# regression_result_tx

==> src/rtl/regression_result_tx.sv <==
// regression_result_tx: serialises captured regression results as a nibble frame over a valid/ready link.
module regression_result_tx #(
  parameter int ELEM_WIDTH = 14
) (
  input  logic                      clk,
  input  logic                      rst,
  input  logic                      load,
  input  logic [2*ELEM_WIDTH-1:0]   c_packed,
  input  logic [ELEM_WIDTH-1:0]     det,
  input  logic                      invalid,
  output logic [3:0]                tx_data,
  output logic                      tx_valid,
  input  logic                      tx_ready,
  output logic                      tx_last,
  output logic                      busy,
  output logic                      sat
);
  localparam int W = ELEM_WIDTH;
  typedef enum logic {IDLE, SEND} state_t;
  state_t state_q, state_d;
  logic [3:0] idx_q, idx_d, tx_data_q, tx_data_d;
  logic [W-1:0] det_q, det_d, b_q, b_d, m_q, m_d;
  logic inv_q, inv_d, sat_q, sat_d, last_q, last_d;
  logic [9:0] e_det, e_b, e_m;
  logic [39:0] frame;
  // Returns {saturated, negative, tens, ones}; magnitude is taken one bit wider so the most negative code is handled.
  function automatic logic [9:0] enc(input logic [W-1:0] v);
    logic [W:0] mag;
    logic [6:0] c;
    mag = v[W-1] ? -{v[W-1], v} : {v[W-1], v};
    c = (mag > 99) ? 7'd99 : mag[6:0];
    return {mag > 99, v[W-1], 4'(c / 7'd10), 4'(c % 7'd10)};
  endfunction
  always_comb begin
    state_d = state_q;
    idx_d = idx_q;
    det_d = det_q;
    b_d = b_q;
    m_d = m_q;
    inv_d = inv_q;
    if (state_q == IDLE && load) begin
      state_d = SEND;
      idx_d = 4'd0;
      det_d = det;
      b_d = c_packed[W-1:0];
      m_d = c_packed[2*W-1:W];
      inv_d = invalid;
    end else if (state_q == SEND && tx_ready) begin
      state_d = last_q ? IDLE : SEND;
      idx_d = last_q ? 4'd0 : idx_q + 4'd1;
    end
    e_det = enc(det_d);
    e_b = enc(b_d);
    e_m = enc(m_d);
    sat_d = (state_q == IDLE && load) ? (e_det[9] | e_b[9] | e_m[9]) : sat_q;
    frame = {4'hA, {4{e_det[8]}}, e_det[7:0], {4{e_b[8]}}, e_b[7:0], {4{e_m[8]}}, e_m[7:0]};
    tx_data_d = (state_d == IDLE) ? 4'h0 : inv_d ? 4'hE : frame[39 - 4*idx_d -: 4];
    last_d = (state_d == SEND) && (inv_d || idx_d == 4'd9);
  end
  always_ff @(posedge clk or posedge rst) begin
    if (rst) begin
      state_q <= IDLE;
      idx_q <= '0;
      det_q <= '0;
      b_q <= '0;
      m_q <= '0;
      inv_q <= 1'b0;
      sat_q <= 1'b0;
      last_q <= 1'b0;
      tx_data_q <= '0;
    end else begin
      state_q <= state_d;
      idx_q <= idx_d;
      det_q <= det_d;
      b_q <= b_d;
      m_q <= m_d;
      inv_q <= inv_d;
      sat_q <= sat_d;
      last_q <= last_d;
      tx_data_q <= tx_data_d;
    end
  end
  assign tx_valid = (state_q == SEND);
  assign busy = (state_q == SEND);
  assign tx_data = tx_data_q;
  assign tx_last = last_q;
  assign sat = sat_q;
endmodule

==> config.mk <==
export PLATFORM = sky130hd
export DESIGN_NAME = regression_result_tx
export DESIGN_NICKNAME = d
export VERILOG_FILES = /design/src/rtl/regression_result_tx.sv
export SDC_FILE = /design/constraint.sdc
export NUM_CORES = 1
export LEC_CHECK = 0
export ABC_AREA = 1
export CAP_MARGIN = 20
export CORE_MARGIN = 10
export CORE_UTILIZATION = 58
export DETAILED_ROUTE_END_ITERATION = 8
export GPL_ROUTABILITY_DRIVEN = 0
export PLACE_DENSITY = 0.81
export SYNTH_ARGS = -nofsm -noshare
export SYNTH_HDL_FRONTEND = slang
export SYNTH_SLANG_ARGS = --single-unit
==> constraint.sdc <==
create_clock -name clk -period 6.35 [get_ports clk]
set_input_delay 1.27 -clock clk [delete_from_list [all_inputs] [get_ports clk]]
set_output_delay 1.27 -clock clk [all_outputs]
set_load 0.01 [all_outputs]
# shift_seq_ctrl

File: config.mk
export PLATFORM = sky130hd
export DESIGN_NAME = shift_seq_ctrl
export DESIGN_NICKNAME = d
export VERILOG_FILES = /design/src/rtl/shift_seq_ctrl_pkg.sv /design/src/rtl/shift_seq_ctrl_shift_cell.sv /design/src/rtl/shift_seq_ctrl.sv
export SDC_FILE = /design/constraint.sdc
export NUM_CORES = 1
export LEC_CHECK = 0
export ABC_CLOCK_PERIOD_IN_PS = 1700
export CAP_MARGIN = 20
export CELL_PAD_IN_SITES_DETAIL_PLACEMENT = 1
export CELL_PAD_IN_SITES_GLOBAL_PLACEMENT = 1
export CORE_MARGIN = 5
export CORE_UTILIZATION = 35
export CTS_BUF_LIST = sky130_fd_sc_hd__clkbuf_2 sky130_fd_sc_hd__clkbuf_4 sky130_fd_sc_hd__clkbuf_8
export DETAILED_ROUTE_END_ITERATION = 8
export GPL_TIMING_DRIVEN = 0
export HOLD_SLACK_MARGIN = 0.12
export PLACE_DENSITY_LB_ADDON = 0.1
export SETUP_SLACK_MARGIN = 0.4
export SYNTH_ARGS = -nofsm -noshare
export SYNTH_HDL_FRONTEND = slang
export SYNTH_SLANG_ARGS = --single-unit
File: constraint.sdc
create_clock -name clk_i -period 1.7 [get_ports clk_i]
set_input_delay 0.17 -clock clk_i [delete_from_list [all_inputs] [get_ports clk_i]]
set_output_delay 0.17 -clock clk_i [all_outputs]
set_load 0.05 [all_outputs]
File: src/rtl/shift_seq_ctrl_pkg.sv
// shift_seq_ctrl_pkg: shared state type and default sizing for the shift sequencer
package shift_seq_ctrl_pkg;
    typedef enum logic [1:0] {IDLE, LOAD, SHIFT, DONE} state_t;
    localparam int DEF_WIDTH = 8;
    localparam int DEF_DIV = 4;
endpackage

File: src/rtl/shift_seq_ctrl_shift_cell.sv
// shift_cell: one register bit, parallel load when move=1, serial shift when move=0
// clk_i, rst_i: clock and synchronous active-high reset
// en: clock enable; move: 1 = take parallel_in, 0 = take serial_in; q: stored bit
module shift_cell (
    input  logic clk_i,
    input  logic rst_i,
    input  logic en,
    input  logic move,
    input  logic parallel_in,
    input  logic serial_in,
    output logic q
);
    always_ff @(posedge clk_i)
        if (rst_i) q <= 1'b0;
        else if (en) q <= (move & parallel_in) | (~move & serial_in);
endmodule

File: src/rtl/shift_seq_ctrl.sv
// shift_seq_ctrl: load a word, shift it out MSB-first while shifting serial_i in, one bit per DIV cycles
// clk_i, rst_i: clock and synchronous active-high reset
// start_i, abort_i: request / cancel a transfer; data_i: word to send
// serial_i / serial_o: serial in (to LSB) / out (from MSB); data_o: last received word
// move_o: cell select (1 = load); busy_o: LOAD or SHIFT; done_o: one-cycle completion pulse
module shift_seq_ctrl
    import shift_seq_ctrl_pkg::*;
#(
    parameter int WIDTH = DEF_WIDTH,
    parameter int DIV = DEF_DIV
) (
    input  logic             clk_i,
    input  logic             rst_i,
    input  logic             start_i,
    input  logic             abort_i,
    input  logic [WIDTH-1:0] data_i,
    input  logic             serial_i,
    output logic             serial_o,
    output logic [WIDTH-1:0] data_o,
    output logic             move_o,
    output logic             busy_o,
    output logic             done_o
);
    localparam int DW = DIV > 1 ? $clog2(DIV) : 1;
    localparam int BW = $clog2(WIDTH + 1);
    localparam logic [DW-1:0] DMAX = DW'(DIV - 1);
    localparam logic [BW-1:0] BLAST = BW'(WIDTH - 1);

    state_t st, nxt;
    logic [WIDTH-1:0] lat, q, chain;
    logic [DW-1:0] div;
    logic [BW-1:0] bitc;
    logic wrap, en;

    assign wrap = st == SHIFT && div == DMAX;
    assign move_o = st == LOAD;
    assign en = move_o || wrap;
    assign busy_o = st == LOAD || st == SHIFT;
    assign done_o = st == DONE;
    assign serial_o = q[WIDTH-1];
    // each cell shifts in its lower neighbour; cell 0 takes the serial input
    assign chain = {q[WIDTH-2:0], serial_i};

    always_comb begin
        nxt = st;
        case (st)
            IDLE:    nxt = start_i && !abort_i ? LOAD : IDLE;
            LOAD:    nxt = abort_i ? IDLE : SHIFT;
            SHIFT:   nxt = abort_i ? IDLE : wrap && bitc == BLAST ? DONE : SHIFT;
            default: nxt = IDLE;
        endcase
    end

    always_ff @(posedge clk_i) begin
        if (rst_i) begin
            st <= IDLE;
            lat <= '0;
            div <= '0;
            bitc <= '0;
            data_o <= '0;
        end else begin
            st <= nxt;
            if (st == IDLE && start_i && !abort_i) lat <= data_i;
            if (st == LOAD) begin
                div <= '0;
                bitc <= '0;
            end else if (st == SHIFT) begin
                div <= wrap ? '0 : div + 1'b1;
                if (wrap) bitc <= bitc + 1'b1;
            end
            if (st == DONE) data_o <= q;
        end
    end

    for (genvar i = 0; i < WIDTH; i++) begin : g_cell
        shift_cell u_cell (
            .clk_i      (clk_i),
            .rst_i      (rst_i),
            .en         (en),
            .move       (move_o),
            .parallel_in(lat[i]),
            .serial_in  (chain[i]),
            .q          (q[i])
        );
    end
endmodule

# mem_arbiter

## src/rtl/mem_arbiter.sv

```systemverilog
// Single-port memory arbiter for the nRisc core: data port has priority over instruction fetch.
// Optional stall-cycle counter is built when MEM_ARB_STALL_CNT_EN is defined.
module mem_arbiter #(
  parameter int unsigned              ADDR_W    = 8,
  parameter int unsigned              DATA_W    = 8,
  parameter logic [ADDR_W-1:0]        DATA_BASE = 'h80,
  parameter int unsigned              TIMEOUT   = 16
) (
  input  logic              Clock,
  input  logic              reset,
  input  logic              if_req,
  input  logic [ADDR_W-1:0] if_addr,
  output logic [DATA_W-1:0] if_data,
  output logic              if_valid,
  input  logic              LerMem,
  input  logic              EscMem,
  input  logic [ADDR_W-1:0] dm_addr,
  input  logic [DATA_W-1:0] dm_wdata,
  output logic [DATA_W-1:0] dm_rdata,
  output logic              dm_valid,
  output logic [ADDR_W-1:0] mem_addr,
  output logic [DATA_W-1:0] mem_wdata,
  output logic              mem_re,
  output logic              mem_we,
  input  logic [DATA_W-1:0] mem_rdata,
  input  logic              mem_ready,
  output logic              stall,
  output logic              err,
  output logic [15:0]       stall_cnt
);

  localparam int unsigned       CNT_W    = $clog2(TIMEOUT + 1);
  localparam logic [CNT_W-1:0]  TMO_LAST = CNT_W'(TIMEOUT - 1);

  typedef enum logic [1:0] {IDLE, FETCH, DREAD, DWRITE} state_t;

  state_t            state, state_nx;
  logic [CNT_W-1:0]  tmo_cnt;
  logic              data_req, fetch_req, busy, timeout_hit, done;
  logic [DATA_W-1:0] rd_val;

  // A requester keeps its request up during its own valid cycle; mask it so
  // the completed access is not reissued and exactly one IDLE cycle separates accesses.
  assign data_req    = (LerMem | EscMem) & ~dm_valid;
  assign fetch_req   = if_req & ~if_valid;
  assign busy        = (state != IDLE);
  assign timeout_hit = busy & ~mem_ready & (tmo_cnt == TMO_LAST);
  assign done        = busy & (mem_ready | timeout_hit);
  assign rd_val      = mem_ready ? mem_rdata : '1;

  always_comb begin
    state_nx = state;
    case (state)
      IDLE: begin
        if (data_req)       state_nx = EscMem ? DWRITE : DREAD;
        else if (fetch_req) state_nx = FETCH;
      end
      default: begin
        if (done) state_nx = IDLE;
      end
    endcase
  end

  always_comb begin
    mem_addr  = '0;
    mem_wdata = '0;
    mem_re    = 1'b0;
    mem_we    = 1'b0;
    case (state)
      FETCH: begin
        mem_addr = if_addr;
        mem_re   = 1'b1;
      end
      DREAD: begin
        mem_addr = dm_addr + DATA_BASE;
        mem_re   = 1'b1;
      end
      DWRITE: begin
        mem_addr  = dm_addr + DATA_BASE;
        mem_wdata = dm_wdata;
        mem_we    = 1'b1;
      end
      default: ;
    endcase
  end

  always_ff @(posedge Clock or negedge reset) begin
    if (!reset) begin
      state    <= IDLE;
      tmo_cnt  <= '0;
      if_data  <= '0;
      if_valid <= 1'b0;
      dm_rdata <= '0;
      dm_valid <= 1'b0;
      err      <= 1'b0;
    end else begin
      state    <= state_nx;
      if_valid <= done & (state == FETCH);
      dm_valid <= done & ((state == DREAD) | (state == DWRITE));
      if (state == IDLE) tmo_cnt <= '0;
      else               tmo_cnt <= tmo_cnt + CNT_W'(1);
      if (done && state == FETCH) if_data  <= rd_val;
      if (done && state == DREAD) dm_rdata <= rd_val;
      if (timeout_hit || (state == IDLE && data_req && LerMem && EscMem)) err <= 1'b1;
    end
  end

  assign stall = reset & ((if_req & ~if_valid) | ((LerMem | EscMem) & ~dm_valid));

`ifdef MEM_ARB_STALL_CNT_EN
  always_ff @(posedge Clock or negedge reset) begin
    if (!reset)                       stall_cnt <= '0;
    else if (stall && stall_cnt != '1) stall_cnt <= stall_cnt + 16'd1;
  end
`else
  assign stall_cnt = '0;
`endif

endmodule

```

## config.mk

```make
export PLATFORM = sky130hd
export DESIGN_NAME = mem_arbiter
export DESIGN_NICKNAME = d
export VERILOG_FILES = /design/src/rtl/mem_arbiter.sv
export SDC_FILE = /design/constraint.sdc
export NUM_CORES = 1
export LEC_CHECK = 0
export ABC_CLOCK_PERIOD_IN_PS = 2900
export CORE_MARGIN = 2
export CORE_UTILIZATION = 40
export DETAILED_ROUTE_END_ITERATION = 6
export PLACE_DENSITY_LB_ADDON = 0.12
export SYNTH_ARGS = -nofsm -noshare
export SYNTH_HDL_FRONTEND = slang
export SYNTH_SLANG_ARGS = --single-unit
export TNS_END_PERCENT = 5
```

## constraint.sdc

```tcl
create_clock -name Clock -period 2.9 [get_ports Clock]
set_clock_uncertainty 0.05 [all_clocks]
set_input_delay 0.435 -clock Clock [delete_from_list [all_inputs] [get_ports Clock]]
set_output_delay 0.435 -clock Clock [all_outputs]
set_load 0.01 [all_outputs]
```

Figure 1. Clock wiring as the flow saved it (shift_seq_ctrl).
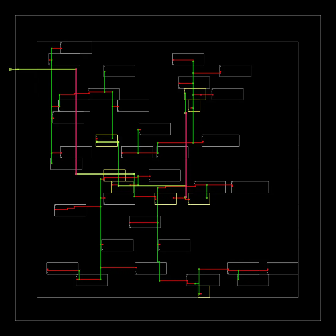
Sink Count: 32
Late-Pin Clk Latency: 0.27 ns
Clock Skews: 0.00566 ns
total CTS buffers: 5

==> results_dict.tcl, shift_seq_ctrl <==
# place-and-route summary
set metrics [dict create \
    met3_usage 0.0407 \
    yosysChipArea_mm2 0.00132 \
    seq_power_share 0.490 \
    ys_top_logic_family "multiplexers" \
    place_inst 202 \
    syn_area_mm2 0.00132 \
    cp.required_ns 1.89 \
    syn_area_per_cell_um2 10.1 \
    layout_top_cells "dfxtp_1, mux2i_1, nor2_1" \
    fin_util 0.555 \
    num_rows 22 \
    synth.most_common_cell "dfxtp_1" \
    antenna_found_initial 0 \
    design_area_mm2 0.00203 \
    status "complete, no violations" \
    pwr-share-clk 0.386 \
]
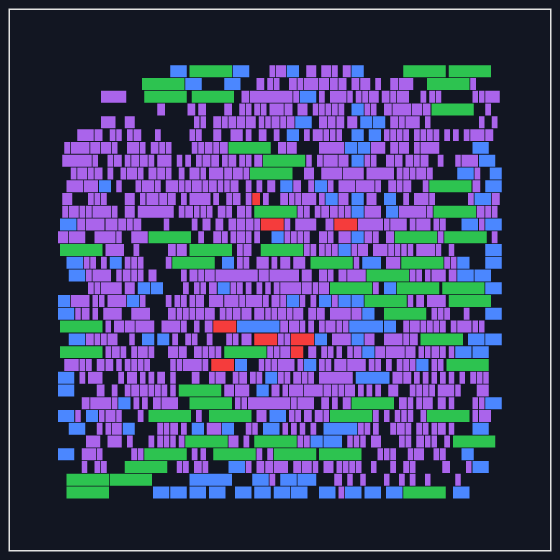
Figure 2: regression_result_tx, placement by cell class.
- blue: other buffers and delay cells (cells 117)
- green: flip-flops (cells 54)
- purple: all other logic (cells 779)
- red: clock drivers and dummy loads (cells 8)

==> results_dict.tcl, regression_result_tx <==
# place-and-route summary
set metrics [dict create \
    p_comb_mw 2.96 \
    adder_share 0.0334 \
    status "complete, no violations" \
    synth.most_common_cell "nand2_1" \
    drt_pass1_iterations 8 \
    hpwl_um 10700 \
    grt_util_all_layers 0.207 \
    drive_gt1_frac 0.228 \
    wl_met2_um 7740 \
    worstSetupPathDepth 44 \
    yosys_cells 848 \
    regArea_mm2 0.00135 \
    ys_top_logic_family "simple AND/OR/NAND/NOR gates" \
    endpoint "tx_data[2]" \
    ir_drop_v 0.000366 \
    synth_seq_share 0.258 \
    fin_util 0.763 \
    mux_share 0.00191 \
    power_top_consumer "combinational logic" \
    layout_top_cells "nand2_1, inv_1, nand3_1" \
    ff_type "dfrtp_1" \
    hold_ws_ns 0.508 \
    reg2reg_to "tx_data[2]" \
]
Figure 3. Clock network drawn from the DEF (mem_arbiter).
The bar under the picture is 20 µm long.
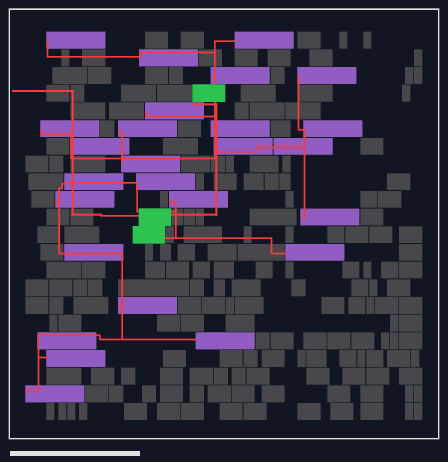
- green: cells driving clock nets (count 3)
- purple: flip-flops (count 26)
- red: clock wires (length 339 µm)
- routed clock nets: 4
Clock net power: 307 µW
Clock Power Share: 0.145
Late-Pin Clk Latency: 0.28 ns

Figure 4. Clock wiring as the flow saved it (mem_arbiter).
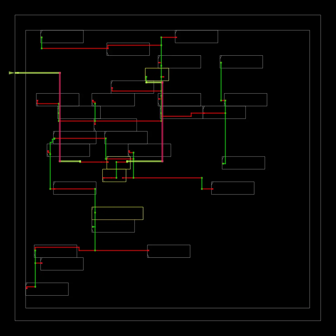
Sink Count: 26
total CTS buffers: 3
flip-flops: 26
CLK BUF: 3

==> results_dict.tcl, mem_arbiter <==
# place-and-route summary
set metrics [dict create \
    gr-usage-met2 0.322 \
    cp_num_buf_inv 2 \
    final-nonclk-buf-share 0.328 \
    yosysChipArea_mm2 0.00153 \
    sh_seq_area 0.279 \
    wl_met1_um 1630 \
    comb.multi_input.count 98 \
    io_buffers 75 \
    final-clk-cell-share 0.0305 \
    htreeDepth 1 \
    finalPower_mw 2.12 \
    tightest_slew_ns 0.528 \
    wl_met2_um 1930 \
    hold_viol 0 \
    hold_ws_ns 0.428 \
    edf_count 0 \
    nets 255 \
    top_layer "met4" \
    ir_drop_v 0.000571 \
    status "complete, no violations" \
    hold_path_class "register to register" \
    internal-power_mw 1.41 \
    cp.required_ns 2.41 \
    postCtsSetupRepairBufs 0 \
    reg_top3 "dm_rdata x8, if_data x8, tmo_cnt x5" \
    layout_top_cells "clkdlybuf4s50_1, dfrtp_1, nor2_1, mux2_4, conb_1" \
    switching_power_uw 716 \
]

# regs_wb_ctrl_flat

Figure 5. Wiring by layer (regs_wb_ctrl_flat).
The bar under the picture is 20 µm long.
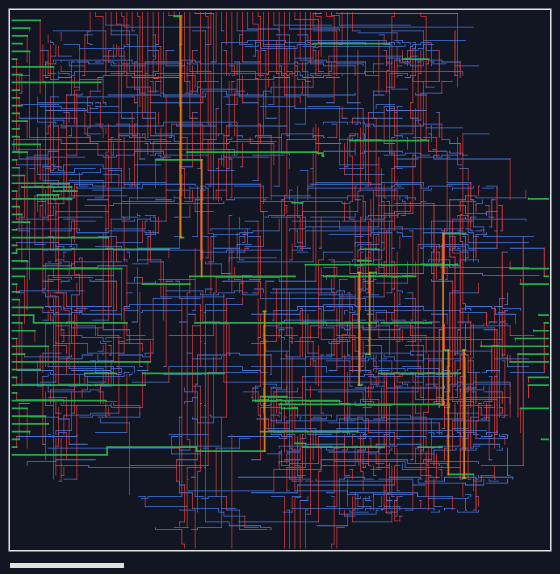

### config.mk
export PLATFORM = sky130hd
export DESIGN_NAME = regs_wb_ctrl_flat
export DESIGN_NICKNAME = d
export VERILOG_FILES = /design/src/rtl/regs_wb_ctrl_if.sv /design/src/rtl/regs_wb_ctrl.sv /design/src/flat_wrapper.sv
export SDC_FILE = /design/constraint.sdc
export NUM_CORES = 1
export LEC_CHECK = 0
export ABC_AREA = 1
export CAP_MARGIN = 40
export CORE_UTILIZATION = 46
export CTS_CLUSTER_DIAMETER = 80
export DETAILED_ROUTE_END_ITERATION = 10
export PLACE_DENSITY = 0.78
export REMOVE_ABC_BUFFERS = 1
export SLEW_MARGIN = 20
export SYNTH_ARGS = -nofsm -noshare
export SYNTH_HDL_FRONTEND = slang
export SYNTH_SLANG_ARGS = --single-unit
export TNS_END_PERCENT = 5
### constraint.sdc
create_clock -name clk -period 2.78 [get_ports clk]
set_input_delay 0.278 -clock clk [delete_from_list [all_inputs] [get_ports clk]]
set_output_delay 0.278 -clock clk [all_outputs]
set_load 0.005 [all_outputs]
### src/rtl/regs_wb_ctrl_if.sv
// Signal bundle between the writeback controller and the ALU path, load unit,
// decode stage and register file; clk/rst travel separately.
interface regs_wb_ctrl_if #(
    parameter int LDQ_DEPTH = 4
);
    localparam int CW = $clog2(LDQ_DEPTH) + 1;

    logic          alu_wb_valid;
    logic [4:0]    alu_wb_rd;
    logic [31:0]   alu_wb_data;
    logic          alu_wb_ready;

    logic          ld_issue_valid;
    logic [4:0]    ld_issue_rd;
    logic          ld_issue_ready;

    logic          ld_resp_valid;
    logic [31:0]   ld_resp_data;

    logic [4:0]    rs1_addr;
    logic [4:0]    rs2_addr;
    logic          hazard_stall;

    logic          write_reg_enable;
    logic [4:0]    rd_addr;
    logic [31:0]   rd_write_data;

    logic [CW-1:0] ld_pending_cnt;
    logic          ld_resp_err;

    modport master (
        output alu_wb_valid, alu_wb_rd, alu_wb_data,
        output ld_issue_valid, ld_issue_rd,
        output ld_resp_valid, ld_resp_data,
        output rs1_addr, rs2_addr,
        input  alu_wb_ready, ld_issue_ready, hazard_stall,
        input  write_reg_enable, rd_addr, rd_write_data,
        input  ld_pending_cnt, ld_resp_err
    );

    modport slave (
        input  alu_wb_valid, alu_wb_rd, alu_wb_data,
        input  ld_issue_valid, ld_issue_rd,
        input  ld_resp_valid, ld_resp_data,
        input  rs1_addr, rs2_addr,
        output alu_wb_ready, ld_issue_ready, hazard_stall,
        output write_reg_enable, rd_addr, rd_write_data,
        output ld_pending_cnt, ld_resp_err
    );
endinterface

### src/rtl/regs_wb_ctrl.sv
// Register-file writeback arbiter: in-order load destination queue, load-first
// write port arbitration, registered write port and scoreboard-style hazard detection.
module regs_wb_ctrl #(
    parameter int LDQ_DEPTH = 4
) (
    input  logic           clk,
    input  logic           rst,
    regs_wb_ctrl_if.slave  bus
);
    localparam int PW = $clog2(LDQ_DEPTH);
    localparam int CW = PW + 1;

    logic [4:0]           ldq [LDQ_DEPTH];
    logic [PW-1:0]        head;
    logic [PW-1:0]        tail;
    logic [CW-1:0]        count;

    logic                 wr_en_q;
    logic [4:0]           rd_q;
    logic [31:0]          data_q;
    logic                 err_q;

    logic                 not_full;
    logic                 push;
    logic                 pop;
    logic                 drop;
    logic                 alu_take;
    logic                 take;
    logic [4:0]           sel_rd;
    logic [31:0]          sel_data;

    logic [PW-1:0]        offset [LDQ_DEPTH];
    logic [LDQ_DEPTH-1:0] occupied;
    logic [LDQ_DEPTH-1:0] match1;
    logic [LDQ_DEPTH-1:0] match2;
    logic                 hit1;
    logic                 hit2;

    always_comb begin
        not_full = (count < CW'(LDQ_DEPTH));
        push     = !rst && bus.ld_issue_valid && not_full;
        pop      = !rst && bus.ld_resp_valid && (count != '0);
        drop     = !rst && bus.ld_resp_valid && (count == '0);
        alu_take = !rst && !bus.ld_resp_valid && bus.alu_wb_valid;
        take     = pop || alu_take;
        sel_rd   = pop ? ldq[head] : bus.alu_wb_rd;
        sel_data = pop ? bus.ld_resp_data : bus.alu_wb_data;
    end

    // An entry is live when its distance from head is below the occupancy count.
    always_comb begin
        for (int i = 0; i < LDQ_DEPTH; i++) begin
            offset[i]   = PW'(i) - head;
            occupied[i] = ({1'b0, offset[i]} < count);
            match1[i]   = occupied[i] && (ldq[i] == bus.rs1_addr);
            match2[i]   = occupied[i] && (ldq[i] == bus.rs2_addr);
        end
        hit1 = (bus.rs1_addr != 5'd0) &&
               ((|match1) || (wr_en_q && (rd_q == bus.rs1_addr)));
        hit2 = (bus.rs2_addr != 5'd0) &&
               ((|match2) || (wr_en_q && (rd_q == bus.rs2_addr)));
    end

    always_comb begin
        bus.ld_issue_ready   = !rst && not_full;
        bus.alu_wb_ready     = !rst && !bus.ld_resp_valid;
        bus.hazard_stall     = !rst && (hit1 || hit2);
        bus.write_reg_enable = wr_en_q;
        bus.rd_addr          = rd_q;
        bus.rd_write_data    = data_q;
        bus.ld_pending_cnt   = count;
        bus.ld_resp_err      = err_q;
    end

    always_ff @(posedge clk) begin
        if (push) begin
            ldq[tail] <= bus.ld_issue_rd;
        end
    end

    // Destination 0 is consumed like any other write but never reaches the file.
    always_ff @(posedge clk) begin
        if (rst) begin
            head    <= '0;
            tail    <= '0;
            count   <= '0;
            wr_en_q <= 1'b0;
            rd_q    <= '0;
            data_q  <= '0;
            err_q   <= 1'b0;
        end else begin
            if (push) begin
                tail <= tail + 1'b1;
            end
            if (pop) begin
                head <= head + 1'b1;
            end
            case ({push, pop})
                2'b10:   count <= count + 1'b1;
                2'b01:   count <= count - 1'b1;
                default: count <= count;
            endcase
            if (drop) begin
                err_q <= 1'b1;
            end
            wr_en_q <= take && (sel_rd != 5'd0);
            if (take) begin
                rd_q   <= sel_rd;
                data_q <= sel_data;
            end
        end
    end
endmodule

### src/flat_wrapper.sv
// flat-port wrapper written by rule: the top's interface ports become plain ports
module regs_wb_ctrl_flat 
#(
    parameter int LDQ_DEPTH = 4
)
  (clk, rst, bus_alu_wb_valid, bus_alu_wb_rd, bus_alu_wb_data, bus_ld_issue_valid, bus_ld_issue_rd, bus_ld_resp_valid, bus_ld_resp_data, bus_rs1_addr, bus_rs2_addr, bus_alu_wb_ready, bus_ld_issue_ready, bus_hazard_stall, bus_write_reg_enable, bus_rd_addr, bus_rd_write_data, bus_ld_pending_cnt, bus_ld_resp_err);
  regs_wb_ctrl_if #(.LDQ_DEPTH(LDQ_DEPTH)) bus_i ();
  input  logic clk;
  input  logic rst;
  input wire logic [$bits(bus_i.alu_wb_valid)-1:0] bus_alu_wb_valid;
  input wire logic [$bits(bus_i.alu_wb_rd)-1:0] bus_alu_wb_rd;
  input wire logic [$bits(bus_i.alu_wb_data)-1:0] bus_alu_wb_data;
  input wire logic [$bits(bus_i.ld_issue_valid)-1:0] bus_ld_issue_valid;
  input wire logic [$bits(bus_i.ld_issue_rd)-1:0] bus_ld_issue_rd;
  input wire logic [$bits(bus_i.ld_resp_valid)-1:0] bus_ld_resp_valid;
  input wire logic [$bits(bus_i.ld_resp_data)-1:0] bus_ld_resp_data;
  input wire logic [$bits(bus_i.rs1_addr)-1:0] bus_rs1_addr;
  input wire logic [$bits(bus_i.rs2_addr)-1:0] bus_rs2_addr;
  output wire logic [$bits(bus_i.alu_wb_ready)-1:0] bus_alu_wb_ready;
  output wire logic [$bits(bus_i.ld_issue_ready)-1:0] bus_ld_issue_ready;
  output wire logic [$bits(bus_i.hazard_stall)-1:0] bus_hazard_stall;
  output wire logic [$bits(bus_i.write_reg_enable)-1:0] bus_write_reg_enable;
  output wire logic [$bits(bus_i.rd_addr)-1:0] bus_rd_addr;
  output wire logic [$bits(bus_i.rd_write_data)-1:0] bus_rd_write_data;
  output wire logic [$bits(bus_i.ld_pending_cnt)-1:0] bus_ld_pending_cnt;
  output wire logic [$bits(bus_i.ld_resp_err)-1:0] bus_ld_resp_err;
  assign bus_i.alu_wb_valid = bus_alu_wb_valid;
  assign bus_i.alu_wb_rd = bus_alu_wb_rd;
  assign bus_i.alu_wb_data = bus_alu_wb_data;
  assign bus_i.ld_issue_valid = bus_ld_issue_valid;
  assign bus_i.ld_issue_rd = bus_ld_issue_rd;
  assign bus_i.ld_resp_valid = bus_ld_resp_valid;
  assign bus_i.ld_resp_data = bus_ld_resp_data;
  assign bus_i.rs1_addr = bus_rs1_addr;
  assign bus_i.rs2_addr = bus_rs2_addr;
  assign bus_alu_wb_ready = bus_i.alu_wb_ready;
  assign bus_ld_issue_ready = bus_i.ld_issue_ready;
  assign bus_hazard_stall = bus_i.hazard_stall;
  assign bus_write_reg_enable = bus_i.write_reg_enable;
  assign bus_rd_addr = bus_i.rd_addr;
  assign bus_rd_write_data = bus_i.rd_write_data;
  assign bus_ld_pending_cnt = bus_i.ld_pending_cnt;
  assign bus_ld_resp_err = bus_i.ld_resp_err;
  regs_wb_ctrl #(.LDQ_DEPTH(LDQ_DEPTH)) u_core (.clk(clk), .rst(rst), .bus(bus_i));
endmodule
# toggle_pulse_gen

**src/rtl/toggle_pulse_gen.sv**
```systemverilog
// Push-button conditioner: synchronizes and debounces a raw button and emits a
// single-cycle toggle pulse per accepted press, with optional auto-repeat while held.
module toggle_pulse_gen #(
  parameter int unsigned DEBOUNCE_CYCLES = 4,
  parameter int unsigned CNT_W           = 8,
  parameter int unsigned REPEAT_CYCLES   = 0
) (
  input  logic       clock,
  input  logic       reset,
  input  logic       btn_in,
  output logic       t,
  output logic       btn_level,
  output logic [7:0] press_count
);

  localparam int unsigned PCNT_W = 8;
  localparam logic [CNT_W-1:0] DB_LAST = CNT_W'(DEBOUNCE_CYCLES - 1);
  localparam bit RPT_EN = (REPEAT_CYCLES != 0);
  localparam logic [CNT_W-1:0] RPT_LAST = CNT_W'(RPT_EN ? (REPEAT_CYCLES - 1) : 0);

  typedef enum logic [1:0] {
    IDLE     = 2'd0,
    PRESS_DB = 2'd1,
    HELD     = 2'd2,
    REL_DB   = 2'd3
  } state_e;

  state_e              state_q, state_d;
  logic                sync1_q, sync1_d;
  logic                s_q, s_d;
  logic [CNT_W-1:0]    cnt_q, cnt_d;
  logic [CNT_W-1:0]    rpt_q, rpt_d;
  logic                t_q, t_d;
  logic                lvl_q, lvl_d;
  logic [PCNT_W-1:0]   pcnt_q, pcnt_d;

  // Next-state and registered-output logic
  always_comb begin
    sync1_d = btn_in;
    s_d     = sync1_q;
    state_d = state_q;
    cnt_d   = cnt_q;
    rpt_d   = rpt_q;
    t_d     = 1'b0;
    pcnt_d  = pcnt_q;

    case (state_q)
      IDLE: begin
        if (s_q) begin
          state_d = PRESS_DB;
          cnt_d   = '0;
        end
      end
      PRESS_DB: begin
        if (!s_q) begin
          state_d = IDLE;
        end else if (cnt_q == DB_LAST) begin
          state_d = HELD;
          t_d     = 1'b1;
          pcnt_d  = pcnt_q + PCNT_W'(1);
          rpt_d   = '0;
        end else begin
          cnt_d = cnt_q + CNT_W'(1);
        end
      end
      HELD: begin
        if (!s_q) begin
          state_d = REL_DB;
          cnt_d   = '0;
        end else if (RPT_EN) begin
          if (rpt_q == RPT_LAST) begin
            t_d    = 1'b1;
            pcnt_d = pcnt_q + PCNT_W'(1);
            rpt_d  = '0;
          end else begin
            rpt_d = rpt_q + CNT_W'(1);
          end
        end
      end
      REL_DB: begin
        // A return to 1 is release bounce: resume HELD with the repeat phase intact
        if (s_q) begin
          state_d = HELD;
        end else if (cnt_q == DB_LAST) begin
          state_d = IDLE;
        end else begin
          cnt_d = cnt_q + CNT_W'(1);
        end
      end
      default: begin
        state_d = IDLE;
      end
    endcase

    lvl_d = (state_d == HELD) || (state_d == REL_DB);
  end

  always_ff @(posedge clock or posedge reset) begin
    if (reset) begin
      sync1_q <= 1'b0;
      s_q     <= 1'b0;
      state_q <= IDLE;
      cnt_q   <= '0;
      rpt_q   <= '0;
      t_q     <= 1'b0;
      lvl_q   <= 1'b0;
      pcnt_q  <= '0;
    end else begin
      sync1_q <= sync1_d;
      s_q     <= s_d;
      state_q <= state_d;
      cnt_q   <= cnt_d;
      rpt_q   <= rpt_d;
      t_q     <= t_d;
      lvl_q   <= lvl_d;
      pcnt_q  <= pcnt_d;
    end
  end

  assign t           = t_q;
  assign btn_level   = lvl_q;
  assign press_count = pcnt_q;

endmodule

```
**config.mk**
```make
export PLATFORM = sky130hd
export DESIGN_NAME = toggle_pulse_gen
export DESIGN_NICKNAME = d
export VERILOG_FILES = /design/src/rtl/toggle_pulse_gen.sv
export SDC_FILE = /design/constraint.sdc
export NUM_CORES = 1
export LEC_CHECK = 0
export ABC_AREA = 1
export CAP_MARGIN = 40
export CORE_ASPECT_RATIO = 1.4
export CORE_MARGIN = 2
export CORE_UTILIZATION = 30
export DETAILED_ROUTE_END_ITERATION = 12
export GPL_TIMING_DRIVEN = 1
export HOLD_SLACK_MARGIN = 0.1
export PLACE_DENSITY = 0.49
export SYNTH_ARGS = -nofsm -noshare
export SYNTH_HDL_FRONTEND = slang
export SYNTH_SLANG_ARGS = --single-unit
```
**constraint.sdc**
```tcl
create_clock -name clock -period 1.64 [get_ports clock]
set_input_delay 0.328 -clock clock [delete_from_list [all_inputs] [get_ports clock]]
set_output_delay 0.328 -clock clock [all_outputs]
set_load 0.05 [all_outputs]
```
# neuron_mem_arbiter

`src/rtl/neuron_mem_arbiter_pkg.sv`:
```
// Shared types and width helper for the neuron SRAM arbiter.
package tinyodin_arb_pkg;

  typedef enum logic {IDLE, LOCKED} arb_state_e;

  typedef enum logic [1:0] {NONE, CORE, HOST} owner_e;

  function automatic int wait_w(input int starve_max);
    return $clog2(starve_max + 1);
  endfunction

endpackage

```
`src/rtl/neuron_mem_arbiter_arb_starve_counter.sv`:
```
// Saturating host wait counter: counts up to STARVE_MAX, cleared on demand.
module arb_starve_counter
  import tinyodin_arb_pkg::*;
#(
  parameter int STARVE_MAX = 15,
  parameter int WAIT_W     = wait_w(STARVE_MAX)
) (
  input  logic              clk_i,
  input  logic              rst_i,
  input  logic              inc_i,
  input  logic              clr_i,
  output logic [WAIT_W-1:0] cnt_o,
  output logic              sat_o
);

  localparam logic [WAIT_W-1:0] CNT_MAX = WAIT_W'(STARVE_MAX);

  logic [WAIT_W-1:0] cnt_q, cnt_d;

  always_comb begin
    cnt_d = cnt_q;
    if (clr_i) begin
      cnt_d = '0;
    end else if (inc_i && (cnt_q != CNT_MAX)) begin
      cnt_d = cnt_q + 1'b1;
    end
  end

  always_ff @(posedge clk_i) begin
    if (rst_i) begin
      cnt_q <= '0;
    end else begin
      cnt_q <= cnt_d;
    end
  end

  assign cnt_o = cnt_q;
  assign sat_o = (cnt_q == CNT_MAX);

endmodule

```
`src/rtl/neuron_mem_arbiter.sv`:
```
// Core/host arbiter for the single-port neuron state SRAM with RMW locking.
// Optional ARB_PERF_CNT_EN adds host stall and core grant counters.
module neuron_mem_arbiter
  import tinyodin_arb_pkg::*;
#(
  parameter int M          = 8,
  parameter int DW         = 32,
  parameter int STARVE_MAX = 15
) (
  input  logic          CLK,
  input  logic          RST,
  input  logic          core_req_i,
  input  logic          core_we_i,
  input  logic          core_lock_i,
  input  logic [M-1:0]  core_addr_i,
  input  logic [DW-1:0] core_wdata_i,
  output logic          core_gnt_o,
  output logic          core_rvalid_o,
  output logic [DW-1:0] core_rdata_o,
  input  logic          host_req_i,
  input  logic          host_we_i,
  input  logic [M-1:0]  host_addr_i,
  input  logic [DW-1:0] host_wdata_i,
  output logic          host_gnt_o,
  output logic          host_rvalid_o,
  output logic [DW-1:0] host_rdata_o,
  output logic          mem_cs_o,
  output logic          mem_we_o,
  output logic [M-1:0]  mem_addr_o,
  output logic [DW-1:0] mem_wdata_o,
  input  logic [DW-1:0] mem_rdata_i,
  output logic          locked_o
`ifdef ARB_PERF_CNT_EN
  ,
  output logic [31:0]   host_stall_cnt_o,
  output logic [31:0]   core_grant_cnt_o
`endif
);

  localparam int WAIT_W = wait_w(STARVE_MAX);

  arb_state_e        state_q, state_d;
  owner_e            rd_owner_q, rd_owner_d;
  logic [WAIT_W-1:0] wait_cnt;
  logic              wait_sat;
  logic              host_win;

  arb_starve_counter #(
    .STARVE_MAX (STARVE_MAX),
    .WAIT_W     (WAIT_W)
  ) u_starve (
    .clk_i (CLK),
    .rst_i (RST),
    .inc_i (host_req_i && !host_gnt_o),
    .clr_i (host_gnt_o || !host_req_i),
    .cnt_o (wait_cnt),
    .sat_o (wait_sat)
  );

  // The starvation override only acts in IDLE; a held lock always wins.
  always_comb begin
    host_win   = 1'b0;
    core_gnt_o = 1'b0;
    host_gnt_o = 1'b0;
    if (state_q == IDLE) begin
      host_win   = host_req_i && (wait_sat || !core_req_i);
      host_gnt_o = host_win;
      core_gnt_o = core_req_i && !host_win;
    end else begin
      core_gnt_o = core_req_i;
    end
  end

  always_comb begin
    mem_cs_o    = core_gnt_o || host_gnt_o;
    mem_we_o    = host_gnt_o ? host_we_i    : (core_gnt_o && core_we_i);
    mem_addr_o  = host_gnt_o ? host_addr_i  : core_addr_i;
    mem_wdata_o = host_gnt_o ? host_wdata_i : core_wdata_i;
  end

  always_comb begin
    state_d    = state_q;
    rd_owner_d = NONE;
    if (core_gnt_o && !core_we_i) begin
      rd_owner_d = CORE;
    end else if (host_gnt_o && !host_we_i) begin
      rd_owner_d = HOST;
    end
    case (state_q)
      IDLE:    if (core_gnt_o && !core_we_i && core_lock_i) state_d = LOCKED;
      LOCKED:  if (core_gnt_o && core_we_i) state_d = IDLE;
      default: state_d = IDLE;
    endcase
  end

  always_ff @(posedge CLK) begin
    if (RST) begin
      state_q    <= IDLE;
      rd_owner_q <= NONE;
    end else begin
      state_q    <= state_d;
      rd_owner_q <= rd_owner_d;
    end
  end

  // SRAM data arrives one cycle after the read, aligned with the registered owner.
  assign core_rvalid_o = (rd_owner_q == CORE);
  assign host_rvalid_o = (rd_owner_q == HOST);
  assign core_rdata_o  = core_rvalid_o ? mem_rdata_i : '0;
  assign host_rdata_o  = host_rvalid_o ? mem_rdata_i : '0;
  assign locked_o      = (state_q == LOCKED);

`ifdef ARB_PERF_CNT_EN
  logic [31:0] host_stall_cnt_q, core_grant_cnt_q;

  always_ff @(posedge CLK) begin
    if (RST) begin
      host_stall_cnt_q <= '0;
      core_grant_cnt_q <= '0;
    end else begin
      if (host_req_i && !host_gnt_o) host_stall_cnt_q <= host_stall_cnt_q + 32'd1;
      if (core_gnt_o)                core_grant_cnt_q <= core_grant_cnt_q + 32'd1;
    end
  end

  assign host_stall_cnt_o = host_stall_cnt_q;
  assign core_grant_cnt_o = core_grant_cnt_q;
`endif

endmodule
```
`config.mk`:
```
export PLATFORM = sky130hd
export DESIGN_NAME = neuron_mem_arbiter
export DESIGN_NICKNAME = d
export VERILOG_FILES = /design/src/rtl/neuron_mem_arbiter_pkg.sv /design/src/rtl/neuron_mem_arbiter_arb_starve_counter.sv /design/src/rtl/neuron_mem_arbiter.sv
export SDC_FILE = /design/constraint.sdc
export NUM_CORES = 1
export LEC_CHECK = 0
export CAP_MARGIN = 20
export CORE_AREA = 3 3 89 91
export CTS_CLUSTER_SIZE = 30
export DETAILED_ROUTE_END_ITERATION = 8
export DIE_AREA = 0 0 92 94
export PLACE_DENSITY_LB_ADDON = 0.25
export SLEW_MARGIN = 40
export SYNTH_ARGS = -nofsm -noshare
export SYNTH_HDL_FRONTEND = slang
export SYNTH_SLANG_ARGS = --single-unit
```
`constraint.sdc`:
```
create_clock -name CLK -period 5.1 [get_ports CLK]
set_clock_uncertainty 0.2 [all_clocks]
set_input_delay 1.02 -clock CLK [delete_from_list [all_inputs] [get_ports CLK]]
set_output_delay 1.02 -clock CLK [all_outputs]
set_load 0.03 [all_outputs]
```
# mux_serial_adder

==> src/rtl/mux_serial_adder.sv <==
// Bit-serial adder (LSB first) built on 2:1-mux sum and carry cells, with a start/busy/done handshake.
// Optional MUX_SERIAL_ADDER_OVF_EN adds a registered two's-complement overflow output (ovf).

module mux2 (
  input  logic sel,
  input  logic d0,
  input  logic d1,
  output logic y
);
  assign y = sel ? d1 : d0;
endmodule

// Carry-out of a full adder: propagate selects incoming carry, otherwise generate equals a.
module mux_carryOut_logic (
  input  logic a,
  input  logic b,
  input  logic c_in,
  output logic c_out
);
  logic b_n;
  logic p;

  assign b_n = ~b;

  mux2 u_prop (.sel(a), .d0(b), .d1(b_n), .y(p));
  mux2 u_cout (.sel(p), .d0(a), .d1(c_in), .y(c_out));
endmodule

// Sum bit of a full adder as two cascaded mux-based XOR slices.
module mux_sum_logic (
  input  logic a,
  input  logic b,
  input  logic c_in,
  output logic s
);
  logic b_n;
  logic c_n;
  logic p;

  assign b_n = ~b;
  assign c_n = ~c_in;

  mux2 u_prop (.sel(a), .d0(b), .d1(b_n), .y(p));
  mux2 u_sum  (.sel(p), .d0(c_in), .d1(c_n), .y(s));
endmodule

module mux_serial_adder #(
  parameter int unsigned WIDTH = 8
) (
  input  logic             clk,
  input  logic             rst,
  input  logic             start,
  input  logic [WIDTH-1:0] a,
  input  logic [WIDTH-1:0] b,
  input  logic             c_in,
  output logic             busy,
  output logic             done,
  output logic [WIDTH-1:0] sum,
`ifdef MUX_SERIAL_ADDER_OVF_EN
  output logic             c_out,
  output logic             ovf
`else
  output logic             c_out
`endif
);

  localparam int unsigned CNT_W = (WIDTH > 1) ? $clog2(WIDTH) : 1;

  typedef enum logic [1:0] {
    IDLE  = 2'd0,
    SHIFT = 2'd1,
    DONE  = 2'd2
  } state_e;

  state_e state_q, state_d;

  logic [WIDTH-1:0] a_sh_q, a_sh_d;
  logic [WIDTH-1:0] b_sh_q, b_sh_d;
  logic [WIDTH-2:0] r_sh_q, r_sh_d;
  logic             carry_q, carry_d;
  logic [CNT_W-1:0] cnt_q, cnt_d;
  logic             busy_q, busy_d;
  logic             done_q, done_d;
  logic [WIDTH-1:0] sum_q, sum_d;
  logic             c_out_q, c_out_d;
`ifdef MUX_SERIAL_ADDER_OVF_EN
  logic             ovf_q, ovf_d;
`endif

  logic             sum_bit;
  logic             carry_nxt;
  logic [WIDTH-1:0] res_full;
  logic             accept;
  logic             last_bit;

  mux_sum_logic u_sum (
    .a    (a_sh_q[0]),
    .b    (b_sh_q[0]),
    .c_in (carry_q),
    .s    (sum_bit)
  );

  mux_carryOut_logic u_carry (
    .a     (a_sh_q[0]),
    .b     (b_sh_q[0]),
    .c_in  (carry_q),
    .c_out (carry_nxt)
  );

  // New bit enters at the MSB; after WIDTH shifts res_full holds the full sum.
  assign res_full = {sum_bit, r_sh_q};
  assign accept   = start && ((state_q == IDLE) || (state_q == DONE));
  assign last_bit = (state_q == SHIFT) && (cnt_q == CNT_W'(WIDTH - 1));

  always_ff @(posedge clk or posedge rst) begin
    if (rst) begin
      state_q <= IDLE;
    end else begin
      state_q <= state_d;
    end
  end

  always_comb begin
    state_d = state_q;
    unique case (state_q)
      IDLE:    if (start) state_d = SHIFT;
      SHIFT:   if (last_bit) state_d = DONE;
      DONE:    state_d = start ? SHIFT : IDLE;
      default: state_d = IDLE;
    endcase
  end

  always_comb begin
    a_sh_d  = a_sh_q;
    b_sh_d  = b_sh_q;
    r_sh_d  = r_sh_q;
    carry_d = carry_q;
    cnt_d   = cnt_q;
    sum_d   = sum_q;
    c_out_d = c_out_q;
`ifdef MUX_SERIAL_ADDER_OVF_EN
    ovf_d   = ovf_q;
`endif
    busy_d  = (state_d == SHIFT);
    done_d  = (state_d == DONE);

    if (accept) begin
      a_sh_d  = a;
      b_sh_d  = b;
      r_sh_d  = '0;
      carry_d = c_in;
      cnt_d   = '0;
    end else if (state_q == SHIFT) begin
      a_sh_d  = a_sh_q >> 1;
      b_sh_d  = b_sh_q >> 1;
      r_sh_d  = res_full[WIDTH-1:1];
      carry_d = carry_nxt;
      cnt_d   = cnt_q + CNT_W'(1);
      if (last_bit) begin
        sum_d   = res_full;
        c_out_d = carry_nxt;
`ifdef MUX_SERIAL_ADDER_OVF_EN
        // carry_q here is the carry into the MSB
        ovf_d   = carry_q ^ carry_nxt;
`endif
      end
    end
  end

  always_ff @(posedge clk or posedge rst) begin
    if (rst) begin
      a_sh_q  <= '0;
      b_sh_q  <= '0;
      r_sh_q  <= '0;
      carry_q <= 1'b0;
      cnt_q   <= '0;
      busy_q  <= 1'b0;
      done_q  <= 1'b0;
      sum_q   <= '0;
      c_out_q <= 1'b0;
`ifdef MUX_SERIAL_ADDER_OVF_EN
      ovf_q   <= 1'b0;
`endif
    end else begin
      a_sh_q  <= a_sh_d;
      b_sh_q  <= b_sh_d;
      r_sh_q  <= r_sh_d;
      carry_q <= carry_d;
      cnt_q   <= cnt_d;
      busy_q  <= busy_d;
      done_q  <= done_d;
      sum_q   <= sum_d;
      c_out_q <= c_out_d;
`ifdef MUX_SERIAL_ADDER_OVF_EN
      ovf_q   <= ovf_d;
`endif
    end
  end

  assign busy  = busy_q;
  assign done  = done_q;
  assign sum   = sum_q;
  assign c_out = c_out_q;
`ifdef MUX_SERIAL_ADDER_OVF_EN
  assign ovf   = ovf_q;
`endif

endmodule

==> config.mk <==
export PLATFORM = sky130hd
export DESIGN_NAME = mux_serial_adder
export DESIGN_NICKNAME = d
export VERILOG_FILES = /design/src/rtl/mux_serial_adder.sv
export SDC_FILE = /design/constraint.sdc
export NUM_CORES = 1
export LEC_CHECK = 0
export CORE_MARGIN = 8
export CORE_UTILIZATION = 51
export CTS_CLUSTER_SIZE = 14
export DETAILED_ROUTE_END_ITERATION = 10
export GPL_ROUTABILITY_DRIVEN = 0
export PLACE_DENSITY_LB_ADDON = 0.12
export SETUP_SLACK_MARGIN = 0.1
export SLEW_MARGIN = 20
export SYNTH_ARGS = -nofsm -noshare
export SYNTH_HDL_FRONTEND = slang
export SYNTH_HIERARCHICAL = 1
export SYNTH_SLANG_ARGS = --single-unit
export TNS_END_PERCENT = 20
==> constraint.sdc <==
create_clock -name clk -period 1.8 [get_ports clk]
set_input_delay 0.36 -clock clk [delete_from_list [all_inputs] [get_ports clk]]
set_output_delay 0.36 -clock clk [all_outputs]
set_load 0.01 [all_outputs]

## Gallery

Supply network.
The bar under the picture is 20 µm long. Pins as bars on the die edge.
panel A
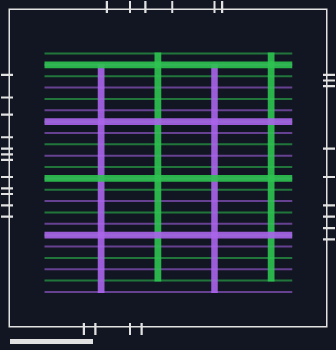
panel B
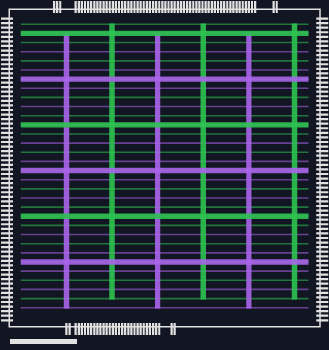
panel C
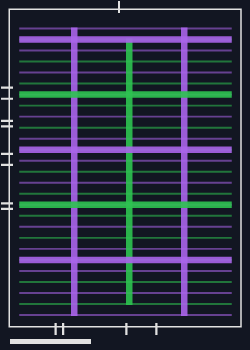
panel D
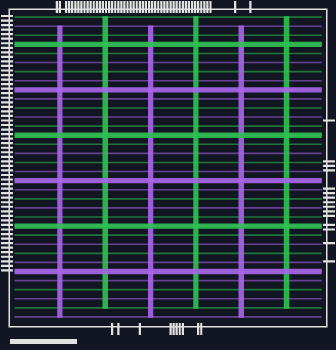
- smallest die: panel C
- fewest pins: panel C
| picture | from |
|---|---|
| panel B | neuron_mem_arbiter |
| panel C | toggle_pulse_gen |
| panel A | mux_serial_adder |
| panel D | regs_wb_ctrl_flat |

Key to panel C:
- purple: VSS
- green: VDD
- met5 straps: 5
- rows: 26

Figure 6. Clock network drawn from the DEF (regs_wb_ctrl_flat).
The bar under the picture is 20 µm long.
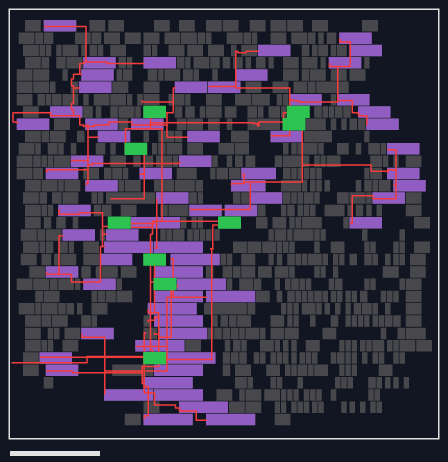
- red: clock wires (length 899 µm)
- purple: flip-flops (count 68)
- green: cells driving clock nets (count 9)
- flops lie: widely spread
- routed clock nets: 10
Clock net power: 847 µW
Clock Skews: 0.0105 ns
Clock Power Share: 0.319

Figure 7. Placement by cell class (regs_wb_ctrl_flat).
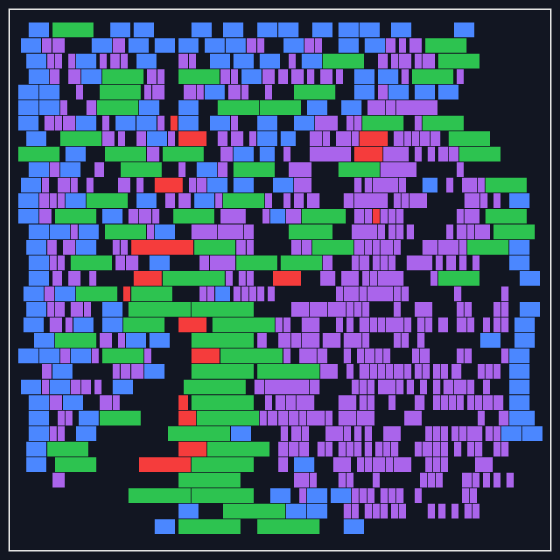
- purple: all other logic (cells 440)
- red: clock drivers and dummy loads (cells 16)
- green: flip-flops (cells 68)
- blue: other buffers and delay cells (cells 138)
Post-Layout Inst Area: 0.00548 mm²
CORE AREA: 0.00826 mm²
Rows: 33
fin util: 0.664

Notes on Figure 5 above:
- blue: met1 (wire length 4950 µm)
- orange: met4 (wire length 192 µm)
- green: met3 (wire length 734 µm)
- red: met2 (wire length 5450 µm)

==> results_dict.tcl, regs_wb_ctrl_flat <==
# place-and-route summary
set metrics [dict create \
    place_inst 751 \
    postCtsSetupRepairBufs 0 \
    max_stage_delay_ns 0.35 \
    mux_share 0 \
    setup_tns_ns 0 \
    gr-total-overflow 0 \
    grt_pass1_vias 3768 \
    die_h_um 94.6 \
    switching_power_uw 765 \
    largest_register_ffs 32 \
    gr-usage-met2 0.431 \
    hold_ws_ns 0.478 \
    critPathMaxFanout 4 \
    final-nonclk-buf-share 0.250 \
    ir_drop_v 0.000308 \
    p_leak_nw 2.19 \
    yosysTopAreaCellShare 0.244 \
    status "complete, no violations" \
    drive_gt1_frac 0.0529 \
]
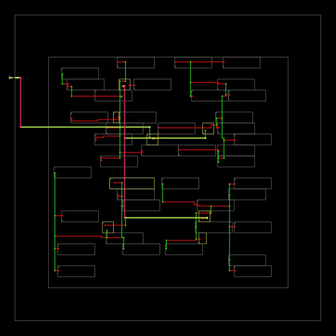
Figure 8: mux_serial_adder, clock wiring as the flow saved it.
CLK BUF: 6
Clock net power: 568 µW
Sink Count: 40
flip-flops: 40
Clock Skews: 0.0102 ns

Figure 9. Placement by cell class (mux_serial_adder).
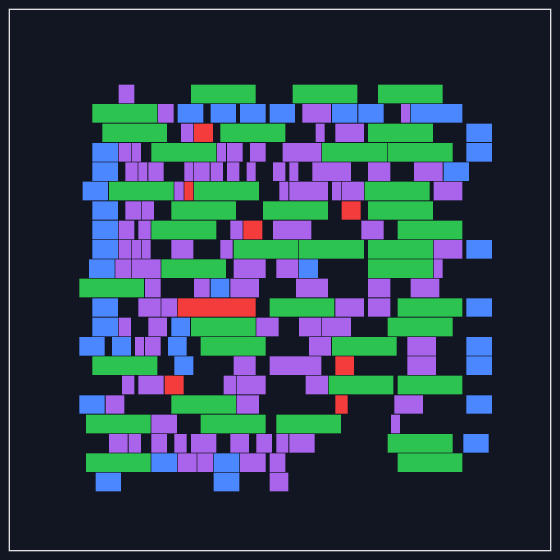
- green: flip-flops (cells 40)
- red: clock drivers and dummy loads (cells 8)
- purple: all other logic (cells 96)
- blue: other buffers and delay cells (cells 37)
fraction of area in registers: 0.448
Rows: 21

==> results_dict.tcl, mux_serial_adder <==
# place-and-route summary
set metrics [dict create \
    htreeDepth 2 \
    comb.multi_input.count 80 \
    dr_total_vias 1187 \
    tightest_slew_ns 0.552 \
    cts_resized 0 \
    grt_pass1_wl_um 5730 \
    wl_met1_um 1440 \
    syn_inst 145 \
    drive_gt1_frac 0.193 \
    cp-end-kind "primary output" \
    final_cell_count_no_fill 227 \
    layout_top_cells "dfrtp_1, clkdlybuf4s50_1, inv_1, a21oi_1" \
    crit_chain "clkdlybuf4s50_1" \
    status "complete, no violations" \
    tool_warnings 26 \
]
Figure 10. Clock network drawn from the DEF (neuron_mem_arbiter).
The bar under the picture is 20 µm long.
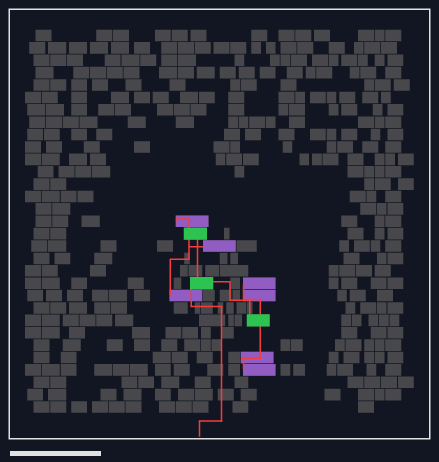
- purple: flip-flops (count 7)
- green: cells driving clock nets (count 3)
- red: clock wires (length 135 µm)
- routed clock nets: 4

Figure 11. Wiring by layer (neuron_mem_arbiter).
The bar under the picture is 20 µm long.
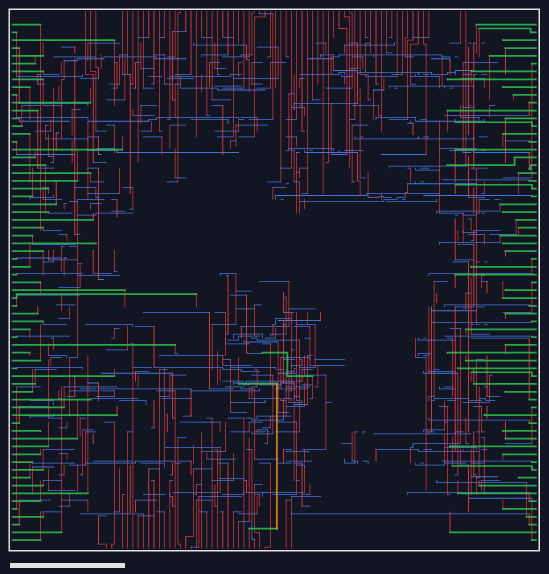
- orange: met4 (wire length 25.2 µm)
- blue: met1 (wire length 2150 µm)
- green: met3 (wire length 930 µm)
- red: met2 (wire length 3380 µm)

==> results_dict.tcl, neuron_mem_arbiter <==
# place-and-route summary
set metrics [dict create \
    status "complete, no violations" \
    min_period_ns 4.47 \
    clockBufferDepth 2 \
    yosysTopAreaCellShare 0.332 \
    comb_area_mm2 0.00106 \
    comb.multi_input.count 133 \
    critPathLaunch "host_req_i" \
    clkSinkCount 7 \
    finalCritPeriodShare 0.876 \
    pwr-share-clk 0.173 \
    critPathSlowestCell "clkdlybuf4s50_1" \
    n_tap_cell 99 \
    core_mm2 0.00721 \
    hold_path_class "register to register" \
    ys.flops 7 \
    hold_ws_ns 0.310 \
    grt_pass1_vias 2030 \
    clk_latency_ns 0.22 \
    gr-total-overflow 0 \
    setup_slack_ns 0.633 \
    vias_per_cell 4.08 \
    grt_pass1_wl_um 9650 \
    power_switching_share 0.356 \
    wl_per_cell_um 13.6 \
    synth.most_common_cell "and2_1" \
]
Figure 12. Wiring by layer (toggle_pulse_gen).
The bar under the picture is 20 µm long.
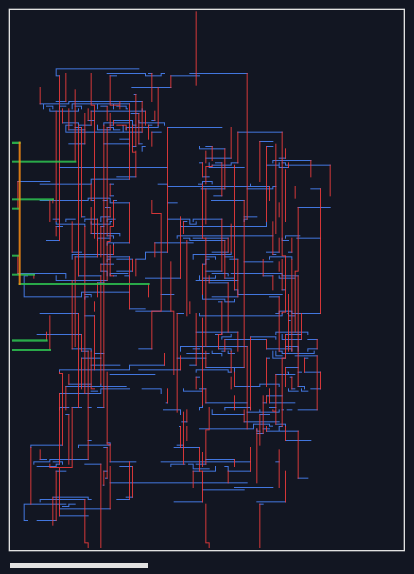
- green: met3 (wire length 48.8 µm)
- blue: met1 (wire length 1010 µm)
- red: met2 (wire length 1240 µm)
- orange: met4 (wire length 20.4 µm)

==> results_dict.tcl, toggle_pulse_gen <==
# place-and-route summary
set metrics [dict create \
    status "complete, no violations" \
    grt_util_all_layers 0.120 \
    yosys.area.top_type "dfrtp_1" \
    critPathMaxFanout 16 \
    htreeDepth 1 \
    seq_power_share 0.448 \
    rr_worst_depth 8 \
    ctsHoldBuffers 0 \
    lay_top_count "nand2_1" \
    path_delay_family "simple AND/OR/NAND/NOR gates" \
    setup_tns_ns 0 \
    place_congestion 0.748 \
    core_mm2 0.00371 \
    n_antenna_cell 0 \
    cts_inserted_buffers 3 \
    ant_nets 0 \
    top_layer "met4" \
    io_buffers 12 \
    tightest_slew_ns 0.319 \
    setup_slack_ns 0.253 \
    inv_count 21 \
    wl_met2_um 1240 \
    layout_top_cells "nand2_1, dfrtp_1, inv_1" \
    ys_top_logic_family "simple AND/OR/NAND/NOR gates" \
    final-nonclk-buf-share 0.140 \
    drc 0 \
    hold_path_class "register to register" \
    syn_to_final_growth_pct 23.7 \
    power_top_consumer "sequential cells" \
    root_buffer "clkbuf_8" \
]

# sbuff_drain_ctrl

Figure 13. Supply network (sbuff_drain_ctrl).
The bar under the picture is 10 µm long. Pins as bars on the die edge.
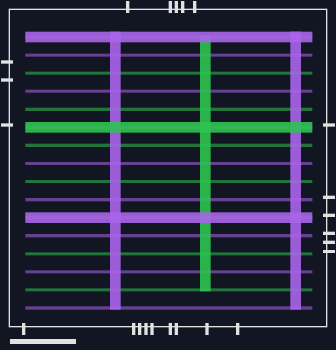

--- config.mk ---
export PLATFORM = sky130hd
export DESIGN_NAME = sbuff_drain_ctrl
export DESIGN_NICKNAME = d
export VERILOG_FILES = /design/src/rtl/sbuff_drain_ctrl_pkg.sv /design/src/rtl/sbuff_outst_cnt.sv /design/src/rtl/sbuff_drain_ctrl.sv
export SDC_FILE = /design/constraint.sdc
export NUM_CORES = 1
export LEC_CHECK = 0
export ABC_AREA = 1
export CAP_MARGIN = 20
export CORE_MARGIN = 2
export CORE_UTILIZATION = 47
export CTS_BUF_LIST = sky130_fd_sc_hd__clkbuf_4 sky130_fd_sc_hd__clkbuf_8 sky130_fd_sc_hd__clkbuf_16
export CTS_CLUSTER_DIAMETER = 30
export DETAILED_ROUTE_END_ITERATION = 7
export GPL_ROUTABILITY_DRIVEN = 1
export PLACE_DENSITY = 0.88
export SYNTH_ARGS = -nofsm -noshare
export SYNTH_HDL_FRONTEND = slang
export SYNTH_HIERARCHICAL = 1
export SYNTH_SLANG_ARGS = --single-unit
--- constraint.sdc ---
create_clock -name clk -period 2.9 [get_ports clk]
set_input_delay 0.29 -clock clk [delete_from_list [all_inputs] [get_ports clk]]
set_output_delay 0.29 -clock clk [all_outputs]
set_load 0.01 [all_outputs]
--- src/rtl/sbuff_drain_ctrl_pkg.sv ---
// Shared sizing and FSM encoding for the store-buffer drain controller.
package sbuff_drain_ctrl_pkg;

    localparam int unsigned SBUFF_ID_WIDTH = 6;
    localparam int unsigned SBUFF_POOL     = 1 << (SBUFF_ID_WIDTH - 1);
    localparam int unsigned MAX_OUTST      = 2;
    localparam int unsigned OUTST_W        = 2;

    typedef enum logic [1:0] {
        StIdle  = 2'd0,
        StRun   = 2'd1,
        StFlush = 2'd2
    } drain_state_e;

endpackage

--- src/rtl/sbuff_outst_cnt.sv ---
// Outstanding DCU store counter: +1 per issued request, -1 per accepted ack,
// with a sticky error for acks that arrive when nothing is in flight.
module sbuff_outst_cnt
    import sbuff_drain_ctrl_pkg::*;
#(
    parameter int unsigned MaxOutst = MAX_OUTST,
    parameter int unsigned OutstW   = OUTST_W
) (
    input  logic clk_i,
    input  logic rst_i,
    input  logic inc_i,
    input  logic dec_i,
    output logic dec_ok_o,
    output logic zero_o,
    output logic below_max_o,
    output logic next_zero_o,
    output logic err_o
);

    localparam logic [OutstW-1:0] MaxVal = OutstW'(MaxOutst);

    logic [OutstW-1:0] cnt_q, cnt_d;
    logic              err_q, err_d;
    logic              dec_ok;

    // An ack paired with a same-cycle issue is legal even from zero.
    assign dec_ok = dec_i & ((cnt_q != '0) | inc_i);

    always_comb begin
        cnt_d = cnt_q;
        err_d = err_q | (dec_i & ~dec_ok);
        unique case ({inc_i, dec_ok})
            2'b10: begin
                if (cnt_q < MaxVal) begin
                    cnt_d = cnt_q + OutstW'(1);
                end
            end
            2'b01:   cnt_d = cnt_q - OutstW'(1);
            default: cnt_d = cnt_q;
        endcase
    end

    always_ff @(posedge clk_i) begin
        if (rst_i) begin
            cnt_q <= '0;
            err_q <= 1'b0;
        end else begin
            cnt_q <= cnt_d;
            err_q <= err_d;
        end
    end

    assign dec_ok_o    = dec_ok;
    assign zero_o      = (cnt_q == '0);
    assign below_max_o = (cnt_q < MaxVal);
    assign next_zero_o = (cnt_d == '0);
    assign err_o       = err_q;

endmodule

--- src/rtl/sbuff_drain_ctrl.sv ---
// Drains committed stores from the store buffer to the D-cache in ID order and
// returns one s_ret pulse per acknowledged store to the ID allocator.
module sbuff_drain_ctrl
    import sbuff_drain_ctrl_pkg::*;
#(
    parameter int unsigned SbuffIdWidth = SBUFF_ID_WIDTH,
    parameter int unsigned MaxOutst     = MAX_OUTST,
    parameter int unsigned OutstW       = OUTST_W
) (
    input  logic                    clk,
    input  logic                    rst,
    input  logic                    i_csr_trap_flush,
    input  logic [SbuffIdWidth-1:0] i_stq_rec_id,
    input  logic                    i_dcu_st_rdy,
    input  logic                    i_dcu_st_ack,
    input  logic                    i_fence_req,
    output logic                    o_dcu_st_vld,
    output logic [SbuffIdWidth-1:0] o_dcu_st_id,
    output logic                    o_exu_dsp_s_ret,
    output logic                    o_fence_done,
    output logic                    o_busy,
    output logic                    o_ack_err
);

    drain_state_e            state_q, state_d;
    logic [SbuffIdWidth-1:0] iss_ptr_q, iss_ptr_d;
    logic                    s_ret_q, s_ret_d;

    logic [SbuffIdWidth-1:0] pend;
    logic                    has_pend;
    logic                    wake;
    logic                    fire;
    logic                    ack_ok;
    logic                    outst_zero;
    logic                    outst_below_max;
    logic                    outst_next_zero;

    assign pend     = i_stq_rec_id - iss_ptr_q;
    assign has_pend = (pend != '0);
    // Fence hook: a fence with pending stores wakes exactly like plain pending work.
    assign wake     = has_pend | (i_fence_req & has_pend);

    assign o_dcu_st_vld = (state_q == StRun) & has_pend & outst_below_max & ~i_csr_trap_flush;
    assign fire         = o_dcu_st_vld & i_dcu_st_rdy;

    sbuff_outst_cnt #(
        .MaxOutst (MaxOutst),
        .OutstW   (OutstW)
    ) u_outst_cnt (
        .clk_i       (clk),
        .rst_i       (rst),
        .inc_i       (fire),
        .dec_i       (i_dcu_st_ack),
        .dec_ok_o    (ack_ok),
        .zero_o      (outst_zero),
        .below_max_o (outst_below_max),
        .next_zero_o (outst_next_zero),
        .err_o       (o_ack_err)
    );

    always_comb begin
        state_d   = state_q;
        iss_ptr_d = iss_ptr_q;
        // Allocator pointers are zeroed on flush, so no return may reach them.
        s_ret_d   = ack_ok & (state_q != StFlush) & ~i_csr_trap_flush;

        if (fire) begin
            iss_ptr_d = iss_ptr_q + SbuffIdWidth'(1);
        end

        if (i_csr_trap_flush) begin
            state_d   = StFlush;
            iss_ptr_d = '0;
        end else begin
            unique case (state_q)
                StIdle: begin
                    if (wake) begin
                        state_d = StRun;
                    end
                end
                StRun: begin
                    if (!has_pend && outst_next_zero) begin
                        state_d = StIdle;
                    end
                end
                StFlush: begin
                    if (outst_next_zero) begin
                        state_d = StIdle;
                    end
                end
                default: state_d = StIdle;
            endcase
        end
    end

    always_ff @(posedge clk) begin
        if (rst) begin
            state_q   <= StIdle;
            iss_ptr_q <= '0;
            s_ret_q   <= 1'b0;
        end else begin
            state_q   <= state_d;
            iss_ptr_q <= iss_ptr_d;
            s_ret_q   <= s_ret_d;
        end
    end

    assign o_dcu_st_id     = iss_ptr_q;
    assign o_exu_dsp_s_ret = s_ret_q & ~i_csr_trap_flush;
    assign o_fence_done    = (state_q != StFlush) & ~has_pend & outst_zero & ~s_ret_q;
    assign o_busy          = (state_q != StIdle);

endmodule
# playback_reader_flat

**src/rtl/playback_reader_if.sv**
```systemverilog
// rtl/playback_reader_if.sv - control, memory and serializer signals of the playback reader
interface playback_reader_if #(
    parameter int ADDR_W = 17
);
    logic              start_i;
    logic              stop_i;
    logic [ADDR_W-1:0] last_addr_i;
    logic [ADDR_W-1:0] mem_addr_o;
    logic              mem_rd_o;
    logic [15:0]       mem_data_i;
    logic              ser_done_i;
    logic              ser_enable_o;
    logic [15:0]       ser_data_o;
    logic              busy_o;
    logic              finished_o;

    // Reader side: consumes control, read data and done; drives memory and serializer.
    modport master (
        input  start_i, stop_i, last_addr_i, mem_data_i, ser_done_i,
        output mem_addr_o, mem_rd_o, ser_enable_o, ser_data_o, busy_o, finished_o
    );

    // Environment side: controller, memory and serializer.
    modport slave (
        output start_i, stop_i, last_addr_i, mem_data_i, ser_done_i,
        input  mem_addr_o, mem_rd_o, ser_enable_o, ser_data_o, busy_o, finished_o
    );
endinterface

```
**src/rtl/playback_reader.sv**
```systemverilog
// rtl/playback_reader.sv - walks sample memory and feeds words to the PDM serializer
module playback_reader #(
    parameter int ADDR_W = 17,
    parameter int RD_LAT = 1
) (
    input logic               clock_i,
    input logic               reset_i,
    playback_reader_if.master bus
);
    localparam logic [2:0] S_IDLE     = 3'd0;
    localparam logic [2:0] S_PRIME    = 3'd1;
    localparam logic [2:0] S_PREFETCH = 3'd2;
    localparam logic [2:0] S_PLAY     = 3'd3;
    localparam logic [2:0] S_LAST     = 3'd4;

    // Counter value on the cycle the read data is valid; the count starts at 0
    // in the cycle the read strobe is high.
    localparam logic [1:0] LAT = 2'(RD_LAT);

    logic [2:0]        state_q;
    logic [ADDR_W-1:0] addr_q;
    logic [ADDR_W-1:0] last_q;
    logic [1:0]        cnt_q;
    logic [15:0]       stage_q;
    logic [15:0]       data_q;
    logic              rd_q;
    logic              en_q;
    logic              fin_q;
    logic              data_valid;
    logic              at_last;

    assign data_valid = (cnt_q == LAT);
    assign at_last    = (addr_q == last_q);

    // Playback sequencer: prime the first word, then prefetch one word ahead of the serializer.
    always_ff @(posedge clock_i or posedge reset_i) begin
        if (reset_i) begin
            state_q <= S_IDLE;
            addr_q  <= '0;
            last_q  <= '0;
            cnt_q   <= '0;
            stage_q <= '0;
            data_q  <= '0;
            rd_q    <= 1'b0;
            en_q    <= 1'b0;
            fin_q   <= 1'b0;
        end else begin
            rd_q  <= 1'b0;
            fin_q <= 1'b0;
            if (state_q != S_IDLE && bus.stop_i) begin
                // Abort: anything still in flight from memory is simply never captured.
                state_q <= S_IDLE;
                en_q    <= 1'b0;
                data_q  <= '0;
                cnt_q   <= '0;
            end else begin
                case (state_q)
                    S_IDLE: begin
                        if (bus.start_i && !bus.stop_i) begin
                            last_q  <= bus.last_addr_i;
                            addr_q  <= '0;
                            rd_q    <= 1'b1;
                            cnt_q   <= '0;
                            state_q <= S_PRIME;
                        end
                    end
                    S_PRIME: begin
                        if (data_valid) begin
                            data_q <= bus.mem_data_i;
                            en_q   <= 1'b1;
                            if (at_last) begin
                                state_q <= S_LAST;
                            end else begin
                                addr_q  <= addr_q + 1'b1;
                                rd_q    <= 1'b1;
                                cnt_q   <= '0;
                                state_q <= S_PREFETCH;
                            end
                        end else begin
                            cnt_q <= cnt_q + 1'b1;
                        end
                    end
                    S_PREFETCH: begin
                        if (data_valid) begin
                            stage_q <= bus.mem_data_i;
                            state_q <= S_PLAY;
                        end else begin
                            cnt_q <= cnt_q + 1'b1;
                        end
                    end
                    S_PLAY: begin
                        if (bus.ser_done_i) begin
                            data_q <= stage_q;
                            // Compare before incrementing so the top address never wraps.
                            if (at_last) begin
                                state_q <= S_LAST;
                            end else begin
                                addr_q  <= addr_q + 1'b1;
                                rd_q    <= 1'b1;
                                cnt_q   <= '0;
                                state_q <= S_PREFETCH;
                            end
                        end
                    end
                    S_LAST: begin
                        if (bus.ser_done_i) begin
                            en_q    <= 1'b0;
                            data_q  <= '0;
                            fin_q   <= 1'b1;
                            state_q <= S_IDLE;
                        end
                    end
                    default: state_q <= S_IDLE;
                endcase
            end
        end
    end

    // The serializer's 17-cycle word period always outlasts the prefetch; done here means a broken serializer.
    assert property (@(posedge clock_i) disable iff (reset_i)
        !(state_q == S_PREFETCH && bus.ser_done_i));

    assign bus.mem_addr_o   = addr_q;
    assign bus.mem_rd_o     = rd_q;
    assign bus.ser_enable_o = en_q;
    assign bus.ser_data_o   = data_q;
    assign bus.busy_o       = (state_q != S_IDLE);
    assign bus.finished_o   = fin_q;
endmodule

```
**src/flat_wrapper.sv**
```systemverilog
// flat-port wrapper written by rule: the top's interface ports become plain ports
module playback_reader_flat 
#(
    parameter int ADDR_W = 17,
    parameter int RD_LAT = 1
)
  (clock_i, reset_i, bus_start_i, bus_stop_i, bus_last_addr_i, bus_mem_data_i, bus_ser_done_i, bus_mem_addr_o, bus_mem_rd_o, bus_ser_enable_o, bus_ser_data_o, bus_busy_o, bus_finished_o);
  playback_reader_if #(.ADDR_W(ADDR_W)) bus_i ();
  input logic clock_i;
  input logic reset_i;
  input wire logic [$bits(bus_i.start_i)-1:0] bus_start_i;
  input wire logic [$bits(bus_i.stop_i)-1:0] bus_stop_i;
  input wire logic [$bits(bus_i.last_addr_i)-1:0] bus_last_addr_i;
  input wire logic [$bits(bus_i.mem_data_i)-1:0] bus_mem_data_i;
  input wire logic [$bits(bus_i.ser_done_i)-1:0] bus_ser_done_i;
  output wire logic [$bits(bus_i.mem_addr_o)-1:0] bus_mem_addr_o;
  output wire logic [$bits(bus_i.mem_rd_o)-1:0] bus_mem_rd_o;
  output wire logic [$bits(bus_i.ser_enable_o)-1:0] bus_ser_enable_o;
  output wire logic [$bits(bus_i.ser_data_o)-1:0] bus_ser_data_o;
  output wire logic [$bits(bus_i.busy_o)-1:0] bus_busy_o;
  output wire logic [$bits(bus_i.finished_o)-1:0] bus_finished_o;
  assign bus_i.start_i = bus_start_i;
  assign bus_i.stop_i = bus_stop_i;
  assign bus_i.last_addr_i = bus_last_addr_i;
  assign bus_i.mem_data_i = bus_mem_data_i;
  assign bus_i.ser_done_i = bus_ser_done_i;
  assign bus_mem_addr_o = bus_i.mem_addr_o;
  assign bus_mem_rd_o = bus_i.mem_rd_o;
  assign bus_ser_enable_o = bus_i.ser_enable_o;
  assign bus_ser_data_o = bus_i.ser_data_o;
  assign bus_busy_o = bus_i.busy_o;
  assign bus_finished_o = bus_i.finished_o;
  playback_reader #(.ADDR_W(ADDR_W), .RD_LAT(RD_LAT)) u_core (.clock_i(clock_i), .reset_i(reset_i), .bus(bus_i));
endmodule
```
**config.mk**
```make
export PLATFORM = sky130hd
export DESIGN_NAME = playback_reader_flat
export DESIGN_NICKNAME = d
export VERILOG_FILES = /design/src/rtl/playback_reader_if.sv /design/src/rtl/playback_reader.sv /design/src/flat_wrapper.sv
export SDC_FILE = /design/constraint.sdc
export NUM_CORES = 1
export LEC_CHECK = 0
export CAP_MARGIN = 10
export CORE_MARGIN = 1
export CORE_UTILIZATION = 35
export CTS_CLUSTER_DIAMETER = 120
export DETAILED_ROUTE_END_ITERATION = 7
export GPL_TIMING_DRIVEN = 0
export MAX_ROUTING_LAYER = met4
export PLACE_DENSITY = 0.55
export SLEW_MARGIN = 30
export SYNTH_ARGS = -nofsm -noshare
export SYNTH_HDL_FRONTEND = slang
export SYNTH_SLANG_ARGS = --single-unit
```
**constraint.sdc**
```tcl
create_clock -name clock_i -period 3.2 [get_ports clock_i]
set_clock_uncertainty 0.1 [all_clocks]
set_input_delay 0.32 -clock clock_i [delete_from_list [all_inputs] [get_ports clock_i]]
set_output_delay 0.32 -clock clock_i [all_outputs]
set_load 0.01 [all_outputs]
```
# elevator_scan_controller

File: src/rtl/elevator_scan_controller.sv
// rtl/elevator_scan_controller.sv - N-floor elevator controller with SCAN sweep policy
module elevator_scan_controller #(
    parameter int NUM_FLOORS    = 8,
    parameter int FLOOR_W       = $clog2(NUM_FLOORS),
    parameter int TRAVEL_CYCLES = 4,
    parameter int DOOR_CYCLES   = 6
) (
    input  logic                  clk,
    input  logic                  reset,
    input  logic [NUM_FLOORS-1:0] call_req,
    output logic [FLOOR_W-1:0]    floor,
    output logic                  moving,
    output logic                  direction,
    output logic                  door_open,
    output logic                  arrived,
    output logic [NUM_FLOORS-1:0] pending
);

    localparam logic [1:0] ST_IDLE   = 2'd0;
    localparam logic [1:0] ST_MOVING = 2'd1;
    localparam logic [1:0] ST_DOOR   = 2'd2;

    localparam int TW = (TRAVEL_CYCLES > 1) ? $clog2(TRAVEL_CYCLES) : 1;
    localparam int DW = (DOOR_CYCLES > 1) ? $clog2(DOOR_CYCLES) : 1;
    localparam logic [TW-1:0] TRAVEL_LOAD = TW'(TRAVEL_CYCLES - 1);
    localparam logic [DW-1:0] DOOR_LOAD   = DW'(DOOR_CYCLES - 1);

    logic [1:0]            state;
    logic [TW-1:0]         travel_cnt;
    logic [DW-1:0]         door_cnt;
    logic [NUM_FLOORS-1:0] eff;
    logic [NUM_FLOORS-1:0] floor_bit;
    logic [NUM_FLOORS-1:0] nf_bit;
    logic [FLOOR_W-1:0]    nf;
    logic                  ahead_up;
    logic                  ahead_dn;
    logic                  beyond_up;
    logic                  beyond_dn;

    // nf only matters in MOVING, where the ahead logic keeps it in range
    always_comb begin
        eff       = pending | call_req;
        nf        = direction ? floor + 1'b1 : floor - 1'b1;
        floor_bit = NUM_FLOORS'(1) << floor;
        nf_bit    = NUM_FLOORS'(1) << nf;
        ahead_up  = 1'b0;
        ahead_dn  = 1'b0;
        beyond_up = 1'b0;
        beyond_dn = 1'b0;
        for (int i = 0; i < NUM_FLOORS; i++) begin
            if (eff[i] && i > int'(floor)) ahead_up  = 1'b1;
            if (eff[i] && i < int'(floor)) ahead_dn  = 1'b1;
            if (eff[i] && i > int'(nf))    beyond_up = 1'b1;
            if (eff[i] && i < int'(nf))    beyond_dn = 1'b1;
        end
    end

    always_ff @(posedge clk) begin
        if (reset) begin
            state      <= ST_IDLE;
            floor      <= '0;
            direction  <= 1'b1;
            arrived    <= 1'b0;
            pending    <= '0;
            travel_cnt <= '0;
            door_cnt   <= '0;
        end else begin
            arrived <= 1'b0;
            pending <= eff;
            case (state)
                ST_IDLE: begin
                    if ((eff & floor_bit) != '0) begin
                        state    <= ST_DOOR;
                        pending  <= eff & ~floor_bit;
                        door_cnt <= DOOR_LOAD;
                    end else if (direction ? ahead_up : ahead_dn) begin
                        state      <= ST_MOVING;
                        travel_cnt <= TRAVEL_LOAD;
                    end else if (direction ? ahead_dn : ahead_up) begin
                        state      <= ST_MOVING;
                        direction  <= ~direction;
                        travel_cnt <= TRAVEL_LOAD;
                    end
                end
                ST_MOVING: begin
                    if (travel_cnt == '0) begin
                        floor   <= nf;
                        arrived <= 1'b1;
                        if ((eff & nf_bit) != '0) begin
                            state    <= ST_DOOR;
                            pending  <= eff & ~nf_bit;
                            door_cnt <= DOOR_LOAD;
                        end else if (direction ? beyond_up : beyond_dn) begin
                            travel_cnt <= TRAVEL_LOAD;
                        end else begin
                            state <= ST_IDLE;
                        end
                    end else begin
                        travel_cnt <= travel_cnt - 1'b1;
                    end
                end
                ST_DOOR: begin
                    // a call for the open floor just holds the door, never latches
                    pending <= eff & ~floor_bit;
                    if ((call_req & floor_bit) != '0) begin
                        door_cnt <= DOOR_LOAD;
                    end else if (door_cnt == '0) begin
                        state <= ST_IDLE;
                    end else begin
                        door_cnt <= door_cnt - 1'b1;
                    end
                end
                default: state <= ST_IDLE;
            endcase
        end
    end

    assign moving    = (state == ST_MOVING);
    assign door_open = (state == ST_DOOR);

    always_ff @(posedge clk) begin
        if (!reset && state == ST_MOVING) begin
            assert (!(int'(floor) == NUM_FLOORS - 1 && direction));
            assert (!(floor == '0 && !direction));
        end
    end

endmodule
File: config.mk
export PLATFORM = sky130hd
export DESIGN_NAME = elevator_scan_controller
export DESIGN_NICKNAME = d
export VERILOG_FILES = /design/src/rtl/elevator_scan_controller.sv
export SDC_FILE = /design/constraint.sdc
export NUM_CORES = 1
export LEC_CHECK = 0
export ABC_AREA = 1
export CAP_MARGIN = 20
export CORE_ASPECT_RATIO = 0.7
export CORE_MARGIN = 2
export CORE_UTILIZATION = 45
export CTS_CLUSTER_SIZE = 30
export DETAILED_ROUTE_END_ITERATION = 8
export PLACE_DENSITY = 0.79
export SYNTH_ARGS = -nofsm -noshare
export SYNTH_HDL_FRONTEND = slang
export SYNTH_SLANG_ARGS = --single-unit
File: constraint.sdc
create_clock -name clk -period 6.9 [get_ports clk]
set_input_delay 2.07 -clock clk [delete_from_list [all_inputs] [get_ports clk]]
set_output_delay 2.07 -clock clk [all_outputs]
set_load 0.02 [all_outputs]
# pc_sequencer

===== src/rtl/pc_sequencer_pkg.sv =====
// Shared definitions for the program-counter sequencer: opcode constants,
// FSM state encoding, jump condition codes and instruction field positions.
package pc_sequencer_pkg;

  // Instruction layout: [17:14] opcode, [13:11] cond, [10:0] offset
  localparam int unsigned OPC_MSB  = 17;
  localparam int unsigned OPC_LSB  = 14;
  localparam int unsigned COND_MSB = 13;
  localparam int unsigned COND_LSB = 11;
  localparam int unsigned OFF_MSB  = 10;
  localparam int unsigned OFF_LSB  = 0;

  localparam logic [3:0] OP_CMP  = 4'hD;
  localparam logic [3:0] OP_JMP  = 4'hE;
  localparam logic [3:0] OP_HALT = 4'hF;

  typedef enum logic [2:0] {
    ST_IDLE,
    ST_FETCH,
    ST_DECODE,
    ST_EXEC,
    ST_HALT
  } state_t;

  typedef enum logic [2:0] {
    CC_JMP = 3'd0,
    CC_JE  = 3'd1,
    CC_JA  = 3'd2,
    CC_JB  = 3'd3,
    CC_JAE = 3'd4,
    CC_JBE = 3'd5
  } cond_t;

  // Codes 6 and 7 are reserved; such jumps execute as a NOP.
  function automatic logic cond_is_reserved(input logic [2:0] c);
    return (c > 3'(CC_JBE));
  endfunction

endpackage


===== src/rtl/pc_sequencer_pc_incrementer.sv =====
// pc_incrementer: ADDR_W-bit program counter +1, wrapping modulo 2^ADDR_W.
//  i_pc      current program counter
//  o_pc_inc  i_pc + 1 (carry out discarded)
module pc_incrementer #(
  parameter int unsigned ADDR_W = 11
) (
  input  logic [ADDR_W-1:0] i_pc,
  output logic [ADDR_W-1:0] o_pc_inc
);

  assign o_pc_inc = i_pc + ADDR_W'(1);

endmodule


===== src/rtl/pc_sequencer.sv =====
// pc_sequencer: owns the program counter and ZF/CF flags, steps the core
// through IDLE -> FETCH -> DECODE -> EXEC, drives the jump resolver and
// loads its returned target.
//  clk, rst_n            core clock, async active-low reset
//  imem_req/addr/ack/data instruction fetch handshake
//  exec_start/exec_done   ALU handshake, alu_zf/alu_cf flag results
//  ir, pc                 instruction register, program counter
//  jump_signal/cond/offset, zf, cf  jump resolver inputs
//  jump_target            resolver result, loaded while jump_signal is high
//  halted                 high while in HALT
module pc_sequencer
  import pc_sequencer_pkg::*;
#(
  parameter int unsigned       ADDR_W   = 11,
  parameter int unsigned       INSTR_W  = 18,
  parameter logic [ADDR_W-1:0] RESET_PC = '0
) (
  input  logic               clk,
  input  logic               rst_n,
  output logic               imem_req,
  output logic [ADDR_W-1:0]  imem_addr,
  input  logic               imem_ack,
  input  logic [INSTR_W-1:0] imem_data,
  output logic               exec_start,
  input  logic               exec_done,
  input  logic               alu_zf,
  input  logic               alu_cf,
  output logic [INSTR_W-1:0] ir,
  output logic [ADDR_W-1:0]  pc,
  output logic               jump_signal,
  output logic [2:0]         jump_cond,
  output logic [ADDR_W-1:0]  jump_offset,
  output logic               zf,
  output logic               cf,
  input  logic [ADDR_W-1:0]  jump_target,
  output logic               halted
);

  state_t              r_state, w_state_nxt;
  logic [ADDR_W-1:0]   r_pc, w_pc_nxt, w_pc_inc;
  logic [INSTR_W-1:0]  r_ir, w_ir_nxt;
  logic                r_zf, w_zf_nxt, r_cf, w_cf_nxt;
  logic                r_imem_req, w_req_nxt;
  logic [ADDR_W-1:0]   r_imem_addr, w_addr_nxt;
  logic                r_exec_start, w_start_nxt;
  logic                r_jump_signal, w_jsig_nxt;
  logic                r_halted, w_halted_nxt;

  logic [3:0]          w_opcode;
  logic [2:0]          w_cond;
  logic                w_is_jmp, w_is_cmp, w_is_halt;

  assign w_opcode  = r_ir[OPC_MSB:OPC_LSB];
  assign w_cond    = r_ir[COND_MSB:COND_LSB];
  assign w_is_jmp  = (w_opcode == OP_JMP);
  assign w_is_cmp  = (w_opcode == OP_CMP);
  assign w_is_halt = (w_opcode == OP_HALT);

  pc_incrementer #(.ADDR_W(ADDR_W)) u_pc_inc (
    .i_pc     (r_pc),
    .o_pc_inc (w_pc_inc)
  );

  always_comb begin
    w_state_nxt  = r_state;
    w_pc_nxt     = r_pc;
    w_ir_nxt     = r_ir;
    w_zf_nxt     = r_zf;
    w_cf_nxt     = r_cf;
    w_req_nxt    = 1'b0;
    w_addr_nxt   = r_imem_addr;
    w_start_nxt  = 1'b0;
    w_jsig_nxt   = 1'b0;
    w_halted_nxt = 1'b0;
    unique case (r_state)
      ST_IDLE: begin
        w_state_nxt = ST_FETCH;
        w_req_nxt   = 1'b1;
        w_addr_nxt  = r_pc;
      end
      ST_FETCH: begin
        if (r_imem_req && imem_ack) begin
          w_ir_nxt    = imem_data;
          w_state_nxt = ST_DECODE;
        end else begin
          w_req_nxt   = 1'b1;
        end
      end
      ST_DECODE: begin
        // Strobes are registered here so they are high during the first EXEC cycle.
        w_state_nxt = ST_EXEC;
        if (w_is_jmp) begin
          w_jsig_nxt  = !cond_is_reserved(w_cond);
        end else if (!w_is_halt) begin
          w_start_nxt = 1'b1;
        end
      end
      ST_EXEC: begin
        if (w_is_halt) begin
          w_state_nxt  = ST_HALT;
          w_halted_nxt = 1'b1;
        end else if (w_is_jmp) begin
          w_pc_nxt    = r_jump_signal ? jump_target : w_pc_inc;
          w_state_nxt = ST_FETCH;
        end else if (exec_done) begin
          w_pc_nxt    = w_pc_inc;
          if (w_is_cmp) begin
            w_zf_nxt = alu_zf;
            w_cf_nxt = alu_cf;
          end
          w_state_nxt = ST_FETCH;
        end
        if (w_state_nxt == ST_FETCH) begin
          w_req_nxt  = 1'b1;
          w_addr_nxt = w_pc_nxt;
        end
      end
      ST_HALT: begin
        w_halted_nxt = 1'b1;
      end
      default: begin
        w_state_nxt = ST_IDLE;
      end
    endcase
  end

  always_ff @(posedge clk or negedge rst_n) begin
    if (!rst_n) begin
      r_state       <= ST_IDLE;
      r_pc          <= RESET_PC;
      r_ir          <= '0;
      r_zf          <= 1'b0;
      r_cf          <= 1'b0;
      r_imem_req    <= 1'b0;
      r_imem_addr   <= '0;
      r_exec_start  <= 1'b0;
      r_jump_signal <= 1'b0;
      r_halted      <= 1'b0;
    end else begin
      r_state       <= w_state_nxt;
      r_pc          <= w_pc_nxt;
      r_ir          <= w_ir_nxt;
      r_zf          <= w_zf_nxt;
      r_cf          <= w_cf_nxt;
      r_imem_req    <= w_req_nxt;
      r_imem_addr   <= w_addr_nxt;
      r_exec_start  <= w_start_nxt;
      r_jump_signal <= w_jsig_nxt;
      r_halted      <= w_halted_nxt;
    end
  end

  assign imem_req    = r_imem_req;
  assign imem_addr   = r_imem_addr;
  assign exec_start  = r_exec_start;
  assign ir          = r_ir;
  assign pc          = r_pc;
  assign jump_signal = r_jump_signal;
  assign jump_cond   = w_cond;
  assign jump_offset = ADDR_W'(r_ir[OFF_MSB:OFF_LSB]);
  assign zf          = r_zf;
  assign cf          = r_cf;
  assign halted      = r_halted;

endmodule


===== config.mk =====
export PLATFORM = sky130hd
export DESIGN_NAME = pc_sequencer
export DESIGN_NICKNAME = d
export VERILOG_FILES = /design/src/rtl/pc_sequencer_pkg.sv /design/src/rtl/pc_sequencer_pc_incrementer.sv /design/src/rtl/pc_sequencer.sv
export SDC_FILE = /design/constraint.sdc
export NUM_CORES = 1
export LEC_CHECK = 0
export ABC_AREA = 1
export CORE_MARGIN = 2
export CORE_UTILIZATION = 49
export DETAILED_ROUTE_END_ITERATION = 12
export PLACE_DENSITY = 0.82
export SLEW_MARGIN = 20
export SYNTH_ARGS = -nofsm -noshare
export SYNTH_HDL_FRONTEND = slang
export SYNTH_SLANG_ARGS = --single-unit

===== constraint.sdc =====
create_clock -name clk -period 2.2 [get_ports clk]
set_input_delay 0.44 -clock clk [delete_from_list [all_inputs] [get_ports clk]]
set_output_delay 0.44 -clock clk [all_outputs]
set_load 0.03 [all_outputs]

Figure 14. Placement by cell class (elevator_scan_controller).
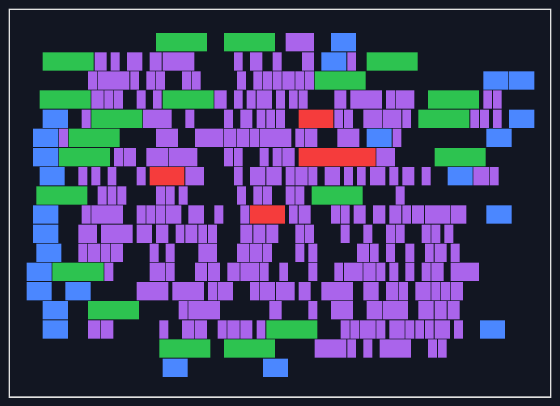
- blue: other buffers and delay cells (cells 24)
- green: flip-flops (cells 20)
- purple: all other logic (cells 241)
- red: clock drivers and dummy loads (cells 4)

==> results_dict.tcl, elevator_scan_controller <==
# place-and-route summary
set metrics [dict create \
    cp.required_ns 7.04 \
    max_stage_delay_ns 0.42 \
    cts_inserted_buffers 3 \
    power_top_consumer "combinational logic" \
    wl_per_cell_um 14.9 \
    place_congestion 0.979 \
    comb.multi_input.count 198 \
    die_area_mm2 0.00421 \
    syn_area_mm2 0.00167 \
    combPwrFrac 0.637 \
    largest_register_ffs 8 \
    min_period_ns 3.93 \
    crit_chain "clkdlybuf4s50_1, nor2_1, o22ai_1, nor2_1, nand2_1, o21ai_1, a21oi_2, nand2_4, nand2_1, o21ai_0, nor2_1" \
    p_comb_uw 532 \
    status "complete, no violations" \
    critPathLaunch "call_req[3]" \
    hold_ws_ns 0.425 \
    internal-power_uw 407 \
    reg2reg_from "floor[0]" \
    num_rows 18 \
    syn_inst 265 \
    endpoint "door_cnt[1]" \
    io_buffers 24 \
    final_cell_count_no_fill 339 \
    synth.net_count 285 \
    wl_met1_um 2390 \
    drive_gt1_frac 0.0934 \
    tool_warnings 31 \
    io_pins 25 \
]
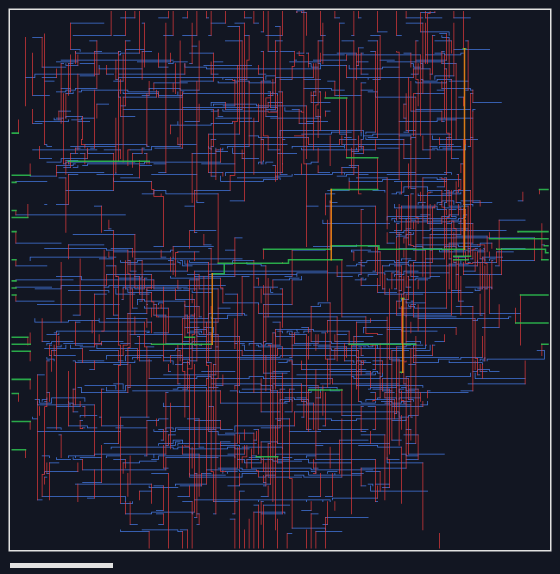
Figure 15: playback_reader_flat, wiring by layer.
The bar under the picture is 20 µm long.
- orange: met4 (wire length 80.2 µm)
- red: met2 (wire length 4310 µm)
- blue: met1 (wire length 4620 µm)
- green: met3 (wire length 224 µm)

==> results_dict.tcl, playback_reader_flat <==
# place-and-route summary
set metrics [dict create \
    status "complete, no violations" \
    hold_path_class "input port to async pin" \
    drv_slew 0 \
    top_layer "met4" \
    met3_usage 0.0313 \
    syn_inst 383 \
    power_top_consumer "sequential cells" \
    path_clk_slew_ns 0.09 \
    layout_top_cells "nand2_1, clkdlybuf4s50_1, dfrtp_1" \
    design_area_mm2 0.00480 \
    ys_top_cells_by_count "dfrtp_1, nand2_1, nor2_1" \
    power.density_mw_per_mm2 618 \
    final-nonclk-buf-share 0.182 \
    cp.required_ns 2.78 \
    min_period_ns 2.26 \
    cts_tree "yes" \
    clk_latency_ns 0.35 \
    initCoreUtil 0.359 \
    place_congestion 0.827 \
]
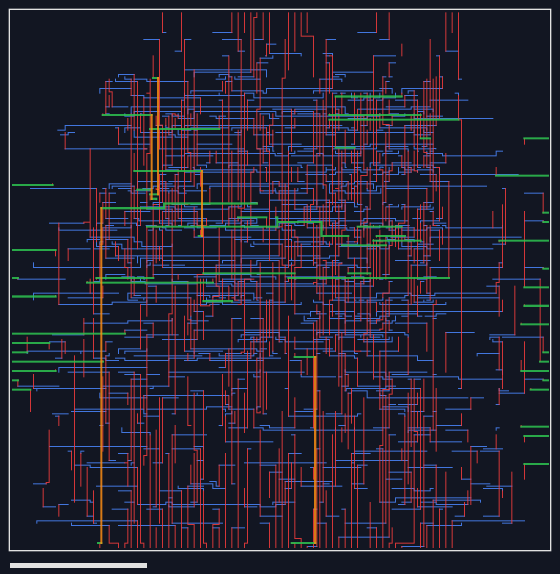
Figure 16: pc_sequencer, wiring by layer.
The bar under the picture is 20 µm long.
- blue: met1 (wire length 2970 µm)
- green: met3 (wire length 356 µm)
- orange: met4 (wire length 115 µm)
- red: met2 (wire length 3410 µm)

==> results_dict.tcl, pc_sequencer <==
# place-and-route summary
set metrics [dict create \
    yosysTopAreaCellShare 0.445 \
    clkbuf_count 5 \
    power_top_consumer "combinational logic" \
    antenna_found_initial 0 \
    syn_area_per_cell_um2 8.39 \
    slew-limit-headroom 0.674 \
    drt_pass1_iterations 4 \
    max_cap_viol_count 0 \
    ys_top_cells_by_count "nand2_1, dfrtp_1, nand3_1, nor2_1, inv_1" \
    ff_type "dfrtp_1" \
    inv_count 40 \
    synth_warnings 0 \
    grt_util_all_layers 0.237 \
    io_buffers 94 \
    status "complete, no violations" \
    final_cell_count_no_fill 487 \
    crit_chain "clkdlybuf4s50_1" \
    adder_share 0.00455 \
    top_layer "met4" \
    num_rows 27 \
    ys.flops 49 \
    clk_latency_ns 0.30 \
    wl_per_cell_um 14.1 \
    pg_clk_uw 534 \
    place_inst 479 \
    io_pins 95 \
    met3_usage 0.0432 \
    wl_met2_um 3410 \
    path_clk_slew_ns 0.10 \
]
Figure 17. Placement by cell class (sbuff_drain_ctrl).
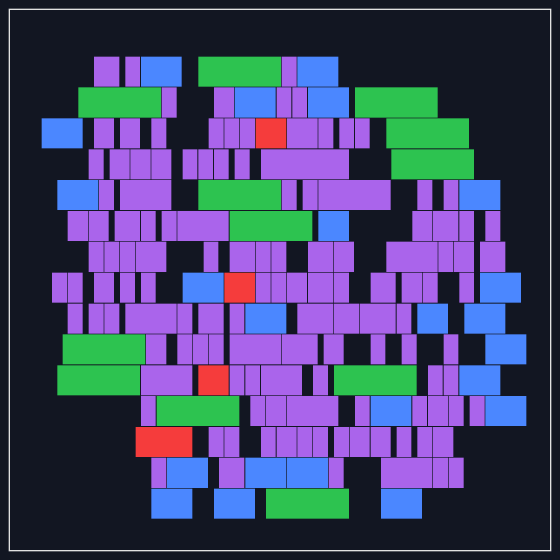
- green: flip-flops (cells 12)
- purple: all other logic (cells 126)
- blue: other buffers and delay cells (cells 23)
- red: clock drivers and dummy loads (cells 4)

Figure 18. Wiring by layer (sbuff_drain_ctrl).
The bar under the picture is 10 µm long.
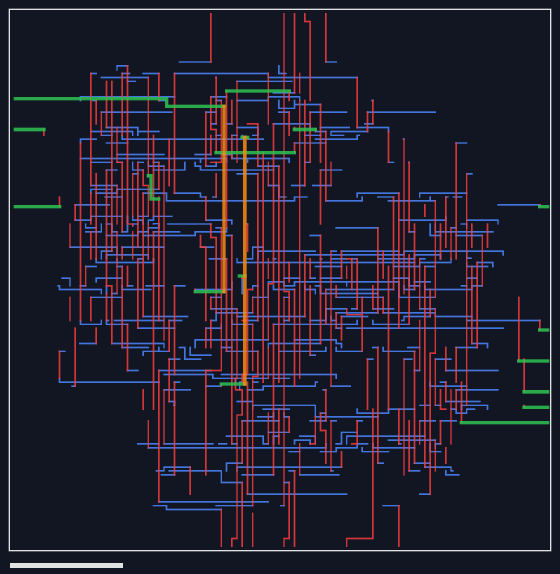
- blue: met1 (wire length 880 µm)
- orange: met4 (wire length 38.1 µm)
- green: met3 (wire length 63.4 µm)
- red: met2 (wire length 1160 µm)

Notes on Figure 13 above:
- green: VDD
- purple: VSS
- signal pins: 23
- met5 straps: 3
- rows: 15
DIE HEIGHT: 47.6 µm
die width: 47.6 µm
Max VDD drop: 0.000287 V
CORE AREA: 0.00176 mm²

==> results_dict.tcl, sbuff_drain_ctrl <==
# place-and-route summary
set metrics [dict create \
    status "complete, no violations" \
    place_area_mm2 0.00115 \
    met3_length_um 63 \
    cp.arrival_ns 2.39 \
    ff_count 12 \
    r2r_setup_slack_ns 0.28 \
    top_layer "met4" \
    syn_area_um2 893 \
    place_ws_ns 0.0547 \
    first_iter_violations 26 \
    wirelength_um 2140 \
    pg_clk_uw 135 \
    antenna_found_initial 0 \
    fin_util 0.675 \
    yosys.area.top_type "dfxtp_1" \
    power.density_mw_per_mm2 350 \
    synth_warnings 6 \
    grt_util_all_layers 0.217 \
    combPwrFrac 0.257 \
]

==> layout pictures side by side <==
Supply network.
The bar under the picture is 20 µm long. Pins as bars on the die edge.
image #1
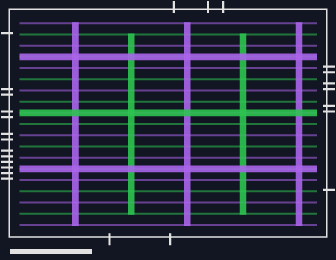
image #2
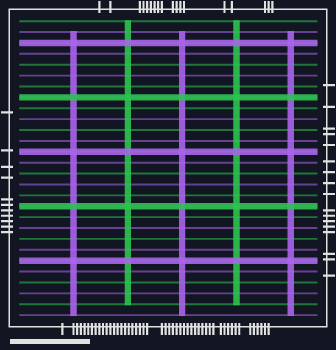
image #3
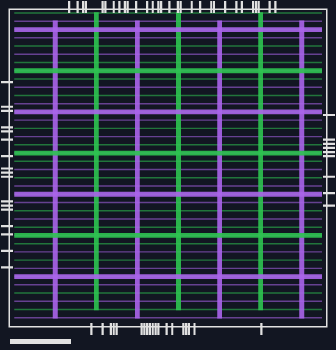
elevator_scan_controller is image #1.
pc_sequencer is image #2.
playback_reader_flat is image #3.

Key to image #1:
- green: VDD
- purple: VSS
- rows: 18
- met1 rails: 19
- met4 straps: 5



## Gallery

Wiring by layer.
The bar under the picture is 20 µm long.
picture 1
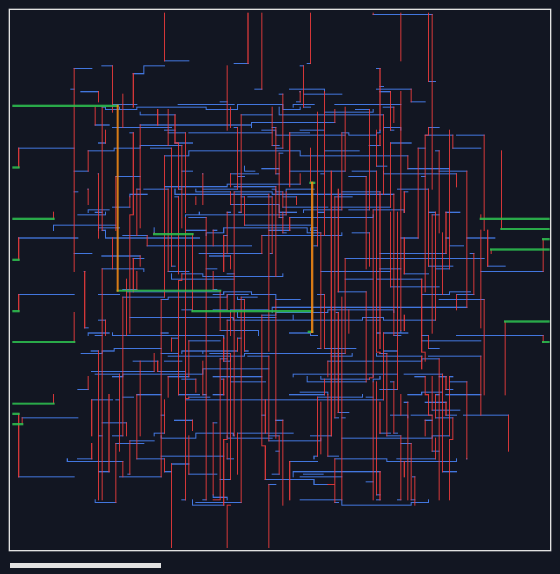
picture 2
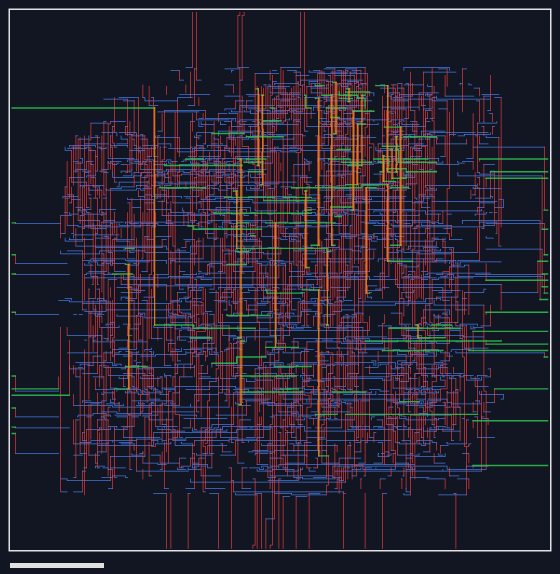
picture 3
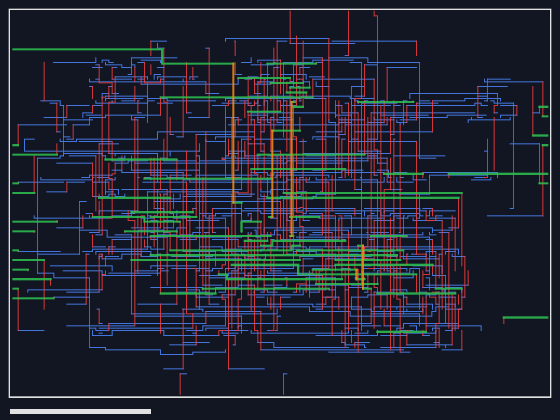
picture 4
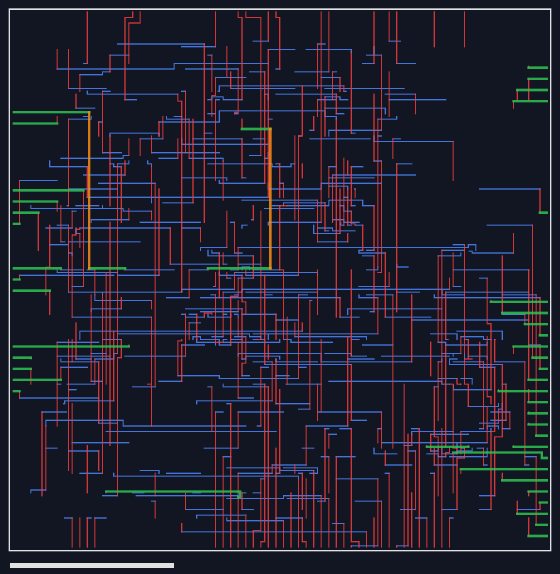
picture 5
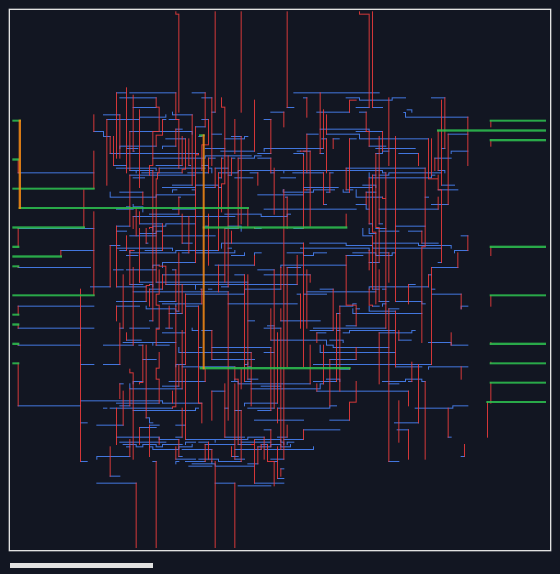
picture 4 -> mem_arbiter
picture 2 -> regression_result_tx
picture 3 -> elevator_scan_controller
picture 1 -> shift_seq_ctrl
picture 5 -> mux_serial_adder
Of these, largest die: picture 2
Of these, most wire: picture 2

Key to picture 5:
- red: met2 (wire length 1590 µm)
- orange: met4 (wire length 44.9 µm)
- green: met3 (wire length 194 µm)
- blue: met1 (wire length 1440 µm)


==> gallery <==
Clock wiring as the flow saved it.
Plate I
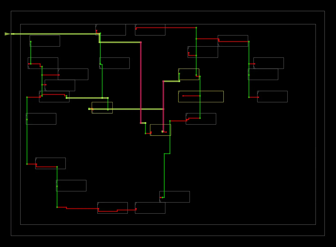
Plate II
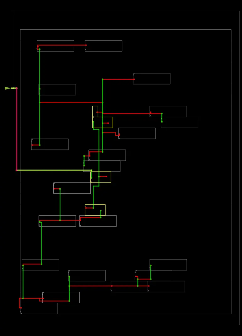
Plate III
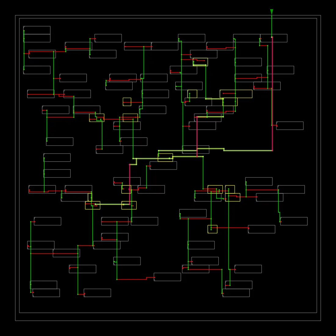
Plate IV
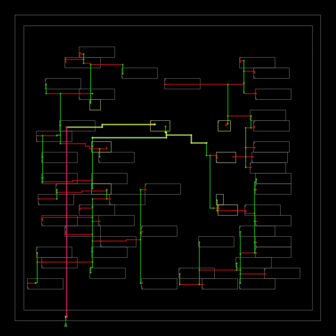
Plate V
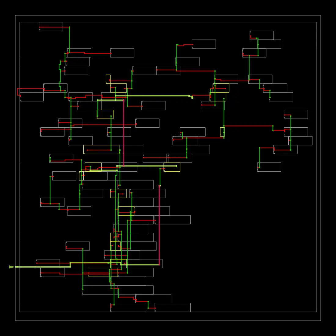
Plate VI
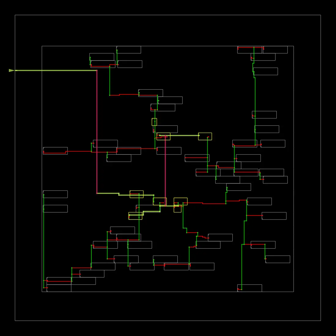
Plate I -> elevator_scan_controller
Plate III -> playback_reader_flat
Plate II -> toggle_pulse_gen
Plate IV -> pc_sequencer
Plate VI -> regression_result_tx
Plate V -> regs_wb_ctrl_flat

Power is estimated from default activity; no workload was simulated.
